# ---- mult_sequencer ----
==> mult_sequencer/logic_types.png <==
Scale: 3 px per um.
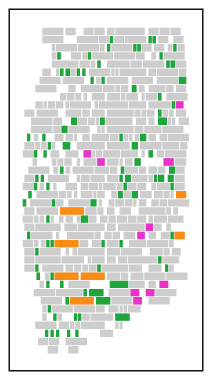

[config.mk]
export PLATFORM = sky130hd
export DESIGN_NAME = mult_sequencer
export DESIGN_NICKNAME = d
export VERILOG_FILES = /design/src/rtl/mult_sequencer.sv
export SDC_FILE = /design/constraint.sdc
export NUM_CORES = 1
export LEC_CHECK = 0
export CAP_MARGIN = 20
export CORE_ASPECT_RATIO = 2
export CORE_MARGIN = 4
export CORE_UTILIZATION = 50
export DETAILED_ROUTE_END_ITERATION = 6
export PLACE_DENSITY = 0.79
export SETUP_SLACK_MARGIN = 0.4
export SLEW_MARGIN = 20
export SYNTH_ARGS = -nofsm -noshare
export SYNTH_HDL_FRONTEND = slang
export SYNTH_SLANG_ARGS = --single-unit
[constraint.sdc]
create_clock -name clk -period 3.6 [get_ports clk]
set_input_delay 1.08 -clock clk [delete_from_list [all_inputs] [get_ports clk]]
set_output_delay 1.08 -clock clk [all_outputs]
set_load 0.01 [all_outputs]
[src/rtl/mult_sequencer.sv]
// Sequential unsigned N x N multiplier built around one 2x2 half-adder multiplier.
// Each operand is split into 2-bit digits. One digit pair is multiplied per clock,
// and the shifted partial products are accumulated into a 2N-bit result.
module mult_sequencer #(
    parameter int unsigned N = 8
) (
    input  logic             clk,
    input  logic             reset,
    input  logic             start_i,
    input  logic [N-1:0]     a_i,
    input  logic [N-1:0]     b_i,
    output logic             busy_o,
    output logic             done_o,
    output logic [2*N-1:0]   product_o
);

    localparam int unsigned D  = N / 2;
    localparam int unsigned PW = 2 * N;
    localparam int unsigned CW = (D > 1) ? $clog2(D) : 1;

    typedef enum logic [1:0] {
        ST_IDLE = 2'd0,
        ST_RUN  = 2'd1,
        ST_DONE = 2'd2
    } state_e;

    state_e          state_q, state_d;
    logic [N-1:0]    a_reg_q, a_reg_d;
    logic [N-1:0]    b_reg_q, b_reg_d;
    logic [PW-1:0]   acc_q, acc_d;
    logic [CW-1:0]   i_q, i_d;
    logic [CW-1:0]   j_q, j_d;
    logic [PW-1:0]   product_q, product_d;
    logic            busy_q, busy_d;
    logic            done_q, done_d;

    logic [1:0]      a_dig_c;
    logic [1:0]      b_dig_c;
    logic [3:0]      pp_c;
    logic            hs1_c, hc1_c, hs2_c, hc2_c;
    logic [CW:0]     pos_c;
    logic [PW-1:0]   pp_shift_c;
    logic [PW-1:0]   sum_c;
    logic            last_i_c, last_j_c;

    // Select the current digit pair from the captured operands.
    always_comb begin
        a_dig_c = 2'(a_reg_q >> {i_q, 1'b0});
        b_dig_c = 2'(b_reg_q >> {j_q, 1'b0});
    end

    // 2x2 multiplier: four AND terms combined through two half adders.
    always_comb begin
        hs1_c = (a_dig_c[1] & b_dig_c[0]) ^ (a_dig_c[0] & b_dig_c[1]);
        hc1_c = (a_dig_c[1] & b_dig_c[0]) & (a_dig_c[0] & b_dig_c[1]);
        hs2_c = (a_dig_c[1] & b_dig_c[1]) ^ hc1_c;
        hc2_c = (a_dig_c[1] & b_dig_c[1]) & hc1_c;
        pp_c  = {hc2_c, hs2_c, hs1_c, a_dig_c[0] & b_dig_c[0]};
    end

    // Weight the partial product by 4^(i+j) and add it to the running sum.
    always_comb begin
        pos_c      = (CW + 1)'(i_q) + (CW + 1)'(j_q);
        pp_shift_c = PW'(pp_c) << {pos_c, 1'b0};
        sum_c      = acc_q + pp_shift_c;
        last_i_c   = (i_q == CW'(D - 1));
        last_j_c   = (j_q == CW'(D - 1));
    end

    // Next-state, datapath and registered-output decode.
    always_comb begin
        state_d   = state_q;
        a_reg_d   = a_reg_q;
        b_reg_d   = b_reg_q;
        acc_d     = acc_q;
        i_d       = i_q;
        j_d       = j_q;
        product_d = product_q;

        case (state_q)
            ST_IDLE: begin
                if (start_i) begin
                    a_reg_d = a_i;
                    b_reg_d = b_i;
                    acc_d   = '0;
                    i_d     = '0;
                    j_d     = '0;
                    state_d = ST_RUN;
                end
            end
            ST_RUN: begin
                acc_d = sum_c;
                if (last_j_c) begin
                    j_d = '0;
                    if (last_i_c) begin
                        i_d       = '0;
                        product_d = sum_c;
                        state_d   = ST_DONE;
                    end else begin
                        i_d = i_q + CW'(1);
                    end
                end else begin
                    j_d = j_q + CW'(1);
                end
            end
            ST_DONE: begin
                state_d = ST_IDLE;
            end
            default: begin
                state_d = ST_IDLE;
            end
        endcase

        busy_d = (state_d == ST_RUN);
        done_d = (state_d == ST_DONE);
    end

    // State and datapath registers with synchronous reset.
    always_ff @(posedge clk) begin
        if (reset) begin
            state_q   <= ST_IDLE;
            a_reg_q   <= '0;
            b_reg_q   <= '0;
            acc_q     <= '0;
            i_q       <= '0;
            j_q       <= '0;
            product_q <= '0;
            busy_q    <= 1'b0;
            done_q    <= 1'b0;
        end else begin
            state_q   <= state_d;
            a_reg_q   <= a_reg_d;
            b_reg_q   <= b_reg_d;
            acc_q     <= acc_d;
            i_q       <= i_d;
            j_q       <= j_d;
            product_q <= product_d;
            busy_q    <= busy_d;
            done_q    <= done_d;
        end
    end

    assign busy_o    = busy_q;
    assign done_o    = done_q;
    assign product_o = product_q;

endmodule
# ---- id_terms_flat ----
## config.mk

```make
export PLATFORM = sky130hd
export DESIGN_NAME = id_terms_flat
export DESIGN_NICKNAME = d
export VERILOG_FILES = /design/src/rtl/pid_pkg.sv /design/src/rtl/id_terms_if.sv /design/src/rtl/id_terms_err_hist.sv /design/src/rtl/id_terms.sv /design/src/flat_wrapper.sv
export SDC_FILE = /design/constraint.sdc
export NUM_CORES = 1
export LEC_CHECK = 0
export CORE_MARGIN = 3
export CORE_UTILIZATION = 40
export CTS_CLUSTER_DIAMETER = 50
export DETAILED_ROUTE_END_ITERATION = 10
export GPL_TIMING_DRIVEN = 0
export PLACE_DENSITY_LB_ADDON = 0.08
export SYNTH_ARGS = -nofsm -noshare
export SYNTH_HDL_FRONTEND = slang
export SYNTH_SLANG_ARGS = --single-unit
```

## constraint.sdc

```tcl
create_clock -name clk -period 12.6 [get_ports clk]
set_input_delay 1.26 -clock clk [delete_from_list [all_inputs] [get_ports clk]]
set_output_delay 1.26 -clock clk [all_outputs]
set_load 0.01 [all_outputs]
```

## src/rtl/pid_pkg.sv

```systemverilog
// Shared widths, FSM state type and saturation helper for the heading PID datapath.
package pid_pkg;

  localparam int ERR_W   = 11;
  localparam int INTEG_W = 16;
  localparam int I_W     = 12;
  localparam int D_W     = 13;

  typedef enum logic [1:0] {
    IDLE = 2'd0,
    FILL = 2'd1,
    RUN  = 2'd2
  } pid_state_e;

  // Clamp a signed value into the range of a 'width'-bit two's-complement number.
  function automatic logic signed [31:0] sat_signed(input logic signed [31:0] val,
                                                    input int unsigned width);
    logic signed [31:0] max_v;
    logic signed [31:0] min_v;
    max_v = (32'sd1 <<< (width - 32'd1)) - 32'sd1;
    min_v = -max_v - 32'sd1;
    if (val > max_v) begin
      return max_v;
    end else if (val < min_v) begin
      return min_v;
    end else begin
      return val;
    end
  endfunction

endpackage

```

## src/rtl/id_terms_if.sv

```systemverilog
// Sample-in / terms-out bundle between the proportional stage, id_terms and the PID summer.
interface id_terms_if;
  import pid_pkg::*;

  logic                    moving;
  logic                    hdng_vld;
  logic signed [ERR_W-1:0] err_sat;
  logic signed [I_W-1:0]   I_term;
  logic signed [D_W-1:0]   D_term;
  logic                    terms_vld;

  modport master (output moving, hdng_vld, err_sat, input I_term, D_term, terms_vld);
  modport slave  (input moving, hdng_vld, err_sat, output I_term, D_term, terms_vld);
endinterface

```

## src/rtl/id_terms_err_hist.sv

```systemverilog
// Heading-error history: DEPTH-deep shift register, newest at index 0, with fill tracking.
module err_hist
  import pid_pkg::*;
#(
  parameter int DEPTH = 2,
  parameter int W     = ERR_W
) (
  input  logic                clk,
  input  logic                rst,
  input  logic                clr_i,
  input  logic                shift_i,
  input  logic signed [W-1:0] din_i,
  output logic signed [W-1:0] oldest_o,
  output logic                full_o,
  output logic                last_o
);

  localparam int CNT_W = $clog2(DEPTH + 1);

  logic signed [W-1:0] hist_q [DEPTH];
  logic signed [W-1:0] hist_d [DEPTH];
  logic [CNT_W-1:0]    cnt_q;
  logic [CNT_W-1:0]    cnt_d;

  always_comb begin
    hist_d = hist_q;
    cnt_d  = cnt_q;
    if (clr_i) begin
      for (int k = 0; k < DEPTH; k++) hist_d[k] = '0;
      cnt_d = '0;
    end else if (shift_i) begin
      hist_d[0] = din_i;
      for (int k = 1; k < DEPTH; k++) hist_d[k] = hist_q[k-1];
      // Count saturates at DEPTH so full stays asserted while samples keep arriving.
      if (cnt_q != CNT_W'(DEPTH)) begin
        cnt_d = cnt_q + CNT_W'(1);
      end else begin
        cnt_d = cnt_q;
      end
    end else begin
      cnt_d = cnt_q;
    end
  end

  always_ff @(posedge clk or posedge rst) begin
    if (rst) begin
      for (int k = 0; k < DEPTH; k++) hist_q[k] <= '0;
      cnt_q <= '0;
    end else begin
      hist_q <= hist_d;
      cnt_q  <= cnt_d;
    end
  end

  assign oldest_o = hist_q[DEPTH-1];
  assign full_o   = (cnt_q == CNT_W'(DEPTH));
  assign last_o   = (cnt_q == CNT_W'(DEPTH - 1));

endmodule

```

## src/rtl/id_terms.sv

```systemverilog
// Integral and derivative term generator for the heading PID loop.
// Define ID_TERM_ANTIWINDUP_EN to hold the integrator on overflow instead of wrapping.
module id_terms
  import pid_pkg::*;
#(
  parameter logic [4:0] D_COEFF    = 5'd7,
  parameter int         HIST_DEPTH = 2,
  parameter int         I_SHIFT    = 4
) (
  input  logic       clk,
  input  logic       rst,
  id_terms_if.slave  bus
);

  localparam int DIFF_W = ERR_W + 1;

  pid_state_e              state_q, state_d;
  logic signed [INTEG_W-1:0] integ_q, integ_d;
  logic signed [I_W-1:0]   i_term_q, i_term_d;
  logic signed [D_W-1:0]   d_term_q, d_term_d;
  logic                    vld_q, vld_d;

  logic                    accept_s;
  logic signed [ERR_W-1:0] oldest_s;
  logic                    hist_full_s;
  logic                    hist_last_s;
  logic signed [INTEG_W-1:0] sum_s;
  logic signed [INTEG_W-1:0] integ_nxt_s;
  logic signed [DIFF_W-1:0] diff_s;
  logic signed [7:0]       sat8_s;
  logic signed [5:0]       dcoef_s;
  logic signed [D_W-1:0]   d_prod_s;

  assign accept_s = bus.hdng_vld && bus.moving;

  err_hist #(.DEPTH(HIST_DEPTH), .W(ERR_W)) u_hist (
    .clk      (clk),
    .rst      (rst),
    .clr_i    (!bus.moving),
    .shift_i  (accept_s),
    .din_i    (bus.err_sat),
    .oldest_o (oldest_s),
    .full_o   (hist_full_s),
    .last_o   (hist_last_s)
  );

  assign sum_s = integ_q + INTEG_W'(bus.err_sat);

`ifdef ID_TERM_ANTIWINDUP_EN
  logic ovf_s;
  assign ovf_s = (integ_q[INTEG_W-1] == bus.err_sat[ERR_W-1]) &&
                 (sum_s[INTEG_W-1] != integ_q[INTEG_W-1]);
  assign integ_nxt_s = ovf_s ? integ_q : sum_s;
`else
  assign integ_nxt_s = sum_s;
`endif

  // Derivative: 12-bit difference against the sample HIST_DEPTH back, clipped to 8 bits.
  assign diff_s   = DIFF_W'(bus.err_sat) - DIFF_W'(oldest_s);
  assign sat8_s   = 8'(sat_signed(32'(diff_s), 32'd8));
  assign dcoef_s  = $signed({1'b0, D_COEFF});
  assign d_prod_s = D_W'(sat8_s) * D_W'(dcoef_s);

  always_comb begin
    state_d = state_q;
    if (!bus.moving) begin
      state_d = IDLE;
    end else if (accept_s) begin
      state_d = (hist_full_s || hist_last_s) ? RUN : FILL;
    end else begin
      state_d = state_q;
    end
  end

  always_comb begin
    integ_d  = integ_q;
    i_term_d = i_term_q;
    d_term_d = d_term_q;
    vld_d    = 1'b0;
    if (!bus.moving) begin
      integ_d  = '0;
      i_term_d = '0;
      d_term_d = '0;
    end else if (accept_s) begin
      integ_d  = integ_nxt_s;
      i_term_d = I_W'(integ_nxt_s >>> I_SHIFT);
      // Until the history holds HIST_DEPTH samples there is nothing valid to difference against.
      d_term_d = (state_q == RUN) ? d_prod_s : '0;
      vld_d    = 1'b1;
    end else begin
      vld_d    = 1'b0;
    end
  end

  always_ff @(posedge clk or posedge rst) begin
    if (rst) begin
      state_q  <= IDLE;
      integ_q  <= '0;
      i_term_q <= '0;
      d_term_q <= '0;
      vld_q    <= 1'b0;
    end else begin
      state_q  <= state_d;
      integ_q  <= integ_d;
      i_term_q <= i_term_d;
      d_term_q <= d_term_d;
      vld_q    <= vld_d;
    end
  end

  assign bus.I_term    = i_term_q;
  assign bus.D_term    = d_term_q;
  assign bus.terms_vld = vld_q;

endmodule

```

## src/flat_wrapper.sv

```systemverilog
// flat-port wrapper written by rule: the top's interface ports become plain ports
module id_terms_flat import pid_pkg::*;
#(
  parameter logic [4:0] D_COEFF    = 5'd7,
  parameter int         HIST_DEPTH = 2,
  parameter int         I_SHIFT    = 4
)
  (clk, rst, bus_moving, bus_hdng_vld, bus_err_sat, bus_I_term, bus_D_term, bus_terms_vld);
  id_terms_if bus_i ();
  input  logic clk;
  input  logic rst;
  input wire logic [$bits(bus_i.moving)-1:0] bus_moving;
  input wire logic [$bits(bus_i.hdng_vld)-1:0] bus_hdng_vld;
  input wire logic [$bits(bus_i.err_sat)-1:0] bus_err_sat;
  output wire logic [$bits(bus_i.I_term)-1:0] bus_I_term;
  output wire logic [$bits(bus_i.D_term)-1:0] bus_D_term;
  output wire logic [$bits(bus_i.terms_vld)-1:0] bus_terms_vld;
  assign bus_i.moving = bus_moving;
  assign bus_i.hdng_vld = bus_hdng_vld;
  assign bus_i.err_sat = bus_err_sat;
  assign bus_I_term = bus_i.I_term;
  assign bus_D_term = bus_i.D_term;
  assign bus_terms_vld = bus_i.terms_vld;
  id_terms #(.D_COEFF(D_COEFF), .HIST_DEPTH(HIST_DEPTH), .I_SHIFT(I_SHIFT)) u_core (.clk(clk), .rst(rst), .bus(bus_i));
endmodule
```

# ---- decode_stage_flat ----
==> src/rtl/decode_stage_pkg.sv <==
`default_nettype none
// ============================================================================
//  Module   : decode_stage_pkg
//  Brief    : Shared instruction-set constants, default field widths and the
//             skid-buffer state encoding used by the decode stage.
//  Revision : 1.0 - initial release
// ============================================================================
package decode_stage_pkg;

    // Default field widths of the instruction encoding
    localparam int unsigned INSTR_W_DEF  = 16;
    localparam int unsigned OPCODE_W_DEF = 4;
    localparam int unsigned REG_AW_DEF   = 3;
    localparam int unsigned IMM_W_DEF    = 8;
    localparam int unsigned OP_COUNT_DEF = 16;

    // Opcodes whose destination register comes from a source-register slot
    localparam logic [3:0] OP_LDI = 4'h1;
    localparam logic [3:0] OP_LD  = 4'h2;

    // Occupancy of the two-entry skid buffer
    typedef enum logic [1:0] {
        ST_EMPTY = 2'd0,
        ST_ONE   = 2'd1,
        ST_FULL  = 2'd2
    } buf_state_e;

endpackage : decode_stage_pkg
`default_nettype wire

==> src/rtl/decode_stage_if.sv <==
`default_nettype none
// ============================================================================
//  Module   : decode_stage_if
//  Brief    : Fetch-side and consumer-side handshake bundle of the decode
//             stage. The stage connects through 'slave', the surrounding
//             environment (fetch unit plus consumer) through 'master'.
//  Revision : 1.0 - initial release
// ============================================================================
interface decode_stage_if
    import decode_stage_pkg::*;
#(
    parameter int unsigned INSTR_W  = INSTR_W_DEF,
    parameter int unsigned OPCODE_W = OPCODE_W_DEF,
    parameter int unsigned REG_AW   = REG_AW_DEF,
    parameter int unsigned IMM_W    = IMM_W_DEF
);
    logic [INSTR_W-1:0]  in_instr;
    logic                in_valid;
    logic                in_ready;
    logic                flush;
    logic [OPCODE_W-1:0] out_opcode;
    logic [REG_AW-1:0]   out_rs1;
    logic [REG_AW-1:0]   out_rs2;
    logic [REG_AW-1:0]   out_rd;
    logic [IMM_W-1:0]    out_imm;
    logic                out_illegal;
    logic                out_valid;
    logic                out_ready;

    modport master (
        output in_instr, in_valid, flush, out_ready,
        input  in_ready, out_opcode, out_rs1, out_rs2, out_rd, out_imm,
               out_illegal, out_valid
    );

    modport slave (
        input  in_instr, in_valid, flush, out_ready,
        output in_ready, out_opcode, out_rs1, out_rs2, out_rd, out_imm,
               out_illegal, out_valid
    );
endinterface : decode_stage_if
`default_nettype wire

==> src/rtl/decode_stage_fields.sv <==
`default_nettype none
// ============================================================================
//  Module   : decode_fields
//  Brief    : Purely combinational slicing of a raw instruction into opcode,
//             register addresses, immediate and an illegal-opcode flag, with
//             destination selection for the load opcodes.
//  Revision : 1.0 - initial release
// ============================================================================
module decode_fields
    import decode_stage_pkg::*;
#(
    parameter int unsigned INSTR_W  = INSTR_W_DEF,
    parameter int unsigned OPCODE_W = OPCODE_W_DEF,
    parameter int unsigned REG_AW   = REG_AW_DEF,
    parameter int unsigned IMM_W    = IMM_W_DEF,
    parameter int unsigned OP_COUNT = OP_COUNT_DEF
) (
    input  wire logic [INSTR_W-1:0]  i_instr,
    output logic      [OPCODE_W-1:0] o_opcode,
    output logic      [REG_AW-1:0]   o_rs1,
    output logic      [REG_AW-1:0]   o_rs2,
    output logic      [REG_AW-1:0]   o_rd,
    output logic      [IMM_W-1:0]    o_imm,
    output logic                     o_illegal
);
    localparam logic [OPCODE_W-1:0] c_op_ldi = OPCODE_W'(OP_LDI);
    localparam logic [OPCODE_W-1:0] c_op_ld  = OPCODE_W'(OP_LD);

    // Encodings that do not fit the instruction word are rejected at build time
    if ((OPCODE_W + 3 * REG_AW > INSTR_W) || (IMM_W > INSTR_W)) begin : g_bad_cfg
        $error("decode_fields: field widths exceed INSTR_W");
    end

    logic [REG_AW-1:0] w_rdf;
    logic [31:0]       w_opcode_ext;

    assign o_opcode     = i_instr[OPCODE_W-1:0];
    assign o_rs1        = i_instr[OPCODE_W +: REG_AW];
    assign o_rs2        = i_instr[OPCODE_W + REG_AW +: REG_AW];
    assign w_rdf        = i_instr[OPCODE_W + 2 * REG_AW +: REG_AW];
    assign o_imm        = i_instr[INSTR_W-1 -: IMM_W];
    assign w_opcode_ext = 32'(o_opcode);
    assign o_illegal    = (w_opcode_ext >= 32'(OP_COUNT));

    // Loads name their destination in a source slot; everything else uses rdf
    always_comb begin
        o_rd = w_rdf;
        if (o_opcode == c_op_ldi) begin
            o_rd = o_rs1;
        end else if (o_opcode == c_op_ld) begin
            o_rd = o_rs2;
        end
    end
endmodule : decode_fields
`default_nettype wire

==> src/rtl/decode_stage.sv <==
`default_nettype none
// ============================================================================
//  Module   : decode_stage
//  Brief    : Instruction decode stage with a two-entry skid buffer holding
//             already-decoded entries, one cycle of latency and strict FIFO
//             order. Defining DECODE_HAZARD_EN adds a load-use interlock that
//             inserts a one-cycle bubble after a load whose destination is a
//             source of the following entry.
//  Revision : 1.0 - initial release
// ============================================================================
module decode_stage
    import decode_stage_pkg::*;
#(
    parameter int unsigned INSTR_W  = INSTR_W_DEF,
    parameter int unsigned OPCODE_W = OPCODE_W_DEF,
    parameter int unsigned REG_AW   = REG_AW_DEF,
    parameter int unsigned IMM_W    = IMM_W_DEF,
    parameter int unsigned OP_COUNT = OP_COUNT_DEF
) (
    input  wire logic     clk,
    input  wire logic     rst,
    decode_stage_if.slave bus
);
    // Packed entry layout: {illegal, imm, rd, rs2, rs1, opcode}
    localparam int c_rs1_lsb = OPCODE_W;
    localparam int c_rs2_lsb = OPCODE_W + REG_AW;
    localparam int c_rd_lsb  = OPCODE_W + 2 * REG_AW;
    localparam int c_imm_lsb = OPCODE_W + 3 * REG_AW;
    localparam int c_entry_w = OPCODE_W + 3 * REG_AW + IMM_W + 1;

    logic [OPCODE_W-1:0]  w_dec_opcode;
    logic [REG_AW-1:0]    w_dec_rs1;
    logic [REG_AW-1:0]    w_dec_rs2;
    logic [REG_AW-1:0]    w_dec_rd;
    logic [IMM_W-1:0]     w_dec_imm;
    logic                 w_dec_illegal;
    logic [c_entry_w-1:0] w_dec_entry;

    buf_state_e           r_state;
    buf_state_e           w_state_nxt;
    logic                 r_in_ready;
    logic [c_entry_w-1:0] r_head;
    logic [c_entry_w-1:0] r_skid;
    logic                 w_load_head;
    logic                 w_head_from_skid;
    logic                 w_load_skid;
    logic                 w_in_xfer;
    logic                 w_out_xfer;
    logic                 w_out_valid;
    logic                 w_has_entry;

    decode_fields #(
        .INSTR_W  (INSTR_W),
        .OPCODE_W (OPCODE_W),
        .REG_AW   (REG_AW),
        .IMM_W    (IMM_W),
        .OP_COUNT (OP_COUNT)
    ) u_fields (
        .i_instr   (bus.in_instr),
        .o_opcode  (w_dec_opcode),
        .o_rs1     (w_dec_rs1),
        .o_rs2     (w_dec_rs2),
        .o_rd      (w_dec_rd),
        .o_imm     (w_dec_imm),
        .o_illegal (w_dec_illegal)
    );

    assign w_dec_entry = {w_dec_illegal, w_dec_imm, w_dec_rd, w_dec_rs2, w_dec_rs1, w_dec_opcode};

    // A flush drops any instruction offered in the same cycle
    assign w_in_xfer   = bus.in_valid & r_in_ready & ~bus.flush;
    assign w_out_xfer  = w_out_valid & bus.out_ready;
    assign w_has_entry = (r_state != ST_EMPTY);

`ifdef DECODE_HAZARD_EN
    localparam logic [OPCODE_W-1:0] c_op_ld = OPCODE_W'(OP_LD);

    logic              r_pend;
    logic [REG_AW-1:0] r_pend_rd;
    logic              w_bubble;

    // Head depends on the load that just left: hide it for one cycle
    assign w_bubble = r_pend & w_has_entry &
                      ((r_head[c_rs1_lsb +: REG_AW] == r_pend_rd) |
                       (r_head[c_rs2_lsb +: REG_AW] == r_pend_rd));
    assign w_out_valid = w_has_entry & ~w_bubble;

    // Remember the destination of a departing load until the next entry is judged
    always_ff @(posedge clk) begin
        if (rst) begin
            r_pend    <= 1'b0;
            r_pend_rd <= '0;
        end else if (bus.flush) begin
            r_pend    <= 1'b0;
        end else if (w_out_xfer) begin
            r_pend    <= (r_head[OPCODE_W-1:0] == c_op_ld);
            r_pend_rd <= r_head[c_rd_lsb +: REG_AW];
        end else if (w_bubble) begin
            r_pend    <= 1'b0;
        end
    end
`else
    assign w_out_valid = w_has_entry;
`endif

    // Occupancy transitions and which storage slot captures/moves data
    always_comb begin
        w_state_nxt      = r_state;
        w_load_head      = 1'b0;
        w_head_from_skid = 1'b0;
        w_load_skid      = 1'b0;
        case (r_state)
            ST_EMPTY: begin
                if (w_in_xfer) begin
                    w_state_nxt = ST_ONE;
                    w_load_head = 1'b1;
                end
            end
            ST_ONE: begin
                if (w_in_xfer && w_out_xfer) begin
                    w_load_head = 1'b1;
                end else if (w_in_xfer) begin
                    w_state_nxt = ST_FULL;
                    w_load_skid = 1'b1;
                end else if (w_out_xfer) begin
                    w_state_nxt = ST_EMPTY;
                end
            end
            ST_FULL: begin
                if (w_out_xfer) begin
                    w_state_nxt      = ST_ONE;
                    w_head_from_skid = 1'b1;
                end
            end
            default: w_state_nxt = ST_EMPTY;
        endcase
        if (bus.flush) begin
            w_state_nxt = ST_EMPTY;
        end
    end

    // State register; in_ready is registered from the upcoming occupancy
    always_ff @(posedge clk) begin
        if (rst) begin
            r_state    <= ST_EMPTY;
            r_in_ready <= 1'b1;
        end else begin
            r_state    <= w_state_nxt;
            r_in_ready <= (w_state_nxt != ST_FULL);
        end
    end

    // Decoded-entry storage: head drives the outputs, skid holds the second entry
    always_ff @(posedge clk) begin
        if (rst) begin
            r_head <= '0;
            r_skid <= '0;
        end else begin
            if (w_load_head) begin
                r_head <= w_dec_entry;
            end else if (w_head_from_skid) begin
                r_head <= r_skid;
            end
            if (w_load_skid) begin
                r_skid <= w_dec_entry;
            end
        end
    end

    assign bus.in_ready    = r_in_ready;
    assign bus.out_valid   = w_out_valid;
    assign bus.out_opcode  = r_head[OPCODE_W-1:0];
    assign bus.out_rs1     = r_head[c_rs1_lsb +: REG_AW];
    assign bus.out_rs2     = r_head[c_rs2_lsb +: REG_AW];
    assign bus.out_rd      = r_head[c_rd_lsb +: REG_AW];
    assign bus.out_imm     = r_head[c_imm_lsb +: IMM_W];
    assign bus.out_illegal = r_head[c_entry_w-1] & w_out_valid;
endmodule : decode_stage
`default_nettype wire

==> src/flat_wrapper.sv <==
// flat-port wrapper written by rule: the top's interface ports become plain ports
module decode_stage_flat import decode_stage_pkg::*;
#(
    parameter int unsigned INSTR_W  = INSTR_W_DEF,
    parameter int unsigned OPCODE_W = OPCODE_W_DEF,
    parameter int unsigned REG_AW   = REG_AW_DEF,
    parameter int unsigned IMM_W    = IMM_W_DEF,
    parameter int unsigned OP_COUNT = OP_COUNT_DEF
)
  (clk, rst, bus_in_instr, bus_in_valid, bus_flush, bus_out_ready, bus_in_ready, bus_out_opcode, bus_out_rs1, bus_out_rs2, bus_out_rd, bus_out_imm, bus_out_illegal, bus_out_valid);
  decode_stage_if #(.INSTR_W(INSTR_W), .OPCODE_W(OPCODE_W), .REG_AW(REG_AW), .IMM_W(IMM_W)) bus_i ();
  input  wire logic clk;
  input  wire logic rst;
  input wire logic [$bits(bus_i.in_instr)-1:0] bus_in_instr;
  input wire logic [$bits(bus_i.in_valid)-1:0] bus_in_valid;
  input wire logic [$bits(bus_i.flush)-1:0] bus_flush;
  input wire logic [$bits(bus_i.out_ready)-1:0] bus_out_ready;
  output wire logic [$bits(bus_i.in_ready)-1:0] bus_in_ready;
  output wire logic [$bits(bus_i.out_opcode)-1:0] bus_out_opcode;
  output wire logic [$bits(bus_i.out_rs1)-1:0] bus_out_rs1;
  output wire logic [$bits(bus_i.out_rs2)-1:0] bus_out_rs2;
  output wire logic [$bits(bus_i.out_rd)-1:0] bus_out_rd;
  output wire logic [$bits(bus_i.out_imm)-1:0] bus_out_imm;
  output wire logic [$bits(bus_i.out_illegal)-1:0] bus_out_illegal;
  output wire logic [$bits(bus_i.out_valid)-1:0] bus_out_valid;
  assign bus_i.in_instr = bus_in_instr;
  assign bus_i.in_valid = bus_in_valid;
  assign bus_i.flush = bus_flush;
  assign bus_i.out_ready = bus_out_ready;
  assign bus_in_ready = bus_i.in_ready;
  assign bus_out_opcode = bus_i.out_opcode;
  assign bus_out_rs1 = bus_i.out_rs1;
  assign bus_out_rs2 = bus_i.out_rs2;
  assign bus_out_rd = bus_i.out_rd;
  assign bus_out_imm = bus_i.out_imm;
  assign bus_out_illegal = bus_i.out_illegal;
  assign bus_out_valid = bus_i.out_valid;
  decode_stage #(.INSTR_W(INSTR_W), .OPCODE_W(OPCODE_W), .REG_AW(REG_AW), .IMM_W(IMM_W), .OP_COUNT(OP_COUNT)) u_core (.clk(clk), .rst(rst), .bus(bus_i));
endmodule
==> config.mk <==
export PLATFORM = sky130hd
export DESIGN_NAME = decode_stage_flat
export DESIGN_NICKNAME = d
export VERILOG_FILES = /design/src/rtl/decode_stage_pkg.sv /design/src/rtl/decode_stage_if.sv /design/src/rtl/decode_stage_fields.sv /design/src/rtl/decode_stage.sv /design/src/flat_wrapper.sv
export SDC_FILE = /design/constraint.sdc
export NUM_CORES = 1
export LEC_CHECK = 0
export CAP_MARGIN = 20
export CORE_AREA = 2 2 78 80
export CTS_CLUSTER_DIAMETER = 150
export DETAILED_ROUTE_END_ITERATION = 7
export DIE_AREA = 0 0 80 82
export PLACE_DENSITY = 0.68
export REMOVE_ABC_BUFFERS = 1
export SLEW_MARGIN = 0
export SYNTH_ARGS = -nofsm -noshare
export SYNTH_HDL_FRONTEND = slang
export SYNTH_HIERARCHICAL = 1
export SYNTH_SLANG_ARGS = --single-unit
==> constraint.sdc <==
create_clock -name clk -period 1.7 [get_ports clk]
set_input_delay 0.34 -clock clk [delete_from_list [all_inputs] [get_ports clk]]
set_output_delay 0.34 -clock clk [all_outputs]
set_load 0.01 [all_outputs]
# ---- pipe_hazard_ctrl ----
===== config.mk =====
export PLATFORM = sky130hd
export DESIGN_NAME = pipe_hazard_ctrl
export DESIGN_NICKNAME = d
export VERILOG_FILES = /design/src/rtl/pipe_hazard_ctrl.sv
export SDC_FILE = /design/constraint.sdc
export NUM_CORES = 1
export LEC_CHECK = 0
export ABC_AREA = 1
export CAP_MARGIN = 20
export CORE_AREA = 2 2 51 53
export CTS_BUF_LIST = sky130_fd_sc_hd__clkbuf_16
export DETAILED_ROUTE_END_ITERATION = 12
export DIE_AREA = 0 0 53 55
export PLACE_DENSITY_LB_ADDON = 0.08
export SYNTH_ARGS = -nofsm -noshare
export SYNTH_HDL_FRONTEND = slang
export SYNTH_SLANG_ARGS = --single-unit
export TNS_END_PERCENT = 100

===== constraint.sdc =====
create_clock -name clk_50MHz -period 1.8 [get_ports clk_50MHz]
set_clock_uncertainty 0.05 [all_clocks]
set_input_delay 0.36 -clock clk_50MHz [delete_from_list [all_inputs] [get_ports clk_50MHz]]
set_output_delay 0.36 -clock clk_50MHz [all_outputs]
set_load 0.01 [all_outputs]

===== src/rtl/pipe_hazard_ctrl.sv =====
// Stall/flush controller for the five-stage pipeline: load-use, shared-RAM conflict, jumps and slow-device wait states.
// Optional statistics counters are built when PIPE_HAZARD_STAT_EN is defined.
module pipe_hazard_ctrl #(
  parameter int WAIT_CYCLES = 3
) (
  input  logic        clk_50MHz,
  input  logic        rst,
  input  logic        id_USE_A,
  input  logic        id_USE_B,
  input  logic [3:0]  id_SRC_A,
  input  logic [3:0]  id_SRC_B,
  input  logic        ie_LOAD,
  input  logic        ie_WB_EN,
  input  logic [3:0]  ie_WB_ADDR,
  input  logic        ie_JUMP,
  input  logic        em_INST_RAM,
  input  logic        em_SLOW,
  output logic        pc_PAUSE,
  output logic        ii_PAUSE,
  output logic        ie_PAUSE,
  output logic        em_PAUSE,
  output logic        ii_FLUSH,
  output logic        ie_FLUSH,
  output logic        mw_FLUSH,
  output logic        mem_DONE,
  output logic [15:0] stall_cnt,
  output logic [15:0] flush_cnt
);

  localparam logic [3:0] CNT_INIT = 4'(WAIT_CYCLES - 1);

  typedef enum logic [0:0] {
    RUN  = 1'b0,
    WAIT = 1'b1
  } state_t;

  state_t     state;
  logic [3:0] cnt;
  logic       load_use;

  assign load_use = ie_LOAD & ie_WB_EN &
                    ((id_USE_A & (id_SRC_A == ie_WB_ADDR)) |
                     (id_USE_B & (id_SRC_B == ie_WB_ADDR)));

  always_ff @(posedge clk_50MHz) begin
    if (!rst) begin
      state <= RUN;
      cnt   <= 4'd0;
    end else begin
      case (state)
        RUN: begin
          if (em_SLOW) begin
            state <= WAIT;
            cnt   <= CNT_INIT;
          end else begin
            state <= RUN;
            cnt   <= 4'd0;
          end
        end
        WAIT: begin
          // em_SLOW is deliberately ignored here: the release cycle always returns to RUN
          if (cnt != 4'd0) begin
            state <= WAIT;
            cnt   <= cnt - 4'd1;
          end else begin
            state <= RUN;
            cnt   <= 4'd0;
          end
        end
        default: begin
          state <= RUN;
          cnt   <= 4'd0;
        end
      endcase
    end
  end

  always_comb begin
    pc_PAUSE = 1'b0;
    ii_PAUSE = 1'b0;
    ie_PAUSE = 1'b0;
    em_PAUSE = 1'b0;
    ii_FLUSH = 1'b0;
    ie_FLUSH = 1'b0;
    mw_FLUSH = 1'b0;
    mem_DONE = 1'b0;
    if (!rst) begin
      ii_FLUSH = 1'b1;
      ie_FLUSH = 1'b1;
      mw_FLUSH = 1'b1;
    end else begin
      case (state)
        WAIT: begin
          if (cnt != 4'd0) begin
            pc_PAUSE = 1'b1;
            ii_PAUSE = 1'b1;
            ie_PAUSE = 1'b1;
            em_PAUSE = 1'b1;
            mw_FLUSH = 1'b1;
          end else begin
            mem_DONE = 1'b1;
          end
        end
        RUN: begin
          // Slow entry freezes everything; jump beats load-use, load-use beats RAM conflict
          if (em_SLOW) begin
            pc_PAUSE = 1'b1;
            ii_PAUSE = 1'b1;
            ie_PAUSE = 1'b1;
            em_PAUSE = 1'b1;
            mw_FLUSH = 1'b1;
          end else if (ie_JUMP) begin
            ii_FLUSH = 1'b1;
            ie_FLUSH = 1'b1;
          end else if (load_use) begin
            pc_PAUSE = 1'b1;
            ii_PAUSE = 1'b1;
            ie_FLUSH = 1'b1;
          end else if (em_INST_RAM) begin
            pc_PAUSE = 1'b1;
            ii_FLUSH = 1'b1;
          end else begin
            pc_PAUSE = 1'b0;
          end
        end
        default: begin
          pc_PAUSE = 1'b0;
        end
      endcase
    end
  end

`ifdef PIPE_HAZARD_STAT_EN
  always_ff @(posedge clk_50MHz) begin
    if (!rst) begin
      stall_cnt <= 16'h0000;
      flush_cnt <= 16'h0000;
    end else begin
      if (pc_PAUSE && (stall_cnt != 16'hFFFF)) begin
        stall_cnt <= stall_cnt + 16'h0001;
      end else begin
        stall_cnt <= stall_cnt;
      end
      if ((ii_FLUSH || ie_FLUSH) && (flush_cnt != 16'hFFFF)) begin
        flush_cnt <= flush_cnt + 16'h0001;
      end else begin
        flush_cnt <= flush_cnt;
      end
    end
  end
`else
  assign stall_cnt = 16'h0000;
  assign flush_cnt = 16'h0000;
`endif

endmodule



==> layout pictures side by side <==
Clock wiring as the flow saved it.
panel A
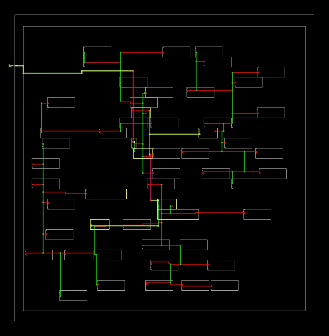
panel B
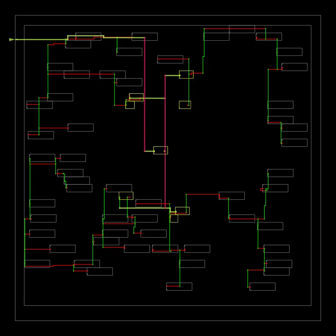
panel C
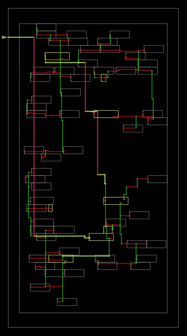
panel D
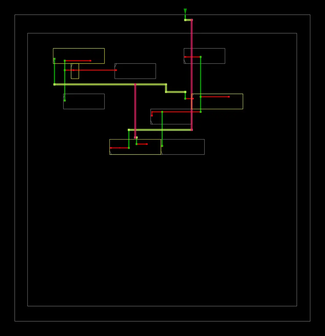
decode_stage_flat -> panel A
mult_sequencer -> panel C
id_terms_flat -> panel B
pipe_hazard_ctrl -> panel D
- fewest sequential cells: panel D

==> id_terms_flat/logic_types.png <==
Scale: 2 px per um.
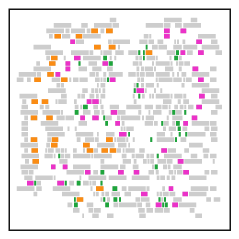
legend:
  orange:
    family: multiplexers
    cells: 28
  magenta:
    family: AND-OR and OR-AND gates
    cells: 42
    where: all over the die
  green:
    family: NAND gates
    cells: 46
final cell count without fillers: 634
combinational share of cell area: 52.43%
dominant logic cell type in the layout: sky130_fd_sc_hd__dfrtp_1

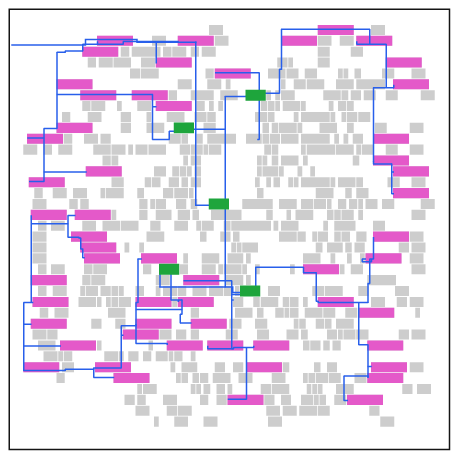
(id_terms_flat/clk_routes.png)
Scale: 4 px per um.
legend:
  blue:
    item: clock wires
    length: 814 um
  magenta:
    item: flip-flops
    count: 55
  green:
    item: clock drivers
    count: 5
routed clock nets: 6
flops lie: all over the die
clock network latency to the later pin of the worst-skew pair: 0.32 ns
share of power burned in the clock network: 16.5%
power attributed to the clock group: 108 uW

==> impl_metrics.csv, id_terms_flat <==
group,metric,value,unit
run_status,run_status,"completed",
power_and_ir_drop,internal_power,400.0,uW
setup_path,timing_worst_setup_path_type,"input port to register",
setup_path,critPathArrivalTime,6.73,ns
synth,synth.area.top_cells,"sky130_fd_sc_hd__dfrtp_1 (32%), sky130_fd_sc_hd__ha_1 (13%), sky130_fd_sc_hd__mux2i_1 (6.3%)",
setup_path,required,12.82,ns
synth,synth_compound_gate_area_share,18.47,%
floorplan,chipWidth,109.7,um
flow_run,tool_warnings,28,
setup_path,cp_num_cells,26,
power_and_ir_drop,switching_power,255.1,uW
synth,commonest_cells_in_the_synthesized_netlist,"sky130_fd_sc_hd__dfrtp_1 (55), sky130_fd_sc_hd__ha_1 (43), sky130_fd_sc_hd__inv_1 (41)",
placement,placement.io_buffers,39,
placement,place_inst,626,
hold_path,worstHoldStart,"u_core.bus.D_term[4]",
global_route,grtUsageMet2,25.28,%
setup_path,worst_stage_delay_on_the_critical_path,0.55,ns
setup_path,cp-startpoint,"bus_err_sat[0]",
setup_path,r2r_setup_slack,7.23,ns
synth,ys_sh_mux,6.545,%
flow_run,maxCapViolations,0,
synth,synth-seq-area-share,32.00,%
final_timing,skew,0.01288,ns
synth,syn-num-nets,515,
layout,flops,55,
final_timing,worstMarginPinSlew,0.7958,ns
layout,comb_area,2610,um^2
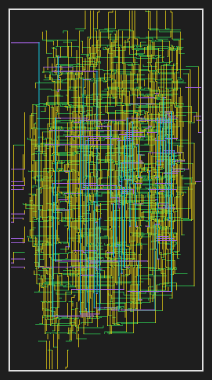
(mult_sequencer/wires.png)
Scale: 3 px per um.
legend:
  yellow:
    layer: metal 2
    wire_length: 6030 um
  cyan:
    layer: metal 4
    wire_length: 1090 um
  purple:
    layer: metal 3
    wire_length: 615 um
  green:
    layer: metal 1
    wire_length: 3660 um
number of vias after detailed routing: 3279
detailed-route wire length: 11.39 mm

## Picture notes: mult_sequencer/logic_types.png
legend:
  orange:
    family: multiplexers
    cells: 7
  magenta:
    family: AND-OR and OR-AND gates
    cells: 10
  green:
    family: NAND gates
    cells: 91
    where: all over the die
combinational share of cell area: 52.76%
dominant logic cell type in the layout: sky130_fd_sc_hd__nand2_1

==> impl_metrics.csv, mult_sequencer <==
group,metric,value,unit
run_status,run_status,"completed",
layout,comb_area,2406,um^2
setup_path,r2r_setup_slack,0.02,ns
power_and_ir_drop,vdd.ir_drop.worst,361.2,uV
detailed_routing,drc_errors,0,
power_and_ir_drop,pwr-share-clk,39.1,%
power_and_ir_drop,cellLeakagePower,0.001713,uW
placement,place_inst,500,
power_and_ir_drop,comb_power_share,9.5,%
final_timing,skew,0.01002,ns
synth,synth.area.top_cells,"sky130_fd_sc_hd__dfxtp_1 (36%), sky130_fd_sc_hd__ha_1 (8.4%), sky130_fd_sc_hd__nand2_1 (8.4%)",
layout,flops,56,
synth,synthSimpleGateAreaFrac,23.37,%
hold_path,hold_path_end,"product_o[5]",
cts,clock_sinks,56,
synth,synth.logic.top_family,"simple AND/OR/NAND/NOR gates",
power_and_ir_drop,switching_share,23.97,%
detailed_routing,drt_iter0_drc,282,
setup_path,timing.reg2reg.worst_path_depth,16,
placement,place_worst_setup_slack,-0.04381,ns
final_timing,setup_viol_count_final,0,
setup_path,cp_bufs_invs,3,
synth,ys_sh_adder,9.649,%
placement,placed_cell_area,3756,um^2
synth,synthDistinctLibCells,52,
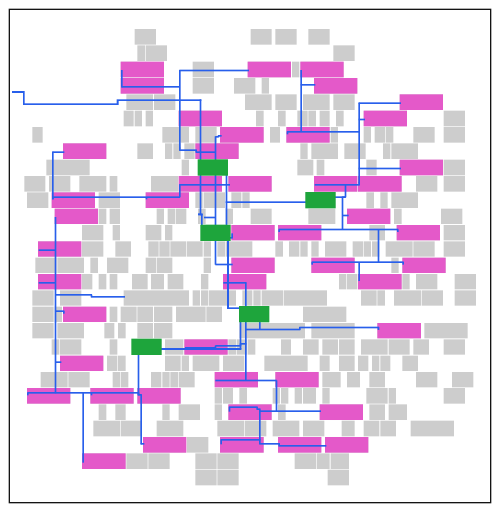
(decode_stage_flat/clk_routes.png)
Scale: 6 px per um.
legend:
  blue:
    item: clock wires
    length: 570 um
  magenta:
    item: flip-flops
    count: 47
  green:
    item: clock drivers
    count: 5
flops lie: all over the die
clock network latency to the later pin of the worst-skew pair: 0.29 ns
share of power burned in the clock network: 38.4%
Setup Skew: 0.004134 ns
power attributed to the clock group: 958 uW

==> impl_metrics.csv, decode_stage_flat <==
group,metric,value,unit
power_and_ir_drop,internal_power,1935,uW
power_and_ir_drop,switching_share,22.36,%
global_route,number_of_antenna_violations_at_the_first_check_in_global_routing,0,
synth,synth.area.top_cells,"sky130_fd_sc_hd__dfxtp_1 (38%), sky130_fd_sc_hd__buf_4 (12%), sky130_fd_sc_hd__a211oi_2 (11%)",
synth,synth-warning-count,6,
power_and_ir_drop,power.sequential.total,1160,uW
power_and_ir_drop,power_leader,"sequential cells",
power_and_ir_drop,powerComb,372,uW
setup_path,required,1.36,ns
placement,dpl.hpwl,3.329,mm
global_route,use_met3,3.736,%
cts,cts_tree,"built",
synth,syn_inst,273,
synth,edf_count,0,
power_and_ir_drop,vdd.ir_drop.worst,492.0,uV
placement,placed_cell_area,2848,um^2
setup_path,critPathArrivalTime,1.27,ns
cts,cts_buffers,5,
detailed_routing,route.met2.wl,2.309,mm
detailed_routing,drtPass1Iterations,4,
global_route,vias_in_the_first_global_route,1743,
final_timing,finalCritPeriodShare,94.67,%
run_status,run_status,"completed",
synth,synthesis.area_per_instance,9.120,um^2
layout,number_of_buffers_outside_the_clock_class_in_the_layout,69,
setup_path,timing_worst_setup_path_type,"register to primary output",
setup_path,worstPathCellList,"or2_2 > and2_1 > clkdlybuf4s15_1",
detailed_routing,post_drt_via_cell_ratio,4.927,
synth,synth_flop_count,47,
synth,synth.logic.top_family,"AND-OR/OR-AND gates",
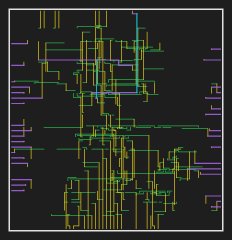
(pipe_hazard_ctrl/wires.png)
Scale: 4 px per um.
legend:
  cyan:
    layer: metal 4
    wire_length: 29.2 um
  green:
    layer: metal 1
    wire_length: 567 um
  yellow:
    layer: metal 2
    wire_length: 687 um
  purple:
    layer: metal 3
    wire_length: 154 um
detailed-route wire length: 1.436 mm
per-cell routed wire length: 7.934 um
Total GRT Usage: 10.62%
number of vias after detailed routing: 657

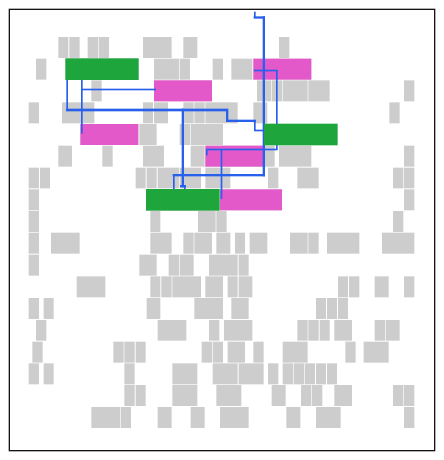
(pipe_hazard_ctrl/clk_routes.png)
Scale: 8 px per um.
legend:
  blue:
    item: clock wires
    length: 138 um
  magenta:
    item: flip-flops
    count: 5
  green:
    item: clock drivers
    count: 3
routed clock nets: 4
flops lie: top middle
clock network latency to the later pin of the worst-skew pair: 0.23 ns
share of power burned in the clock network: 52.7%

==> impl_metrics.csv, pipe_hazard_ctrl <==
group,metric,value,unit
run_status,run_status,"finished with violations",
run_status,failed_checks,"negative setup slack",
global_route,number_of_antenna_violations_at_the_first_check_in_global_routing,0,
final_timing,final_critical_path_setup_slack,-0.04279,ns
placement,dpl.hpwl,1.206,mm
synth,synth-seq-area-share,14.23,%
layout,layout.cell_area.non_filler,987.2,um^2
power_and_ir_drop,finalPower,689.7,uW
setup_path,critical_path.startpoint_type,"register",
final_timing,holdWs,0.4305,ns
detailed_routing,dr.max_layer_used,"met4",
layout,clk_tree_area_share,7.985,%
final_timing,setup_viol_count_final,2,
cts,clock_path_buffers,2,
synth,flop_cell,"sky130_fd_sc_hd__dfxtp_1",
layout,reg_top3,"cnt: 4 flops, state: 1 flops",
layout,final.fill_count,274,
floorplan,num_tap_cells,30,
setup_path,cp_num_cells,10,
detailed_routing,drt_iter0_drc,3,
floorplan,chipWidth,53,um
global_route,gr-max-usage-layer,"met2",
flow_run,maxCapViolations,0,
global_route,grt_first_pass_wirelength,2.235,mm
hold_path,min_path_cells,2,
layout,antenna_cells_inserted,0,
cts,cts_tree,"built",
layout,final.signal_inverter_count,16,
placement,placed_cell_area,927.1,um^2
power_and_ir_drop,power.sequential.total,122,uW
setup_path,crit-reg2reg-capture,"cnt[0]",
hold_path,timing.hold.worst.class,"register to register",
setup_path,reg2reg_from,"cnt[1]",
cts,post_cts.resized_instances,51,
flow_run,tool_warnings,28,
synth,synth_top_cell_by_area,"sky130_fd_sc_hd__buf_4",
synth,synth_compound_gate_area_share,4.270,%
global_route,grtUsageMet2,17.50,%
detailed_routing,drtPass1Iterations,2,
power_and_ir_drop,p_clk,364,uW
synth,synth_largest_type_area_fraction,35.23,%

# ---- transfer_dir_ctrl_flat ----
==> transfer_dir_ctrl_flat/wires.png <==
Scale: 2 px per um.
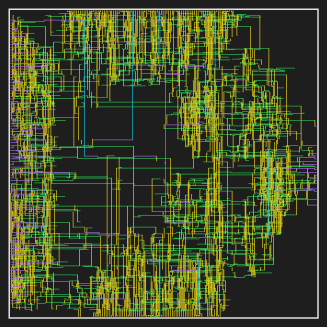

<file path="src/rtl/transfer_dir_ctrl_if.sv">
// transfer_dir_ctrl_if: per-channel stream, pad handshake and status bundle
interface transfer_dir_ctrl_if #(parameter int N = 4);
  logic [N-1:0]    dir_req, tx_valid, tx_ready, rx_valid, rx_ready, oen;
  logic [N-1:0]    REQ_SEND, ACK_SEND, REQ_RECV, ACK_RECV, busy, timeout_err, clear_err;
  logic [N*32-1:0] tx_data, rx_data, DAT_SEND, DAT_RECV;
  modport slave (
    input  dir_req, tx_valid, tx_data, rx_ready, ACK_SEND, REQ_RECV, DAT_RECV, clear_err,
    output tx_ready, rx_valid, rx_data, oen, REQ_SEND, DAT_SEND, ACK_RECV, busy, timeout_err
  );
  modport master (
    output dir_req, tx_valid, tx_data, rx_ready, ACK_SEND, REQ_RECV, DAT_RECV, clear_err,
    input  tx_ready, rx_valid, rx_data, oen, REQ_SEND, DAT_SEND, ACK_RECV, busy, timeout_err
  );
endinterface

</file>
<file path="src/rtl/transfer_dir_ctrl.sv">
// transfer_dir_ctrl: per-channel half-duplex direction FSM with 4-phase pad handshakes
module transfer_dir_ctrl #(
  parameter int All_Channel = 4,
  parameter int TURN_CYC    = 4,
  parameter int TIMEOUT     = 1023
) (
  input  logic               clk,
  input  logic               rst,
  transfer_dir_ctrl_if.slave bus
);
  localparam logic [2:0] RX_IDLE = 3'd0, RX_ACK = 3'd1, TURN_TX = 3'd2, TX_IDLE = 3'd3,
                         TX_REQ  = 3'd4, TX_REL = 3'd5, TURN_RX = 3'd6;
  genvar i;
  for (i = 0; i < All_Channel; i++) begin : g_ch
    logic [2:0]  st;
    logic [15:0] cnt;
    logic        rxv, err, tmo, turn_done, hit;
    logic [31:0] rxd, dsend;
    assign tmo       = cnt == 16'(TIMEOUT - 1);
    assign turn_done = cnt == 16'(TURN_CYC - 1);
    // a timeout only counts while the awaited handshake edge is still missing
    assign hit = tmo && ((st == RX_ACK && bus.REQ_RECV[i]) ||
                         (st == TX_REQ && !bus.ACK_SEND[i]) ||
                         (st == TX_REL && bus.ACK_SEND[i]));
    always_ff @(posedge clk) begin
      if (rst) begin
        st    <= RX_IDLE;
        cnt   <= '0;
        rxv   <= 1'b0;
        rxd   <= '0;
        dsend <= '0;
        err   <= 1'b0;
      end else begin
        cnt <= cnt + 16'd1;
        err <= (err & ~bus.clear_err[i]) | hit;
        if (rxv && bus.rx_ready[i]) rxv <= 1'b0;
        case (st)
          RX_IDLE:
            if (bus.dir_req[i]) begin
              st  <= TURN_TX;
              cnt <= '0;
            end else if (bus.REQ_RECV[i] && !rxv) begin
              rxd <= bus.DAT_RECV[i*32 +: 32];
              rxv <= 1'b1;
              st  <= RX_ACK;
              cnt <= '0;
            end
          RX_ACK:  if (!bus.REQ_RECV[i] || tmo) st <= RX_IDLE;
          TURN_TX: if (turn_done) st <= TX_IDLE;
          TX_IDLE:
            if (!bus.dir_req[i]) begin
              st  <= TURN_RX;
              cnt <= '0;
            end else if (bus.tx_valid[i]) begin
              dsend <= bus.tx_data[i*32 +: 32];
              st    <= TX_REQ;
              cnt   <= '0;
            end
          TX_REQ:
            if (bus.ACK_SEND[i]) begin
              st  <= TX_REL;
              cnt <= '0;
            end else if (tmo) st <= TX_IDLE;
          TX_REL:  if (!bus.ACK_SEND[i] || tmo) st <= TX_IDLE;
          TURN_RX: if (turn_done) st <= RX_IDLE;
          default: st <= RX_IDLE;
        endcase
      end
    end
    assign bus.oen[i]              = !(st inside {TX_IDLE, TX_REQ, TX_REL});
    assign bus.tx_ready[i]         = st == TX_IDLE;
    assign bus.REQ_SEND[i]         = st == TX_REQ;
    assign bus.ACK_RECV[i]         = st == RX_ACK;
    assign bus.busy[i]             = st != RX_IDLE && st != TX_IDLE;
    assign bus.rx_valid[i]         = rxv;
    assign bus.rx_data[i*32 +: 32] = rxd;
    assign bus.DAT_SEND[i*32 +: 32] = dsend;
    assign bus.timeout_err[i]      = err;
  end
endmodule

</file>
<file path="src/flat_wrapper.sv">
// flat-port wrapper written by rule: the top's interface ports become plain ports
module transfer_dir_ctrl_flat 
#(
  parameter int All_Channel = 4,
  parameter int TURN_CYC    = 4,
  parameter int TIMEOUT     = 1023
)
  (clk, rst, bus_dir_req, bus_tx_valid, bus_tx_data, bus_rx_ready, bus_ACK_SEND, bus_REQ_RECV, bus_DAT_RECV, bus_clear_err, bus_tx_ready, bus_rx_valid, bus_rx_data, bus_oen, bus_REQ_SEND, bus_DAT_SEND, bus_ACK_RECV, bus_busy, bus_timeout_err);
  transfer_dir_ctrl_if #(.N((2))) bus_i ();
  input  logic clk;
  input  logic rst;
  input wire logic [$bits(bus_i.dir_req)-1:0] bus_dir_req;
  input wire logic [$bits(bus_i.tx_valid)-1:0] bus_tx_valid;
  input wire logic [$bits(bus_i.tx_data)-1:0] bus_tx_data;
  input wire logic [$bits(bus_i.rx_ready)-1:0] bus_rx_ready;
  input wire logic [$bits(bus_i.ACK_SEND)-1:0] bus_ACK_SEND;
  input wire logic [$bits(bus_i.REQ_RECV)-1:0] bus_REQ_RECV;
  input wire logic [$bits(bus_i.DAT_RECV)-1:0] bus_DAT_RECV;
  input wire logic [$bits(bus_i.clear_err)-1:0] bus_clear_err;
  output wire logic [$bits(bus_i.tx_ready)-1:0] bus_tx_ready;
  output wire logic [$bits(bus_i.rx_valid)-1:0] bus_rx_valid;
  output wire logic [$bits(bus_i.rx_data)-1:0] bus_rx_data;
  output wire logic [$bits(bus_i.oen)-1:0] bus_oen;
  output wire logic [$bits(bus_i.REQ_SEND)-1:0] bus_REQ_SEND;
  output wire logic [$bits(bus_i.DAT_SEND)-1:0] bus_DAT_SEND;
  output wire logic [$bits(bus_i.ACK_RECV)-1:0] bus_ACK_RECV;
  output wire logic [$bits(bus_i.busy)-1:0] bus_busy;
  output wire logic [$bits(bus_i.timeout_err)-1:0] bus_timeout_err;
  assign bus_i.dir_req = bus_dir_req;
  assign bus_i.tx_valid = bus_tx_valid;
  assign bus_i.tx_data = bus_tx_data;
  assign bus_i.rx_ready = bus_rx_ready;
  assign bus_i.ACK_SEND = bus_ACK_SEND;
  assign bus_i.REQ_RECV = bus_REQ_RECV;
  assign bus_i.DAT_RECV = bus_DAT_RECV;
  assign bus_i.clear_err = bus_clear_err;
  assign bus_tx_ready = bus_i.tx_ready;
  assign bus_rx_valid = bus_i.rx_valid;
  assign bus_rx_data = bus_i.rx_data;
  assign bus_oen = bus_i.oen;
  assign bus_REQ_SEND = bus_i.REQ_SEND;
  assign bus_DAT_SEND = bus_i.DAT_SEND;
  assign bus_ACK_RECV = bus_i.ACK_RECV;
  assign bus_busy = bus_i.busy;
  assign bus_timeout_err = bus_i.timeout_err;
  transfer_dir_ctrl #(.All_Channel(All_Channel), .TURN_CYC(TURN_CYC), .TIMEOUT(TIMEOUT)) u_core (.clk(clk), .rst(rst), .bus(bus_i));
endmodule
</file>
<file path="config.mk">
export PLATFORM = sky130hd
export DESIGN_NAME = transfer_dir_ctrl_flat
export DESIGN_NICKNAME = d
export VERILOG_FILES = /design/src/rtl/transfer_dir_ctrl_if.sv /design/src/rtl/transfer_dir_ctrl.sv /design/src/flat_wrapper.sv
export SDC_FILE = /design/constraint.sdc
export NUM_CORES = 1
export LEC_CHECK = 0
export ABC_AREA = 1
export CAP_MARGIN = 20
export CORE_UTILIZATION = 30
export CTS_BUF_LIST = sky130_fd_sc_hd__clkbuf_8
export CTS_CLUSTER_DIAMETER = 50
export CTS_CLUSTER_SIZE = 24
export DETAILED_ROUTE_END_ITERATION = 10
export DONT_BUFFER_PORTS = 1
export PLACE_DENSITY = 0.46
export RECOVER_POWER = 25
export SETUP_SLACK_MARGIN = 0.5
export SLEW_MARGIN = 25
export SYNTH_ARGS = -nofsm -noshare
export SYNTH_HDL_FRONTEND = slang
export SYNTH_SLANG_ARGS = --single-unit
</file>
<file path="constraint.sdc">
create_clock -name clk -period 2.1 [get_ports clk]
set_clock_uncertainty 0.2 [all_clocks]
set_input_delay 0.21 -clock clk [delete_from_list [all_inputs] [get_ports clk]]
set_output_delay 0.21 -clock clk [all_outputs]
set_load 0.02 [all_outputs]
</file>
# ---- output_accum_unit ----
File: src/rtl/output_accum_unit.sv
// Read-modify-write accumulator in front of an output memory write-back port.
// Adds PE partial sums to stored values lane-wise with signed saturation, forwarding in-flight results.
module output_accum_unit #(
  parameter int unsigned LANES    = 32,
  parameter int unsigned LANE_W   = 16,
  parameter int unsigned DATA_W   = LANES * LANE_W,
  parameter int unsigned ADDR_W   = 8,
  parameter int unsigned READ_LAT = 1
) (
  input  logic              clk,
  input  logic              reset,
  input  logic              pe_valid_in,
  input  logic [ADDR_W-1:0] pe_addr_in,
  input  logic [DATA_W-1:0] pe_data_in,
  input  logic              pe_clear_in,
  output logic              rd_valid_out,
  output logic [ADDR_W-1:0] rd_addr_out,
  input  logic [DATA_W-1:0] rd_data_in,
  output logic              wr_valid_out,
  output logic [ADDR_W-1:0] wr_addr_out,
  output logic [DATA_W-1:0] wr_data_out,
  output logic              sat_flag_out,
  input  logic              sat_clr_in,
  output logic              idle_out
);

  localparam int unsigned HIST = READ_LAT + 1;

  // Delay line covering the memory read latency.
  logic              dl_valid_q [READ_LAT];
  logic [ADDR_W-1:0] dl_addr_q  [READ_LAT];
  logic [DATA_W-1:0] dl_data_q  [READ_LAT];
  logic              dl_clear_q [READ_LAT];

  // Result history; entry 0 is the write-back register, entry i is distance i+1.
  logic              hist_valid_q [HIST];
  logic [ADDR_W-1:0] hist_addr_q  [HIST];
  logic [DATA_W-1:0] hist_data_q  [HIST];

  logic              sat_q;

  logic              sa_valid;
  logic [ADDR_W-1:0] sa_addr;
  logic [DATA_W-1:0] sa_data;
  logic              sa_clear;

  logic              fwd_hit;
  logic [DATA_W-1:0] fwd_data;
  logic [DATA_W-1:0] opnd_b;
  logic [DATA_W-1:0] sum;
  logic [LANES-1:0]  lane_sat;
  logic [LANE_W-1:0] lane_a;
  logic [LANE_W-1:0] lane_b;
  logic [LANE_W:0]   lane_wide;
  logic              sat_event;

  assign rd_valid_out = pe_valid_in & ~pe_clear_in & ~reset;
  assign rd_addr_out  = pe_addr_in;

  assign sa_valid = dl_valid_q[READ_LAT-1];
  assign sa_addr  = dl_addr_q[READ_LAT-1];
  assign sa_data  = dl_data_q[READ_LAT-1];
  assign sa_clear = dl_clear_q[READ_LAT-1];

  always_ff @(posedge clk) begin
    if (reset) begin
      for (int i = 0; i < int'(READ_LAT); i++) begin
        dl_valid_q[i] <= 1'b0;
        dl_addr_q[i]  <= '0;
        dl_data_q[i]  <= '0;
        dl_clear_q[i] <= 1'b0;
      end
    end else begin
      dl_valid_q[0] <= pe_valid_in;
      dl_addr_q[0]  <= pe_addr_in;
      dl_data_q[0]  <= pe_data_in;
      dl_clear_q[0] <= pe_clear_in;
      for (int i = 1; i < int'(READ_LAT); i++) begin
        dl_valid_q[i] <= dl_valid_q[i-1];
        dl_addr_q[i]  <= dl_addr_q[i-1];
        dl_data_q[i]  <= dl_data_q[i-1];
        dl_clear_q[i] <= dl_clear_q[i-1];
      end
    end
  end

  // Scan oldest to newest so the nearest matching result wins.
  always_comb begin
    fwd_hit  = 1'b0;
    fwd_data = '0;
    for (int i = int'(HIST) - 1; i >= 0; i--) begin
      if (hist_valid_q[i] && (hist_addr_q[i] == sa_addr)) begin
        fwd_hit  = 1'b1;
        fwd_data = hist_data_q[i];
      end
    end
    if (sa_clear) begin
      opnd_b = '0;
    end else if (fwd_hit) begin
      opnd_b = fwd_data;
    end else begin
      opnd_b = rd_data_in;
    end
  end

  always_comb begin
    sum       = '0;
    lane_sat  = '0;
    lane_a    = '0;
    lane_b    = '0;
    lane_wide = '0;
    for (int l = 0; l < int'(LANES); l++) begin
      lane_a    = sa_data[l*LANE_W +: LANE_W];
      lane_b    = opnd_b[l*LANE_W +: LANE_W];
      lane_wide = {lane_a[LANE_W-1], lane_a} + {lane_b[LANE_W-1], lane_b};
      // Sign bits disagree only on overflow; the carry-out bit gives the true sign.
      if (lane_wide[LANE_W] != lane_wide[LANE_W-1]) begin
        lane_sat[l] = 1'b1;
        sum[l*LANE_W +: LANE_W] = lane_wide[LANE_W] ? {1'b1, {(LANE_W-1){1'b0}}}
                                                    : {1'b0, {(LANE_W-1){1'b1}}};
      end else begin
        sum[l*LANE_W +: LANE_W] = lane_wide[LANE_W-1:0];
      end
    end
  end

  assign sat_event = sa_valid & (|lane_sat);

  always_ff @(posedge clk) begin
    if (reset) begin
      for (int i = 0; i < int'(HIST); i++) begin
        hist_valid_q[i] <= 1'b0;
        hist_addr_q[i]  <= '0;
        hist_data_q[i]  <= '0;
      end
      sat_q <= 1'b0;
    end else begin
      hist_valid_q[0] <= sa_valid;
      hist_addr_q[0]  <= sa_addr;
      hist_data_q[0]  <= sum;
      for (int i = 1; i < int'(HIST); i++) begin
        hist_valid_q[i] <= hist_valid_q[i-1];
        hist_addr_q[i]  <= hist_addr_q[i-1];
        hist_data_q[i]  <= hist_data_q[i-1];
      end
      if (sat_event) begin
        sat_q <= 1'b1;
      end else if (sat_clr_in) begin
        sat_q <= 1'b0;
      end
    end
  end

  always_comb begin
    idle_out = ~pe_valid_in & ~hist_valid_q[0];
    for (int i = 0; i < int'(READ_LAT); i++) begin
      idle_out = idle_out & ~dl_valid_q[i];
    end
  end

  assign wr_valid_out = hist_valid_q[0];
  assign wr_addr_out  = hist_addr_q[0];
  assign wr_data_out  = hist_data_q[0];
  assign sat_flag_out = sat_q;

endmodule

File: config.mk
export PLATFORM = sky130hd
export DESIGN_NAME = output_accum_unit
export DESIGN_NICKNAME = d
export VERILOG_FILES = /design/src/rtl/output_accum_unit.sv
export SDC_FILE = /design/constraint.sdc
export NUM_CORES = 2
export LEC_CHECK = 0
export CAP_MARGIN = 10
export CELL_PAD_IN_SITES_DETAIL_PLACEMENT = 0
export CELL_PAD_IN_SITES_GLOBAL_PLACEMENT = 2
export CORE_AREA = 2 2 606 608
export DETAILED_ROUTE_END_ITERATION = 8
export DIE_AREA = 0 0 608 610
export GPL_TIMING_DRIVEN = 0
export HOLD_SLACK_MARGIN = 0.08
export PLACE_DENSITY_LB_ADDON = 0.12
export SYNTH_ARGS = -nofsm -noshare
export SYNTH_HDL_FRONTEND = slang
export SYNTH_SLANG_ARGS = --single-unit
File: constraint.sdc
create_clock -name clk -period 6.4 [get_ports clk]
set_input_delay 1.28 -clock clk [delete_from_list [all_inputs] [get_ports clk]]
set_output_delay 1.28 -clock clk [all_outputs]
set_load 0.01 [all_outputs]
# ---- anim_frame_sequencer_flat ----
File: config.mk
export PLATFORM = sky130hd
export DESIGN_NAME = anim_frame_sequencer_flat
export DESIGN_NICKNAME = d
export VERILOG_FILES = /design/src/rtl/anim_frame_sequencer_if.sv /design/src/rtl/anim_frame_sequencer.sv /design/src/flat_wrapper.sv
export SDC_FILE = /design/constraint.sdc
export NUM_CORES = 1
export LEC_CHECK = 0
export ABC_AREA = 0
export CORE_MARGIN = 2
export CORE_UTILIZATION = 63
export CTS_BUF_LIST = sky130_fd_sc_hd__clkbuf_4 sky130_fd_sc_hd__clkbuf_8
export CTS_CLUSTER_DIAMETER = 120
export CTS_CLUSTER_SIZE = 16
export DETAILED_ROUTE_END_ITERATION = 10
export GPL_ROUTABILITY_DRIVEN = 0
export MAX_ROUTING_LAYER = met4
export PLACE_DENSITY = 0.85
export SYNTH_ARGS = -nofsm -noshare
export SYNTH_HDL_FRONTEND = slang
export SYNTH_SLANG_ARGS = --single-unit
export TNS_END_PERCENT = 5
File: constraint.sdc
create_clock -name clock -period 4.2 [get_ports clock]
set_clock_uncertainty 0.2 [all_clocks]
set_input_delay 0.63 -clock clock [delete_from_list [all_inputs] [get_ports clock]]
set_output_delay 0.63 -clock clock [all_outputs]
set_load 0.01 [all_outputs]
File: src/rtl/anim_frame_sequencer_if.sv
// Handshake bundle between the animation sequencer (master) and the plot datapath/VGA side (slave).
// Optional macro ANIM_PAUSE_EN adds the pause input.
interface anim_frame_sequencer_if #(
  parameter int OBJ_BITS = 2
);
  logic                go;
  logic                done;
`ifdef ANIM_PAUSE_EN
  logic                pause;
`endif
  logic [OBJ_BITS-1:0] obj_sel;
  logic                start;
  logic                en_vga;
  logic                en_datapath;
  logic                erase;
  logic                can_move;
  logic                frame_tick;
  logic [2:0]          state;

`ifdef ANIM_PAUSE_EN
  modport master (
    input  go, done, pause,
    output obj_sel, start, en_vga, en_datapath, erase, can_move, frame_tick, state
  );
  modport slave (
    output go, done, pause,
    input  obj_sel, start, en_vga, en_datapath, erase, can_move, frame_tick, state
  );
`else
  modport master (
    input  go, done,
    output obj_sel, start, en_vga, en_datapath, erase, can_move, frame_tick, state
  );
  modport slave (
    output go, done,
    input  obj_sel, start, en_vga, en_datapath, erase, can_move, frame_tick, state
  );
`endif
endinterface

File: src/rtl/anim_frame_sequencer.sv
// Multi-object draw/hold/erase/move sequencer with a free-running frame-rate counter.
// Optional macro ANIM_PAUSE_EN: pause input freezes the HOLD phase.
module anim_frame_sequencer #(
  parameter int NUM_OBJ      = 4,
  parameter int OBJ_BITS     = 2,
  parameter int FRAME_CYCLES = 833333,
  parameter int CNT_W        = 20,
  parameter int HOLD_FRAMES  = 4
) (
  input  logic                   clock,
  input  logic                   reset,
  anim_frame_sequencer_if.master bus
);

  typedef enum logic [2:0] {
    IDLE   = 3'b000,
    DRAW   = 3'b001,
    HOLD   = 3'b010,
    ERASE  = 3'b011,
    UPDATE = 3'b100
  } state_e;

  localparam int HOLD_W = (HOLD_FRAMES > 1) ? $clog2(HOLD_FRAMES) : 1;
  localparam logic [CNT_W-1:0]    FRAME_LAST = CNT_W'(FRAME_CYCLES - 1);
  localparam logic [OBJ_BITS-1:0] OBJ_LAST   = OBJ_BITS'(NUM_OBJ - 1);
  localparam logic [HOLD_W-1:0]   HOLD_LAST  = HOLD_W'(HOLD_FRAMES - 1);

  state_e              state_q, state_d;
  logic [OBJ_BITS-1:0] obj_q, obj_d;
  logic [CNT_W-1:0]    frameCnt_q, frameCnt_d;
  logic [HOLD_W-1:0]   holdCnt_q, holdCnt_d;
  logic                start_q, start_d;
  logic                goSync_q;
  logic                frameTick;
  logic                doneAcc;
  logic                pauseHold;

`ifdef ANIM_PAUSE_EN
  assign pauseHold = bus.pause;
`else
  assign pauseHold = 1'b0;
`endif

  assign frameTick  = (frameCnt_q == FRAME_LAST);
  assign frameCnt_d = frameTick ? '0 : frameCnt_q + CNT_W'(1);
  // A done arriving alongside its own start pulse cannot belong to this object.
  assign doneAcc    = bus.done && !start_q;

  // go is registered once, which gives the two-cycle go-to-start latency.
  always_ff @(posedge clock or posedge reset) begin
    if (reset) begin
      state_q    <= IDLE;
      obj_q      <= '0;
      frameCnt_q <= '0;
      holdCnt_q  <= '0;
      start_q    <= 1'b0;
      goSync_q   <= 1'b0;
    end else begin
      state_q    <= state_d;
      obj_q      <= obj_d;
      frameCnt_q <= frameCnt_d;
      holdCnt_q  <= holdCnt_d;
      start_q    <= start_d;
      goSync_q   <= bus.go;
    end
  end

  always_comb begin
    state_d   = state_q;
    obj_d     = obj_q;
    holdCnt_d = '0;
    start_d   = 1'b0;
    case (state_q)
      IDLE: begin
        if (goSync_q) begin
          state_d = DRAW;
          obj_d   = '0;
          start_d = 1'b1;
        end
      end
      DRAW, ERASE: begin
        if (doneAcc) begin
          if (obj_q == OBJ_LAST) begin
            state_d = (state_q == DRAW) ? HOLD : UPDATE;
            obj_d   = '0;
          end else begin
            obj_d   = obj_q + OBJ_BITS'(1);
            start_d = 1'b1;
          end
        end
      end
      HOLD: begin
        holdCnt_d = holdCnt_q;
        if (frameTick && !pauseHold) begin
          if (holdCnt_q == HOLD_LAST) begin
            state_d   = ERASE;
            obj_d     = '0;
            start_d   = 1'b1;
            holdCnt_d = '0;
          end else begin
            holdCnt_d = holdCnt_q + HOLD_W'(1);
          end
        end
      end
      UPDATE: begin
        obj_d   = '0;
        state_d = goSync_q ? DRAW : IDLE;
        start_d = goSync_q;
      end
      default: begin
        state_d = IDLE;
        obj_d   = '0;
      end
    endcase
  end

  always_comb begin
    bus.obj_sel     = obj_q;
    bus.start       = start_q;
    bus.frame_tick  = frameTick;
    bus.state       = state_q;
    bus.en_vga      = 1'b0;
    bus.en_datapath = 1'b0;
    bus.erase       = 1'b0;
    bus.can_move    = 1'b0;
    case (state_q)
      DRAW: begin
        bus.en_vga      = 1'b1;
        bus.en_datapath = 1'b1;
      end
      ERASE: begin
        bus.en_vga      = 1'b1;
        bus.en_datapath = 1'b1;
        bus.erase       = 1'b1;
      end
      UPDATE: bus.can_move = 1'b1;
      default: ;
    endcase
  end

endmodule

File: src/flat_wrapper.sv
// flat-port wrapper written by rule: the top's interface ports become plain ports
module anim_frame_sequencer_flat 
#(
  parameter int NUM_OBJ      = 4,
  parameter int OBJ_BITS     = 2,
  parameter int FRAME_CYCLES = 833333,
  parameter int CNT_W        = 20,
  parameter int HOLD_FRAMES  = 4
)
  (clock, reset, bus_go, bus_done, bus_obj_sel, bus_start, bus_en_vga, bus_en_datapath, bus_erase, bus_can_move, bus_frame_tick, bus_state);
  anim_frame_sequencer_if #(.OBJ_BITS(OBJ_BITS)) bus_i ();
  input  logic clock;
  input  logic reset;
  input wire logic [$bits(bus_i.go)-1:0] bus_go;
  input wire logic [$bits(bus_i.done)-1:0] bus_done;
  output wire logic [$bits(bus_i.obj_sel)-1:0] bus_obj_sel;
  output wire logic [$bits(bus_i.start)-1:0] bus_start;
  output wire logic [$bits(bus_i.en_vga)-1:0] bus_en_vga;
  output wire logic [$bits(bus_i.en_datapath)-1:0] bus_en_datapath;
  output wire logic [$bits(bus_i.erase)-1:0] bus_erase;
  output wire logic [$bits(bus_i.can_move)-1:0] bus_can_move;
  output wire logic [$bits(bus_i.frame_tick)-1:0] bus_frame_tick;
  output wire logic [$bits(bus_i.state)-1:0] bus_state;
  assign bus_i.go = bus_go;
  assign bus_i.done = bus_done;
  assign bus_obj_sel = bus_i.obj_sel;
  assign bus_start = bus_i.start;
  assign bus_en_vga = bus_i.en_vga;
  assign bus_en_datapath = bus_i.en_datapath;
  assign bus_erase = bus_i.erase;
  assign bus_can_move = bus_i.can_move;
  assign bus_frame_tick = bus_i.frame_tick;
  assign bus_state = bus_i.state;
  anim_frame_sequencer #(.NUM_OBJ(NUM_OBJ), .OBJ_BITS(OBJ_BITS), .FRAME_CYCLES(FRAME_CYCLES), .CNT_W(CNT_W), .HOLD_FRAMES(HOLD_FRAMES)) u_core (.clock(clock), .reset(reset), .bus(bus_i));
endmodule
# ---- matmul_tile_sequencer ----
`src/rtl/matmul_tile_sequencer_pkg.sv`:
```
// matmul_tile_sequencer_pkg: shared widths and FSM encoding for the tile sequencer
package matmul_tile_sequencer_pkg;
  localparam int AWIDTH_DEF = 11;
  localparam int TILE_W_DEF = 4;
  typedef enum logic [2:0] {
    S_IDLE, S_PE_CLR, S_START, S_WAIT, S_CLEAR, S_NEXT, S_DONE
  } state_t;
endpackage

```
`src/rtl/matmul_tile_addr_gen.sv`:
```
// matmul_tile_addr_gen: per-job address/tile-index registers with latched steps and last-tile compare
module matmul_tile_addr_gen
  import matmul_tile_sequencer_pkg::*;
#(
  parameter int AWIDTH = AWIDTH_DEF,
  parameter int TILE_W = TILE_W_DEF
) (
  input  logic              clk,
  input  logic              reset,
  input  logic              load,
  input  logic              adv,
  input  logic [TILE_W-1:0] num_tiles,
  input  logic [AWIDTH-1:0] base_a,
  input  logic [AWIDTH-1:0] base_b,
  input  logic [AWIDTH-1:0] base_c,
  input  logic [AWIDTH-1:0] step_a,
  input  logic [AWIDTH-1:0] step_b,
  output logic [AWIDTH-1:0] addr_a,
  output logic [AWIDTH-1:0] addr_b,
  output logic [AWIDTH-1:0] addr_c,
  output logic [TILE_W-1:0] tile_idx,
  output logic              last
);
  logic [TILE_W-1:0] num_q;
  logic [AWIDTH-1:0] step_a_q, step_b_q;
  always_ff @(posedge clk) begin
    if (reset) begin
      addr_a   <= '0;
      addr_b   <= '0;
      addr_c   <= '0;
      tile_idx <= '0;
      num_q    <= '0;
      step_a_q <= '0;
      step_b_q <= '0;
    end else if (load) begin
      addr_a   <= base_a;
      addr_b   <= base_b;
      addr_c   <= base_c;
      tile_idx <= '0;
      num_q    <= num_tiles;
      step_a_q <= step_a;
      step_b_q <= step_b;
    end else if (adv) begin
      addr_a   <= addr_a + step_a_q;
      addr_b   <= addr_b + step_b_q;
      tile_idx <= tile_idx + TILE_W'(1);
    end
  end
  assign last = tile_idx == num_q - TILE_W'(1);
endmodule

```
`src/rtl/matmul_tile_sequencer.sv`:
```
// matmul_tile_sequencer: runs K-dimension tiles through the matmul wrapper start/done/clear handshake
module matmul_tile_sequencer
  import matmul_tile_sequencer_pkg::*;
#(
  parameter int AWIDTH = AWIDTH_DEF,
  parameter int TILE_W = TILE_W_DEF
) (
  input  logic              clk,
  input  logic              reset,
  input  logic              cfg_start,
  input  logic              cfg_abort,
  input  logic [TILE_W-1:0] cfg_num_tiles,
  input  logic [AWIDTH-1:0] cfg_base_a,
  input  logic [AWIDTH-1:0] cfg_base_b,
  input  logic [AWIDTH-1:0] cfg_base_c,
  input  logic [AWIDTH-1:0] cfg_step_a,
  input  logic [AWIDTH-1:0] cfg_step_b,
  input  logic              mm_done,
  output logic              mm_start_reg,
  output logic              mm_clear_done_reg,
  output logic              mm_pe_resetn,
  output logic [AWIDTH-1:0] mm_address_mat_a,
  output logic [AWIDTH-1:0] mm_address_mat_b,
  output logic [AWIDTH-1:0] mm_address_mat_c,
  output logic              busy,
  output logic              done,
  output logic              aborted,
  output logic [TILE_W-1:0] tile_idx
);
  state_t state, state_n;
  logic abort_pend, abort_pend_n, aborted_n, load, adv, last, fin;
  matmul_tile_addr_gen #(.AWIDTH(AWIDTH), .TILE_W(TILE_W)) u_addr (
    .clk      (clk),
    .reset    (reset),
    .load     (load),
    .adv      (adv),
    .num_tiles(cfg_num_tiles),
    .base_a   (cfg_base_a),
    .base_b   (cfg_base_b),
    .base_c   (cfg_base_c),
    .step_a   (cfg_step_a),
    .step_b   (cfg_step_b),
    .addr_a   (mm_address_mat_a),
    .addr_b   (mm_address_mat_b),
    .addr_c   (mm_address_mat_c),
    .tile_idx (tile_idx),
    .last     (last)
  );
  assign fin = last | abort_pend | cfg_abort;
  always_comb begin
    state_n      = state;
    abort_pend_n = abort_pend;
    aborted_n    = aborted;
    load         = 1'b0;
    adv          = 1'b0;
    case (state)
      S_IDLE, S_DONE: if (cfg_start) begin
        load         = 1'b1;
        abort_pend_n = 1'b0;
        aborted_n    = 1'b0;
        state_n      = cfg_num_tiles == '0 ? S_DONE : S_PE_CLR;
      end
      S_PE_CLR: begin
        state_n   = cfg_abort ? S_DONE : S_START;
        aborted_n = cfg_abort;
      end
      // start is already on the wire here, so an abort must let the tile finish
      S_START: begin
        state_n      = S_WAIT;
        abort_pend_n = abort_pend | cfg_abort;
      end
      S_WAIT: begin
        state_n      = mm_done ? S_CLEAR : S_WAIT;
        abort_pend_n = abort_pend | cfg_abort;
      end
      S_CLEAR: begin
        state_n      = mm_done ? S_CLEAR : S_NEXT;
        abort_pend_n = abort_pend | cfg_abort;
      end
      S_NEXT: begin
        state_n   = fin ? S_DONE : S_START;
        adv       = ~fin;
        aborted_n = abort_pend | cfg_abort;
      end
      default: state_n = S_IDLE;
    endcase
  end
  always_ff @(posedge clk) begin
    if (reset) begin
      state             <= S_IDLE;
      abort_pend        <= 1'b0;
      aborted           <= 1'b0;
      busy              <= 1'b0;
      done              <= 1'b0;
      mm_start_reg      <= 1'b0;
      mm_clear_done_reg <= 1'b0;
      mm_pe_resetn      <= 1'b1;
    end else begin
      state             <= state_n;
      abort_pend        <= abort_pend_n;
      aborted           <= aborted_n;
      busy              <= state_n != S_IDLE && state_n != S_DONE;
      done              <= state_n == S_DONE;
      mm_start_reg      <= state_n == S_START;
      mm_clear_done_reg <= state_n == S_CLEAR;
      mm_pe_resetn      <= state_n != S_PE_CLR;
    end
  end
endmodule

```
`config.mk`:
```
export PLATFORM = sky130hd
export DESIGN_NAME = matmul_tile_sequencer
export DESIGN_NICKNAME = d
export VERILOG_FILES = /design/src/rtl/matmul_tile_sequencer_pkg.sv /design/src/rtl/matmul_tile_addr_gen.sv /design/src/rtl/matmul_tile_sequencer.sv
export SDC_FILE = /design/constraint.sdc
export NUM_CORES = 1
export LEC_CHECK = 0
export CORE_UTILIZATION = 45
export CTS_CLUSTER_SIZE = 14
export DETAILED_ROUTE_END_ITERATION = 7
export PLACE_DENSITY_LB_ADDON = 0.2
export SLEW_MARGIN = 20
export SYNTH_ARGS = -nofsm -noshare
export SYNTH_HDL_FRONTEND = slang
export SYNTH_SLANG_ARGS = --single-unit
```
`constraint.sdc`:
```
create_clock -name clk -period 6 [get_ports clk]
set_input_delay 1.2 -clock clk [delete_from_list [all_inputs] [get_ports clk]]
set_output_delay 1.2 -clock clk [all_outputs]
set_load 0.01 [all_outputs]
```
==> matmul_tile_sequencer/clocks.png <==
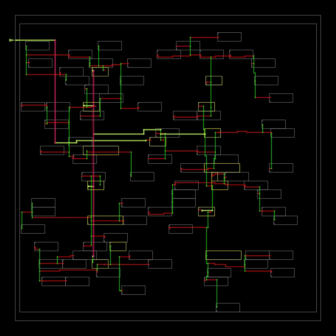
Setup Skew: 0.006054 ns
clk sinks: 73
number of buffers created by CTS: 9
sequential cells: 73

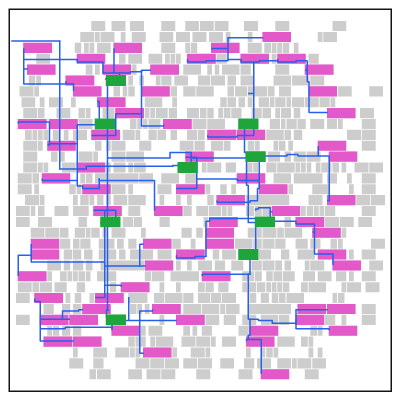
(matmul_tile_sequencer/clk_routes.png)
Scale: 4 px per um.
legend:
  blue:
    item: clock wires
    length: 936 um
  magenta:
    item: flip-flops
    count: 73
  green:
    item: clock drivers
    count: 9
flops lie: all over the die
routed clock nets: 10
power attributed to the clock group: 524 uW
clock network latency to the later pin of the worst-skew pair: 0.34 ns
share of power burned in the clock network: 32.4%

==> impl_metrics.csv, matmul_tile_sequencer <==
group,metric,value,unit
flow_run,maxCapViolations,0,
layout,areaGrowthSynthToFinish,35.67,%
power_and_ir_drop,finalPower,1618,uW
global_route,grt_usage,21.77,%
final_timing,finalCritPeriodShare,54.13,%
final_timing,maxSlewViolCount,0,
synth,synthDistinctLibCells,51,
cts,cts_hold_buf,0,
global_route,grt_start_max_net_pins,75,
layout,layout.comb_gates.multi_input,364,
synth,synth_compound_gate_area_share,19.23,%
setup_path,reg2reg_from,"u_addr.num_q[0]",
global_route,number_of_antenna_violations_at_the_first_check_in_global_routing,0,
detailed_routing,wl,9.380,mm
power_and_ir_drop,switching_share,30.03,%
power_and_ir_drop,vdd.ir_drop.worst,154.8,uV
cts,cts_tree,"built",
final_timing,holdWs,0.4544,ns
layout,number_of_buffers_outside_the_clock_class_in_the_layout,110,
layout,area.share.combinational,43.28,%
synth,synth.logic.top_family,"simple AND/OR/NAND/NOR gates",
setup_path,worst_stage_delay_on_the_critical_path,0.79,ns
global_route,grt_first_pass_wirelength,15.77,mm
setup_path,crit-reg2reg-capture,"u_addr.addr_a[5]",
global_route,use_met3,4.864,%
detailed_routing,drtPass1Iterations,4,
final_timing,max_clock_freq,307.9,MHz
hold_path,worstHoldStart,"u_addr.addr_c[4]",
global_route,gr-max-usage-layer,"met2",
synth,commonest_cells_in_the_synthesized_netlist,"sky130_fd_sc_hd__nand2_1 (87), sky130_fd_sc_hd__dfxtp_1 (73), sky130_fd_sc_hd__a21oi_1 (59)",
placement,dpl.hpwl,6.575,mm
layout,sequential_cell_area,1461,um^2
detailed_routing,vias,3629,
final_timing,min_period,3.248,ns
cts,cts_max_level,3,
synth,synthSimpleGateAreaFrac,20.71,%
final_timing,grt_setup_unrepaired,"false",
placement,gp_congestion,0.8474,
hold_path,hold_path_end,"u_addr.addr_c[4]",
layout,drive_above_1_share,4.688,%
layout,final_core_util,63.82,%
power_and_ir_drop,power.sequential.fraction,37.3,%
synth,synth-seq-area-share,37.44,%
power_and_ir_drop,internal_power,1132,uW
run_status,run_status,"completed",
cts,clockRootBuffer,"sky130_fd_sc_hd__clkbuf_8",
setup_path,cp_slowest_cell,"sky130_fd_sc_hd__nor3_4",
detailed_routing,drt-wirelength-per-cell,13.77,um
layout,num-clock-buffers,11,
floorplan,fp-row-count,33,
cts,cts_post_setup_buffers_inserted,0,
synth,synth_flop_count,73,
final_timing,hold_viol_final,0,
setup_path,critical_path.startpoint_type,"input port",
synth,flop_cell,"sky130_fd_sc_hd__dfxtp_1",
final_timing,worstMarginPinSlew,1.012,ns
global_route,grt.overflow.total,0,
layout,antenna_cells_inserted,0,
layout,comb_area,2292,um^2
final_timing,setup_viol_count_final,0,
layout,final.fill_count,736,
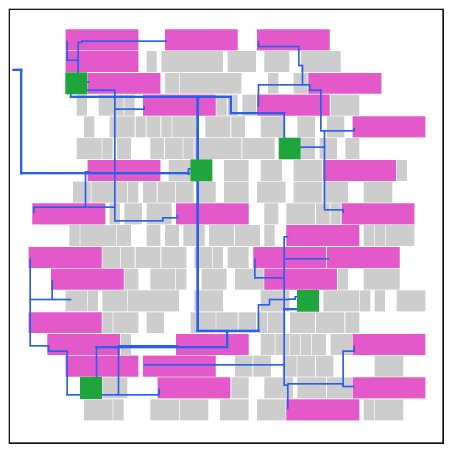
(anim_frame_sequencer_flat/clk_routes.png)
Scale: 8 px per um.
legend:
  green:
    item: clock drivers
    count: 5
  blue:
    item: clock wires
    length: 387 um
  magenta:
    item: flip-flops
    count: 29
routed clock nets: 6
flops lie: all over the die
share of power burned in the clock network: 25.4%
power attributed to the clock group: 180 uW
clock network latency to the later pin of the worst-skew pair: 0.34 ns

==> impl_metrics.csv, anim_frame_sequencer_flat <==
group,metric,value,unit
run_status,run_status,"completed",
power_and_ir_drop,power_density_relative_to_cell_area,399.4,nW/um^2
power_and_ir_drop,switching_power,217.0,uW
synth,synth-seq-area-share,46.00,%
synth,synth-warning-count,0,
final_timing,holdWs,0.3159,ns
synth,commonest_cells_in_the_synthesized_netlist,"sky130_fd_sc_hd__dfrtp_1 (29), sky130_fd_sc_hd__nor2_1 (17), sky130_fd_sc_hd__nand3_1 (11), sky130_fd_sc_hd__xnor2_1 (11), sky130_fd_sc_hd__nand2_1 (10)",
final_timing,maxSlewViolCount,0,
global_route,number_of_antenna_violations_at_the_first_check_in_global_routing,0,
synth,synthSimpleGateAreaFrac,29.74,%
flow_run,tool_warnings,27,
global_route,vias_in_the_first_global_route,1147,
detailed_routing,drtPass1Iterations,4,
layout,stdcell_count,199,
final_timing,max_clock_freq,337.3,MHz
global_route,grt_util_met1,33.33,%
layout,layout.cell_area.non_filler,1775,um^2
setup_path,worst_setup_path_endpoint,"bus_frame_tick",
setup_path,crit-reg2reg-capture,"u_core.holdCnt_q[0]",
floorplan,num_io_pins,15,
global_route,grtUsageMet2,41.46,%
setup_path,required,3.37,ns
setup_path,cp_top_family,"simple AND/OR/NAND/NOR gates",
cts,cts_buffers,5,
final_timing,min_period,2.964,ns
synth,yosys-stat-cells,155,
setup_path,timing.reg2reg.worst_path_depth,6,
synth,edf_count,0,
global_route,grt_start_max_net_pins,30,
floorplan,design.die.area,2921,um^2
setup_path,r2r_setup_slack,2.08,ns
setup_path,reg2reg_from,"u_core.frameCnt_q[1]",
detailed_routing,dr.max_layer_used,"met4",
layout,sequential_cell_area,725.7,um^2
synth,synthDistinctLibCells,39,
detailed_routing,ant_nets,0,
setup_path,most_repeated_library_cell_on_the_critical_path,"sky130_fd_sc_hd__nor2_1",
layout,comb_area,794.5,um^2
detailed_routing,drc_errors,0,
placement,placed_cell_area,1717,um^2
synth,synth.area.top_cells,"sky130_fd_sc_hd__dfrtp_1 (46%), sky130_fd_sc_hd__xnor2_1 (6.1%), sky130_fd_sc_hd__nor2_1 (4.0%)",
power_and_ir_drop,power_leader,"sequential cells",
cts,post_cts.resized_instances,0,
synth,synth_flop_count,29,
setup_path,critical_path.endpoint_type,"primary output",
power_and_ir_drop,power.sequential.total,335,uW
layout,areaGrowthSynthToFinish,12.53,%
detailed_routing,wirelength_met1,1.404,mm
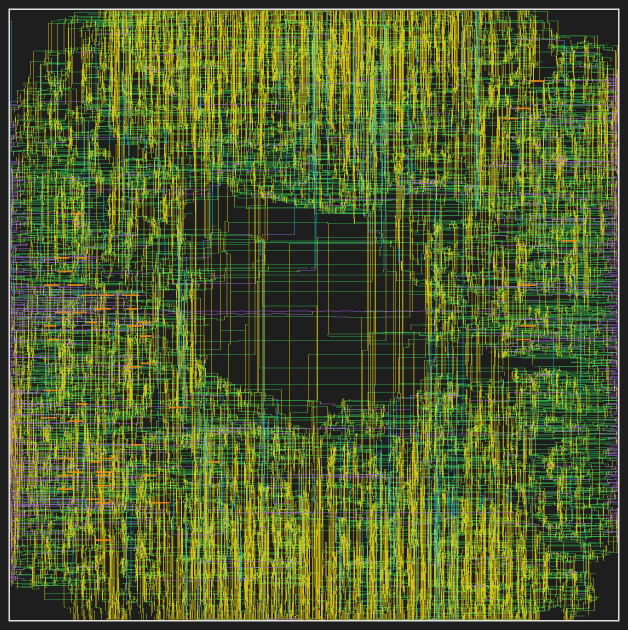
(output_accum_unit/wires.png)
Scale: 1 px per um.
legend:
  cyan:
    layer: metal 4
    wire_length: 17500 um
  yellow:
    layer: metal 2
    wire_length: 216 mm
  orange:
    layer: metal 5
    wire_length: 632 um
  green:
    layer: metal 1
    wire_length: 176 mm
  purple:
    layer: metal 3
    wire_length: 21.2 mm
number of vias after detailed routing: 71160
Total GRT Usage: 22.42%
per-cell routed wire length: 27.34 um
detailed-route wire length: 431.5 mm

==> impl_metrics.csv, output_accum_unit <==
group,metric,value,unit
run_status,run_status,"completed",
final_timing,setup_viol_count_final,0,
setup_path,critPathArrivalTime,7.00,ns
power_and_ir_drop,finalPower,32090,uW
cts,cts_post_setup_buffers_inserted,4,
setup_path,cp_bufs_invs,4,
synth,flop_cell,"sky130_fd_sc_hd__dfxtp_1",
floorplan,die_h,610,um
setup_path,cp_slowest_cell,"sky130_fd_sc_hd__nor4_4",
layout,largest_class,"multi-input combinational cells",
placement,dpl.hpwl,353.4,mm
layout,comb_area,44070,um^2
setup_path,critical_path.startpoint_type,"register",
layout,final.fill_count,38500,
power_and_ir_drop,power.sequential.total,11800,uW
detailed_routing,route.met2.wl,215.7,mm
setup_path,required,7.12,ns
flow_run,tool_warnings,29,
final_timing,max_clock_freq,159.2,MHz
setup_path,cp-startpoint,"dl_addr_q[0][6]",
final_timing,slew_headroom,10.01,%
floorplan,floorplan.initialDensity,22.36,%
layout,flops,1565,
final_timing,min_period,6.279,ns
global_route,use_met3,4.154,%
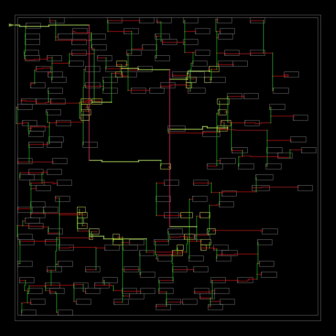
(transfer_dir_ctrl_flat/clocks.png)
sequential cells: 170
clock network latency to the later pin of the worst-skew pair: 0.46 ns

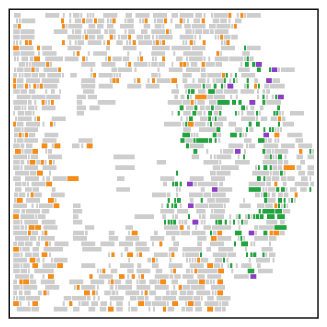
(transfer_dir_ctrl_flat/logic_types.png)
Scale: 2 px per um.
legend:
  green:
    family: NAND gates
    cells: 132
  purple:
    family: XOR/XNOR gates
    cells: 14
  orange:
    family: inverting AOI/OAI gates
    cells: 145
    where: all over the die
final cell count without fillers: 1431
dominant logic cell type in the layout: sky130_fd_sc_hd__nor2_1
combinational share of cell area: 34.35%

About transfer_dir_ctrl_flat/wires.png:
legend:
  green:
    layer: metal 1
    wire_length: 9770 um
  cyan:
    layer: metal 4
    wire_length: 519 um
  purple:
    layer: metal 3
    wire_length: 1310 um
  yellow:
    layer: metal 2
    wire_length: 12000 um
number of vias after detailed routing: 6806
detailed-route wire length: 23.57 mm
Total GRT Usage: 18.52%
per-cell routed wire length: 16.47 um

==> impl_metrics.csv, transfer_dir_ctrl_flat <==
group,metric,value,unit
hold_path,hold_path_end,"u_core.g_ch[1].cnt[0]",
layout,num-clock-buffers,17,
synth,synth_compound_gate_area_share,10.72,%
final_timing,max_clock_freq,547.5,MHz
final_timing,worstMarginPinSlew,0.4420,ns
layout,reg_top3,"u_core.g_ch.dsend: 64 flops, u_core.g_ch.rxd: 64 flops, u_core.g_ch.cnt: 32 flops",
synth,synthSimpleGateAreaFrac,29.85,%
cts,clockRootBuffer,"sky130_fd_sc_hd__clkbuf_8",
synth,synth_area,6899,um^2
final_timing,grt_setup_unrepaired,"true",
setup_path,worstPathCellList,"nor2_4 > nand3_4 > nor3_4 > buf_6 > buf_6 > buf_16 > o21ai_1 > nor2_1",
run_status,run_status,"completed",
layout,clk_tree_area_share,3.548,%
layout,drive_above_1_share,28.88,%
layout,final_core_util,47.96,%
layout,layout.cell_area.non_filler,10830,um^2
setup_path,r2r_setup_slack,0.27,ns
synth,synth_largest_type_area_fraction,49.33,%
detailed_routing,post_drt_via_cell_ratio,4.756,
layout,antenna_cells_inserted,0,
detailed_routing,ant_nets,0,
setup_path,worst_stage_delay_on_the_critical_path,0.38,ns
setup_path,cp_slowest_cell,"sky130_fd_sc_hd__dfxtp_4",
synth,ys_sh_adder,0.7254,%
setup_path,worst-path-max-fanout,4,
floorplan,fp.coreArea,22570,um^2
setup_path,critPathArrivalTime,2.02,ns
setup_path,timing_worst_setup_path_type,"register to register",
final_timing,final_critical_path_setup_slack,0.2737,ns
layout,sequential_cell_area,3438,um^2
layout,comb_area,3719,um^2
detailed_routing,route.met2.wl,11.98,mm
setup_path,cp_num_cells,8,
synth,netlist.top_cell.by_instances,"sky130_fd_sc_hd__nor2_1",
cts,post_cts.resized_instances,193,
layout,largest_class,"multi-input combinational cells",
layout,layout.comb_gates.multi_input,657,
power_and_ir_drop,power.sequential.fraction,42.1,%
power_and_ir_drop,power.sequential.total,4380,uW
placement,placement.io_buffers,0,
final_timing,min_period,1.826,ns
global_route,grtUsageMet2,32.51,%
synth,yosys-stat-cells,944,
synth,syn-num-nets,1090,
placement,place_worst_setup_slack,0.2785,ns

==> notes/layouts.md <==
Pictures saved along the way, in no particular order.

M3 wires.
image #1
Scale: 3 px per um.
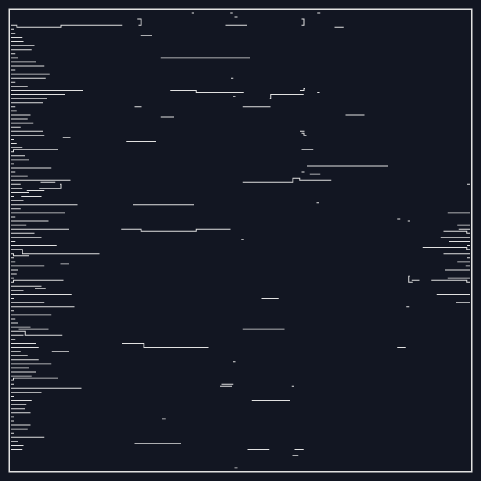
image #2
Scale: 8 px per um.
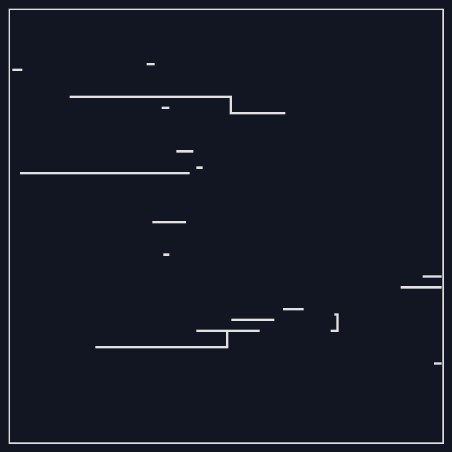
image #3
Scale: 1 px per um.
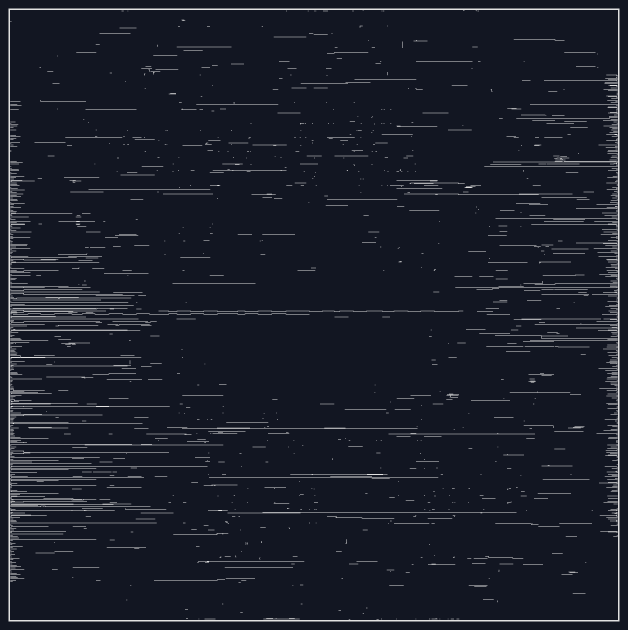
image #4
Scale: 4 px per um.
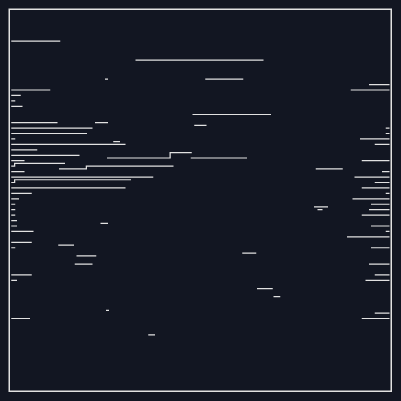
anim_frame_sequencer_flat: image #2
matmul_tile_sequencer: image #4
output_accum_unit: image #3
transfer_dir_ctrl_flat: image #1



## Gallery

Selected gate families.
(a)
Scale: 3 px per um.
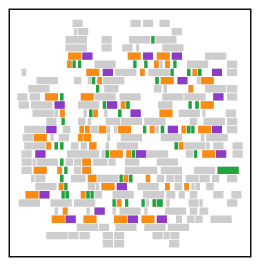
(b)
Scale: 3 px per um.
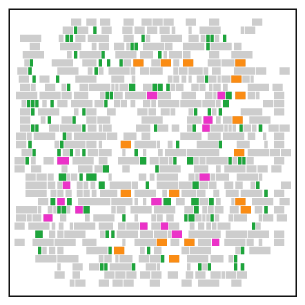
(c)
Scale: 4 px per um.
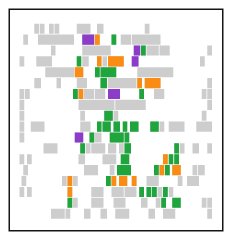
(d)
Scale: 4 px per um.
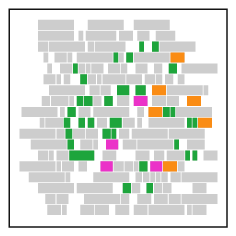
- largest die: (b)
- most cells: (b)
anim_frame_sequencer_flat: (d)
matmul_tile_sequencer: (b)
pipe_hazard_ctrl: (c)
decode_stage_flat: (a)


==> screenshots <==
Clock distribution.
picture 1
Scale: 1 px per um.
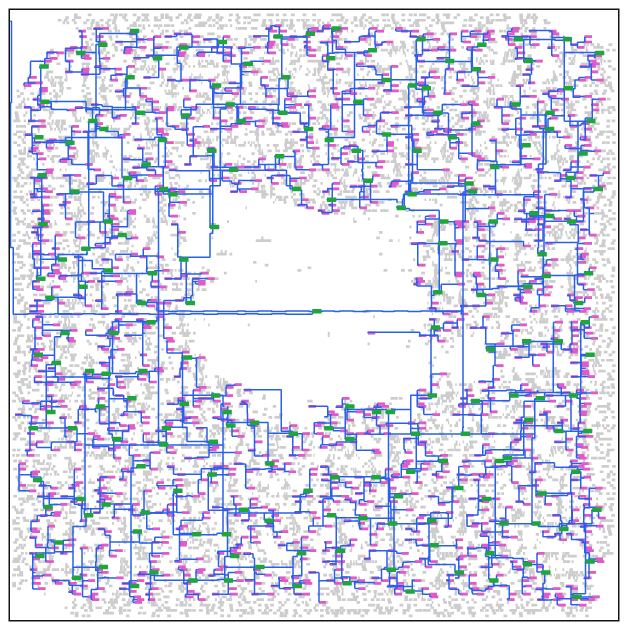
picture 2
Scale: 3 px per um.
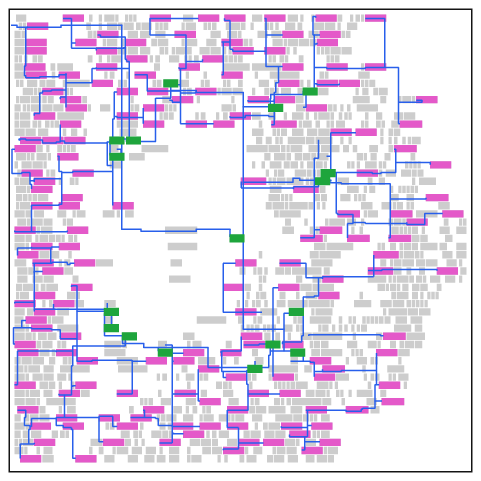
picture 3
Scale: 4 px per um.
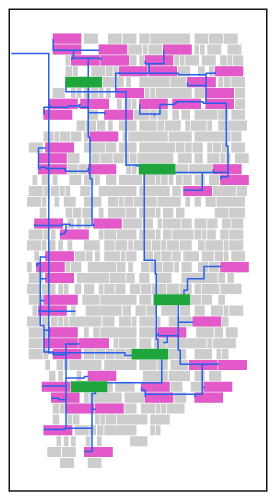
transfer_dir_ctrl_flat -> picture 2
output_accum_unit -> picture 1
mult_sequencer -> picture 3

Key to picture 1:
legend:
  green:
    item: clock drivers
    count: 206
  magenta:
    item: flip-flops
    count: 1565
  blue:
    item: clock wires
    length: 28.9 mm
routed clock nets: 207

Power and IR drop assume default switching activity.
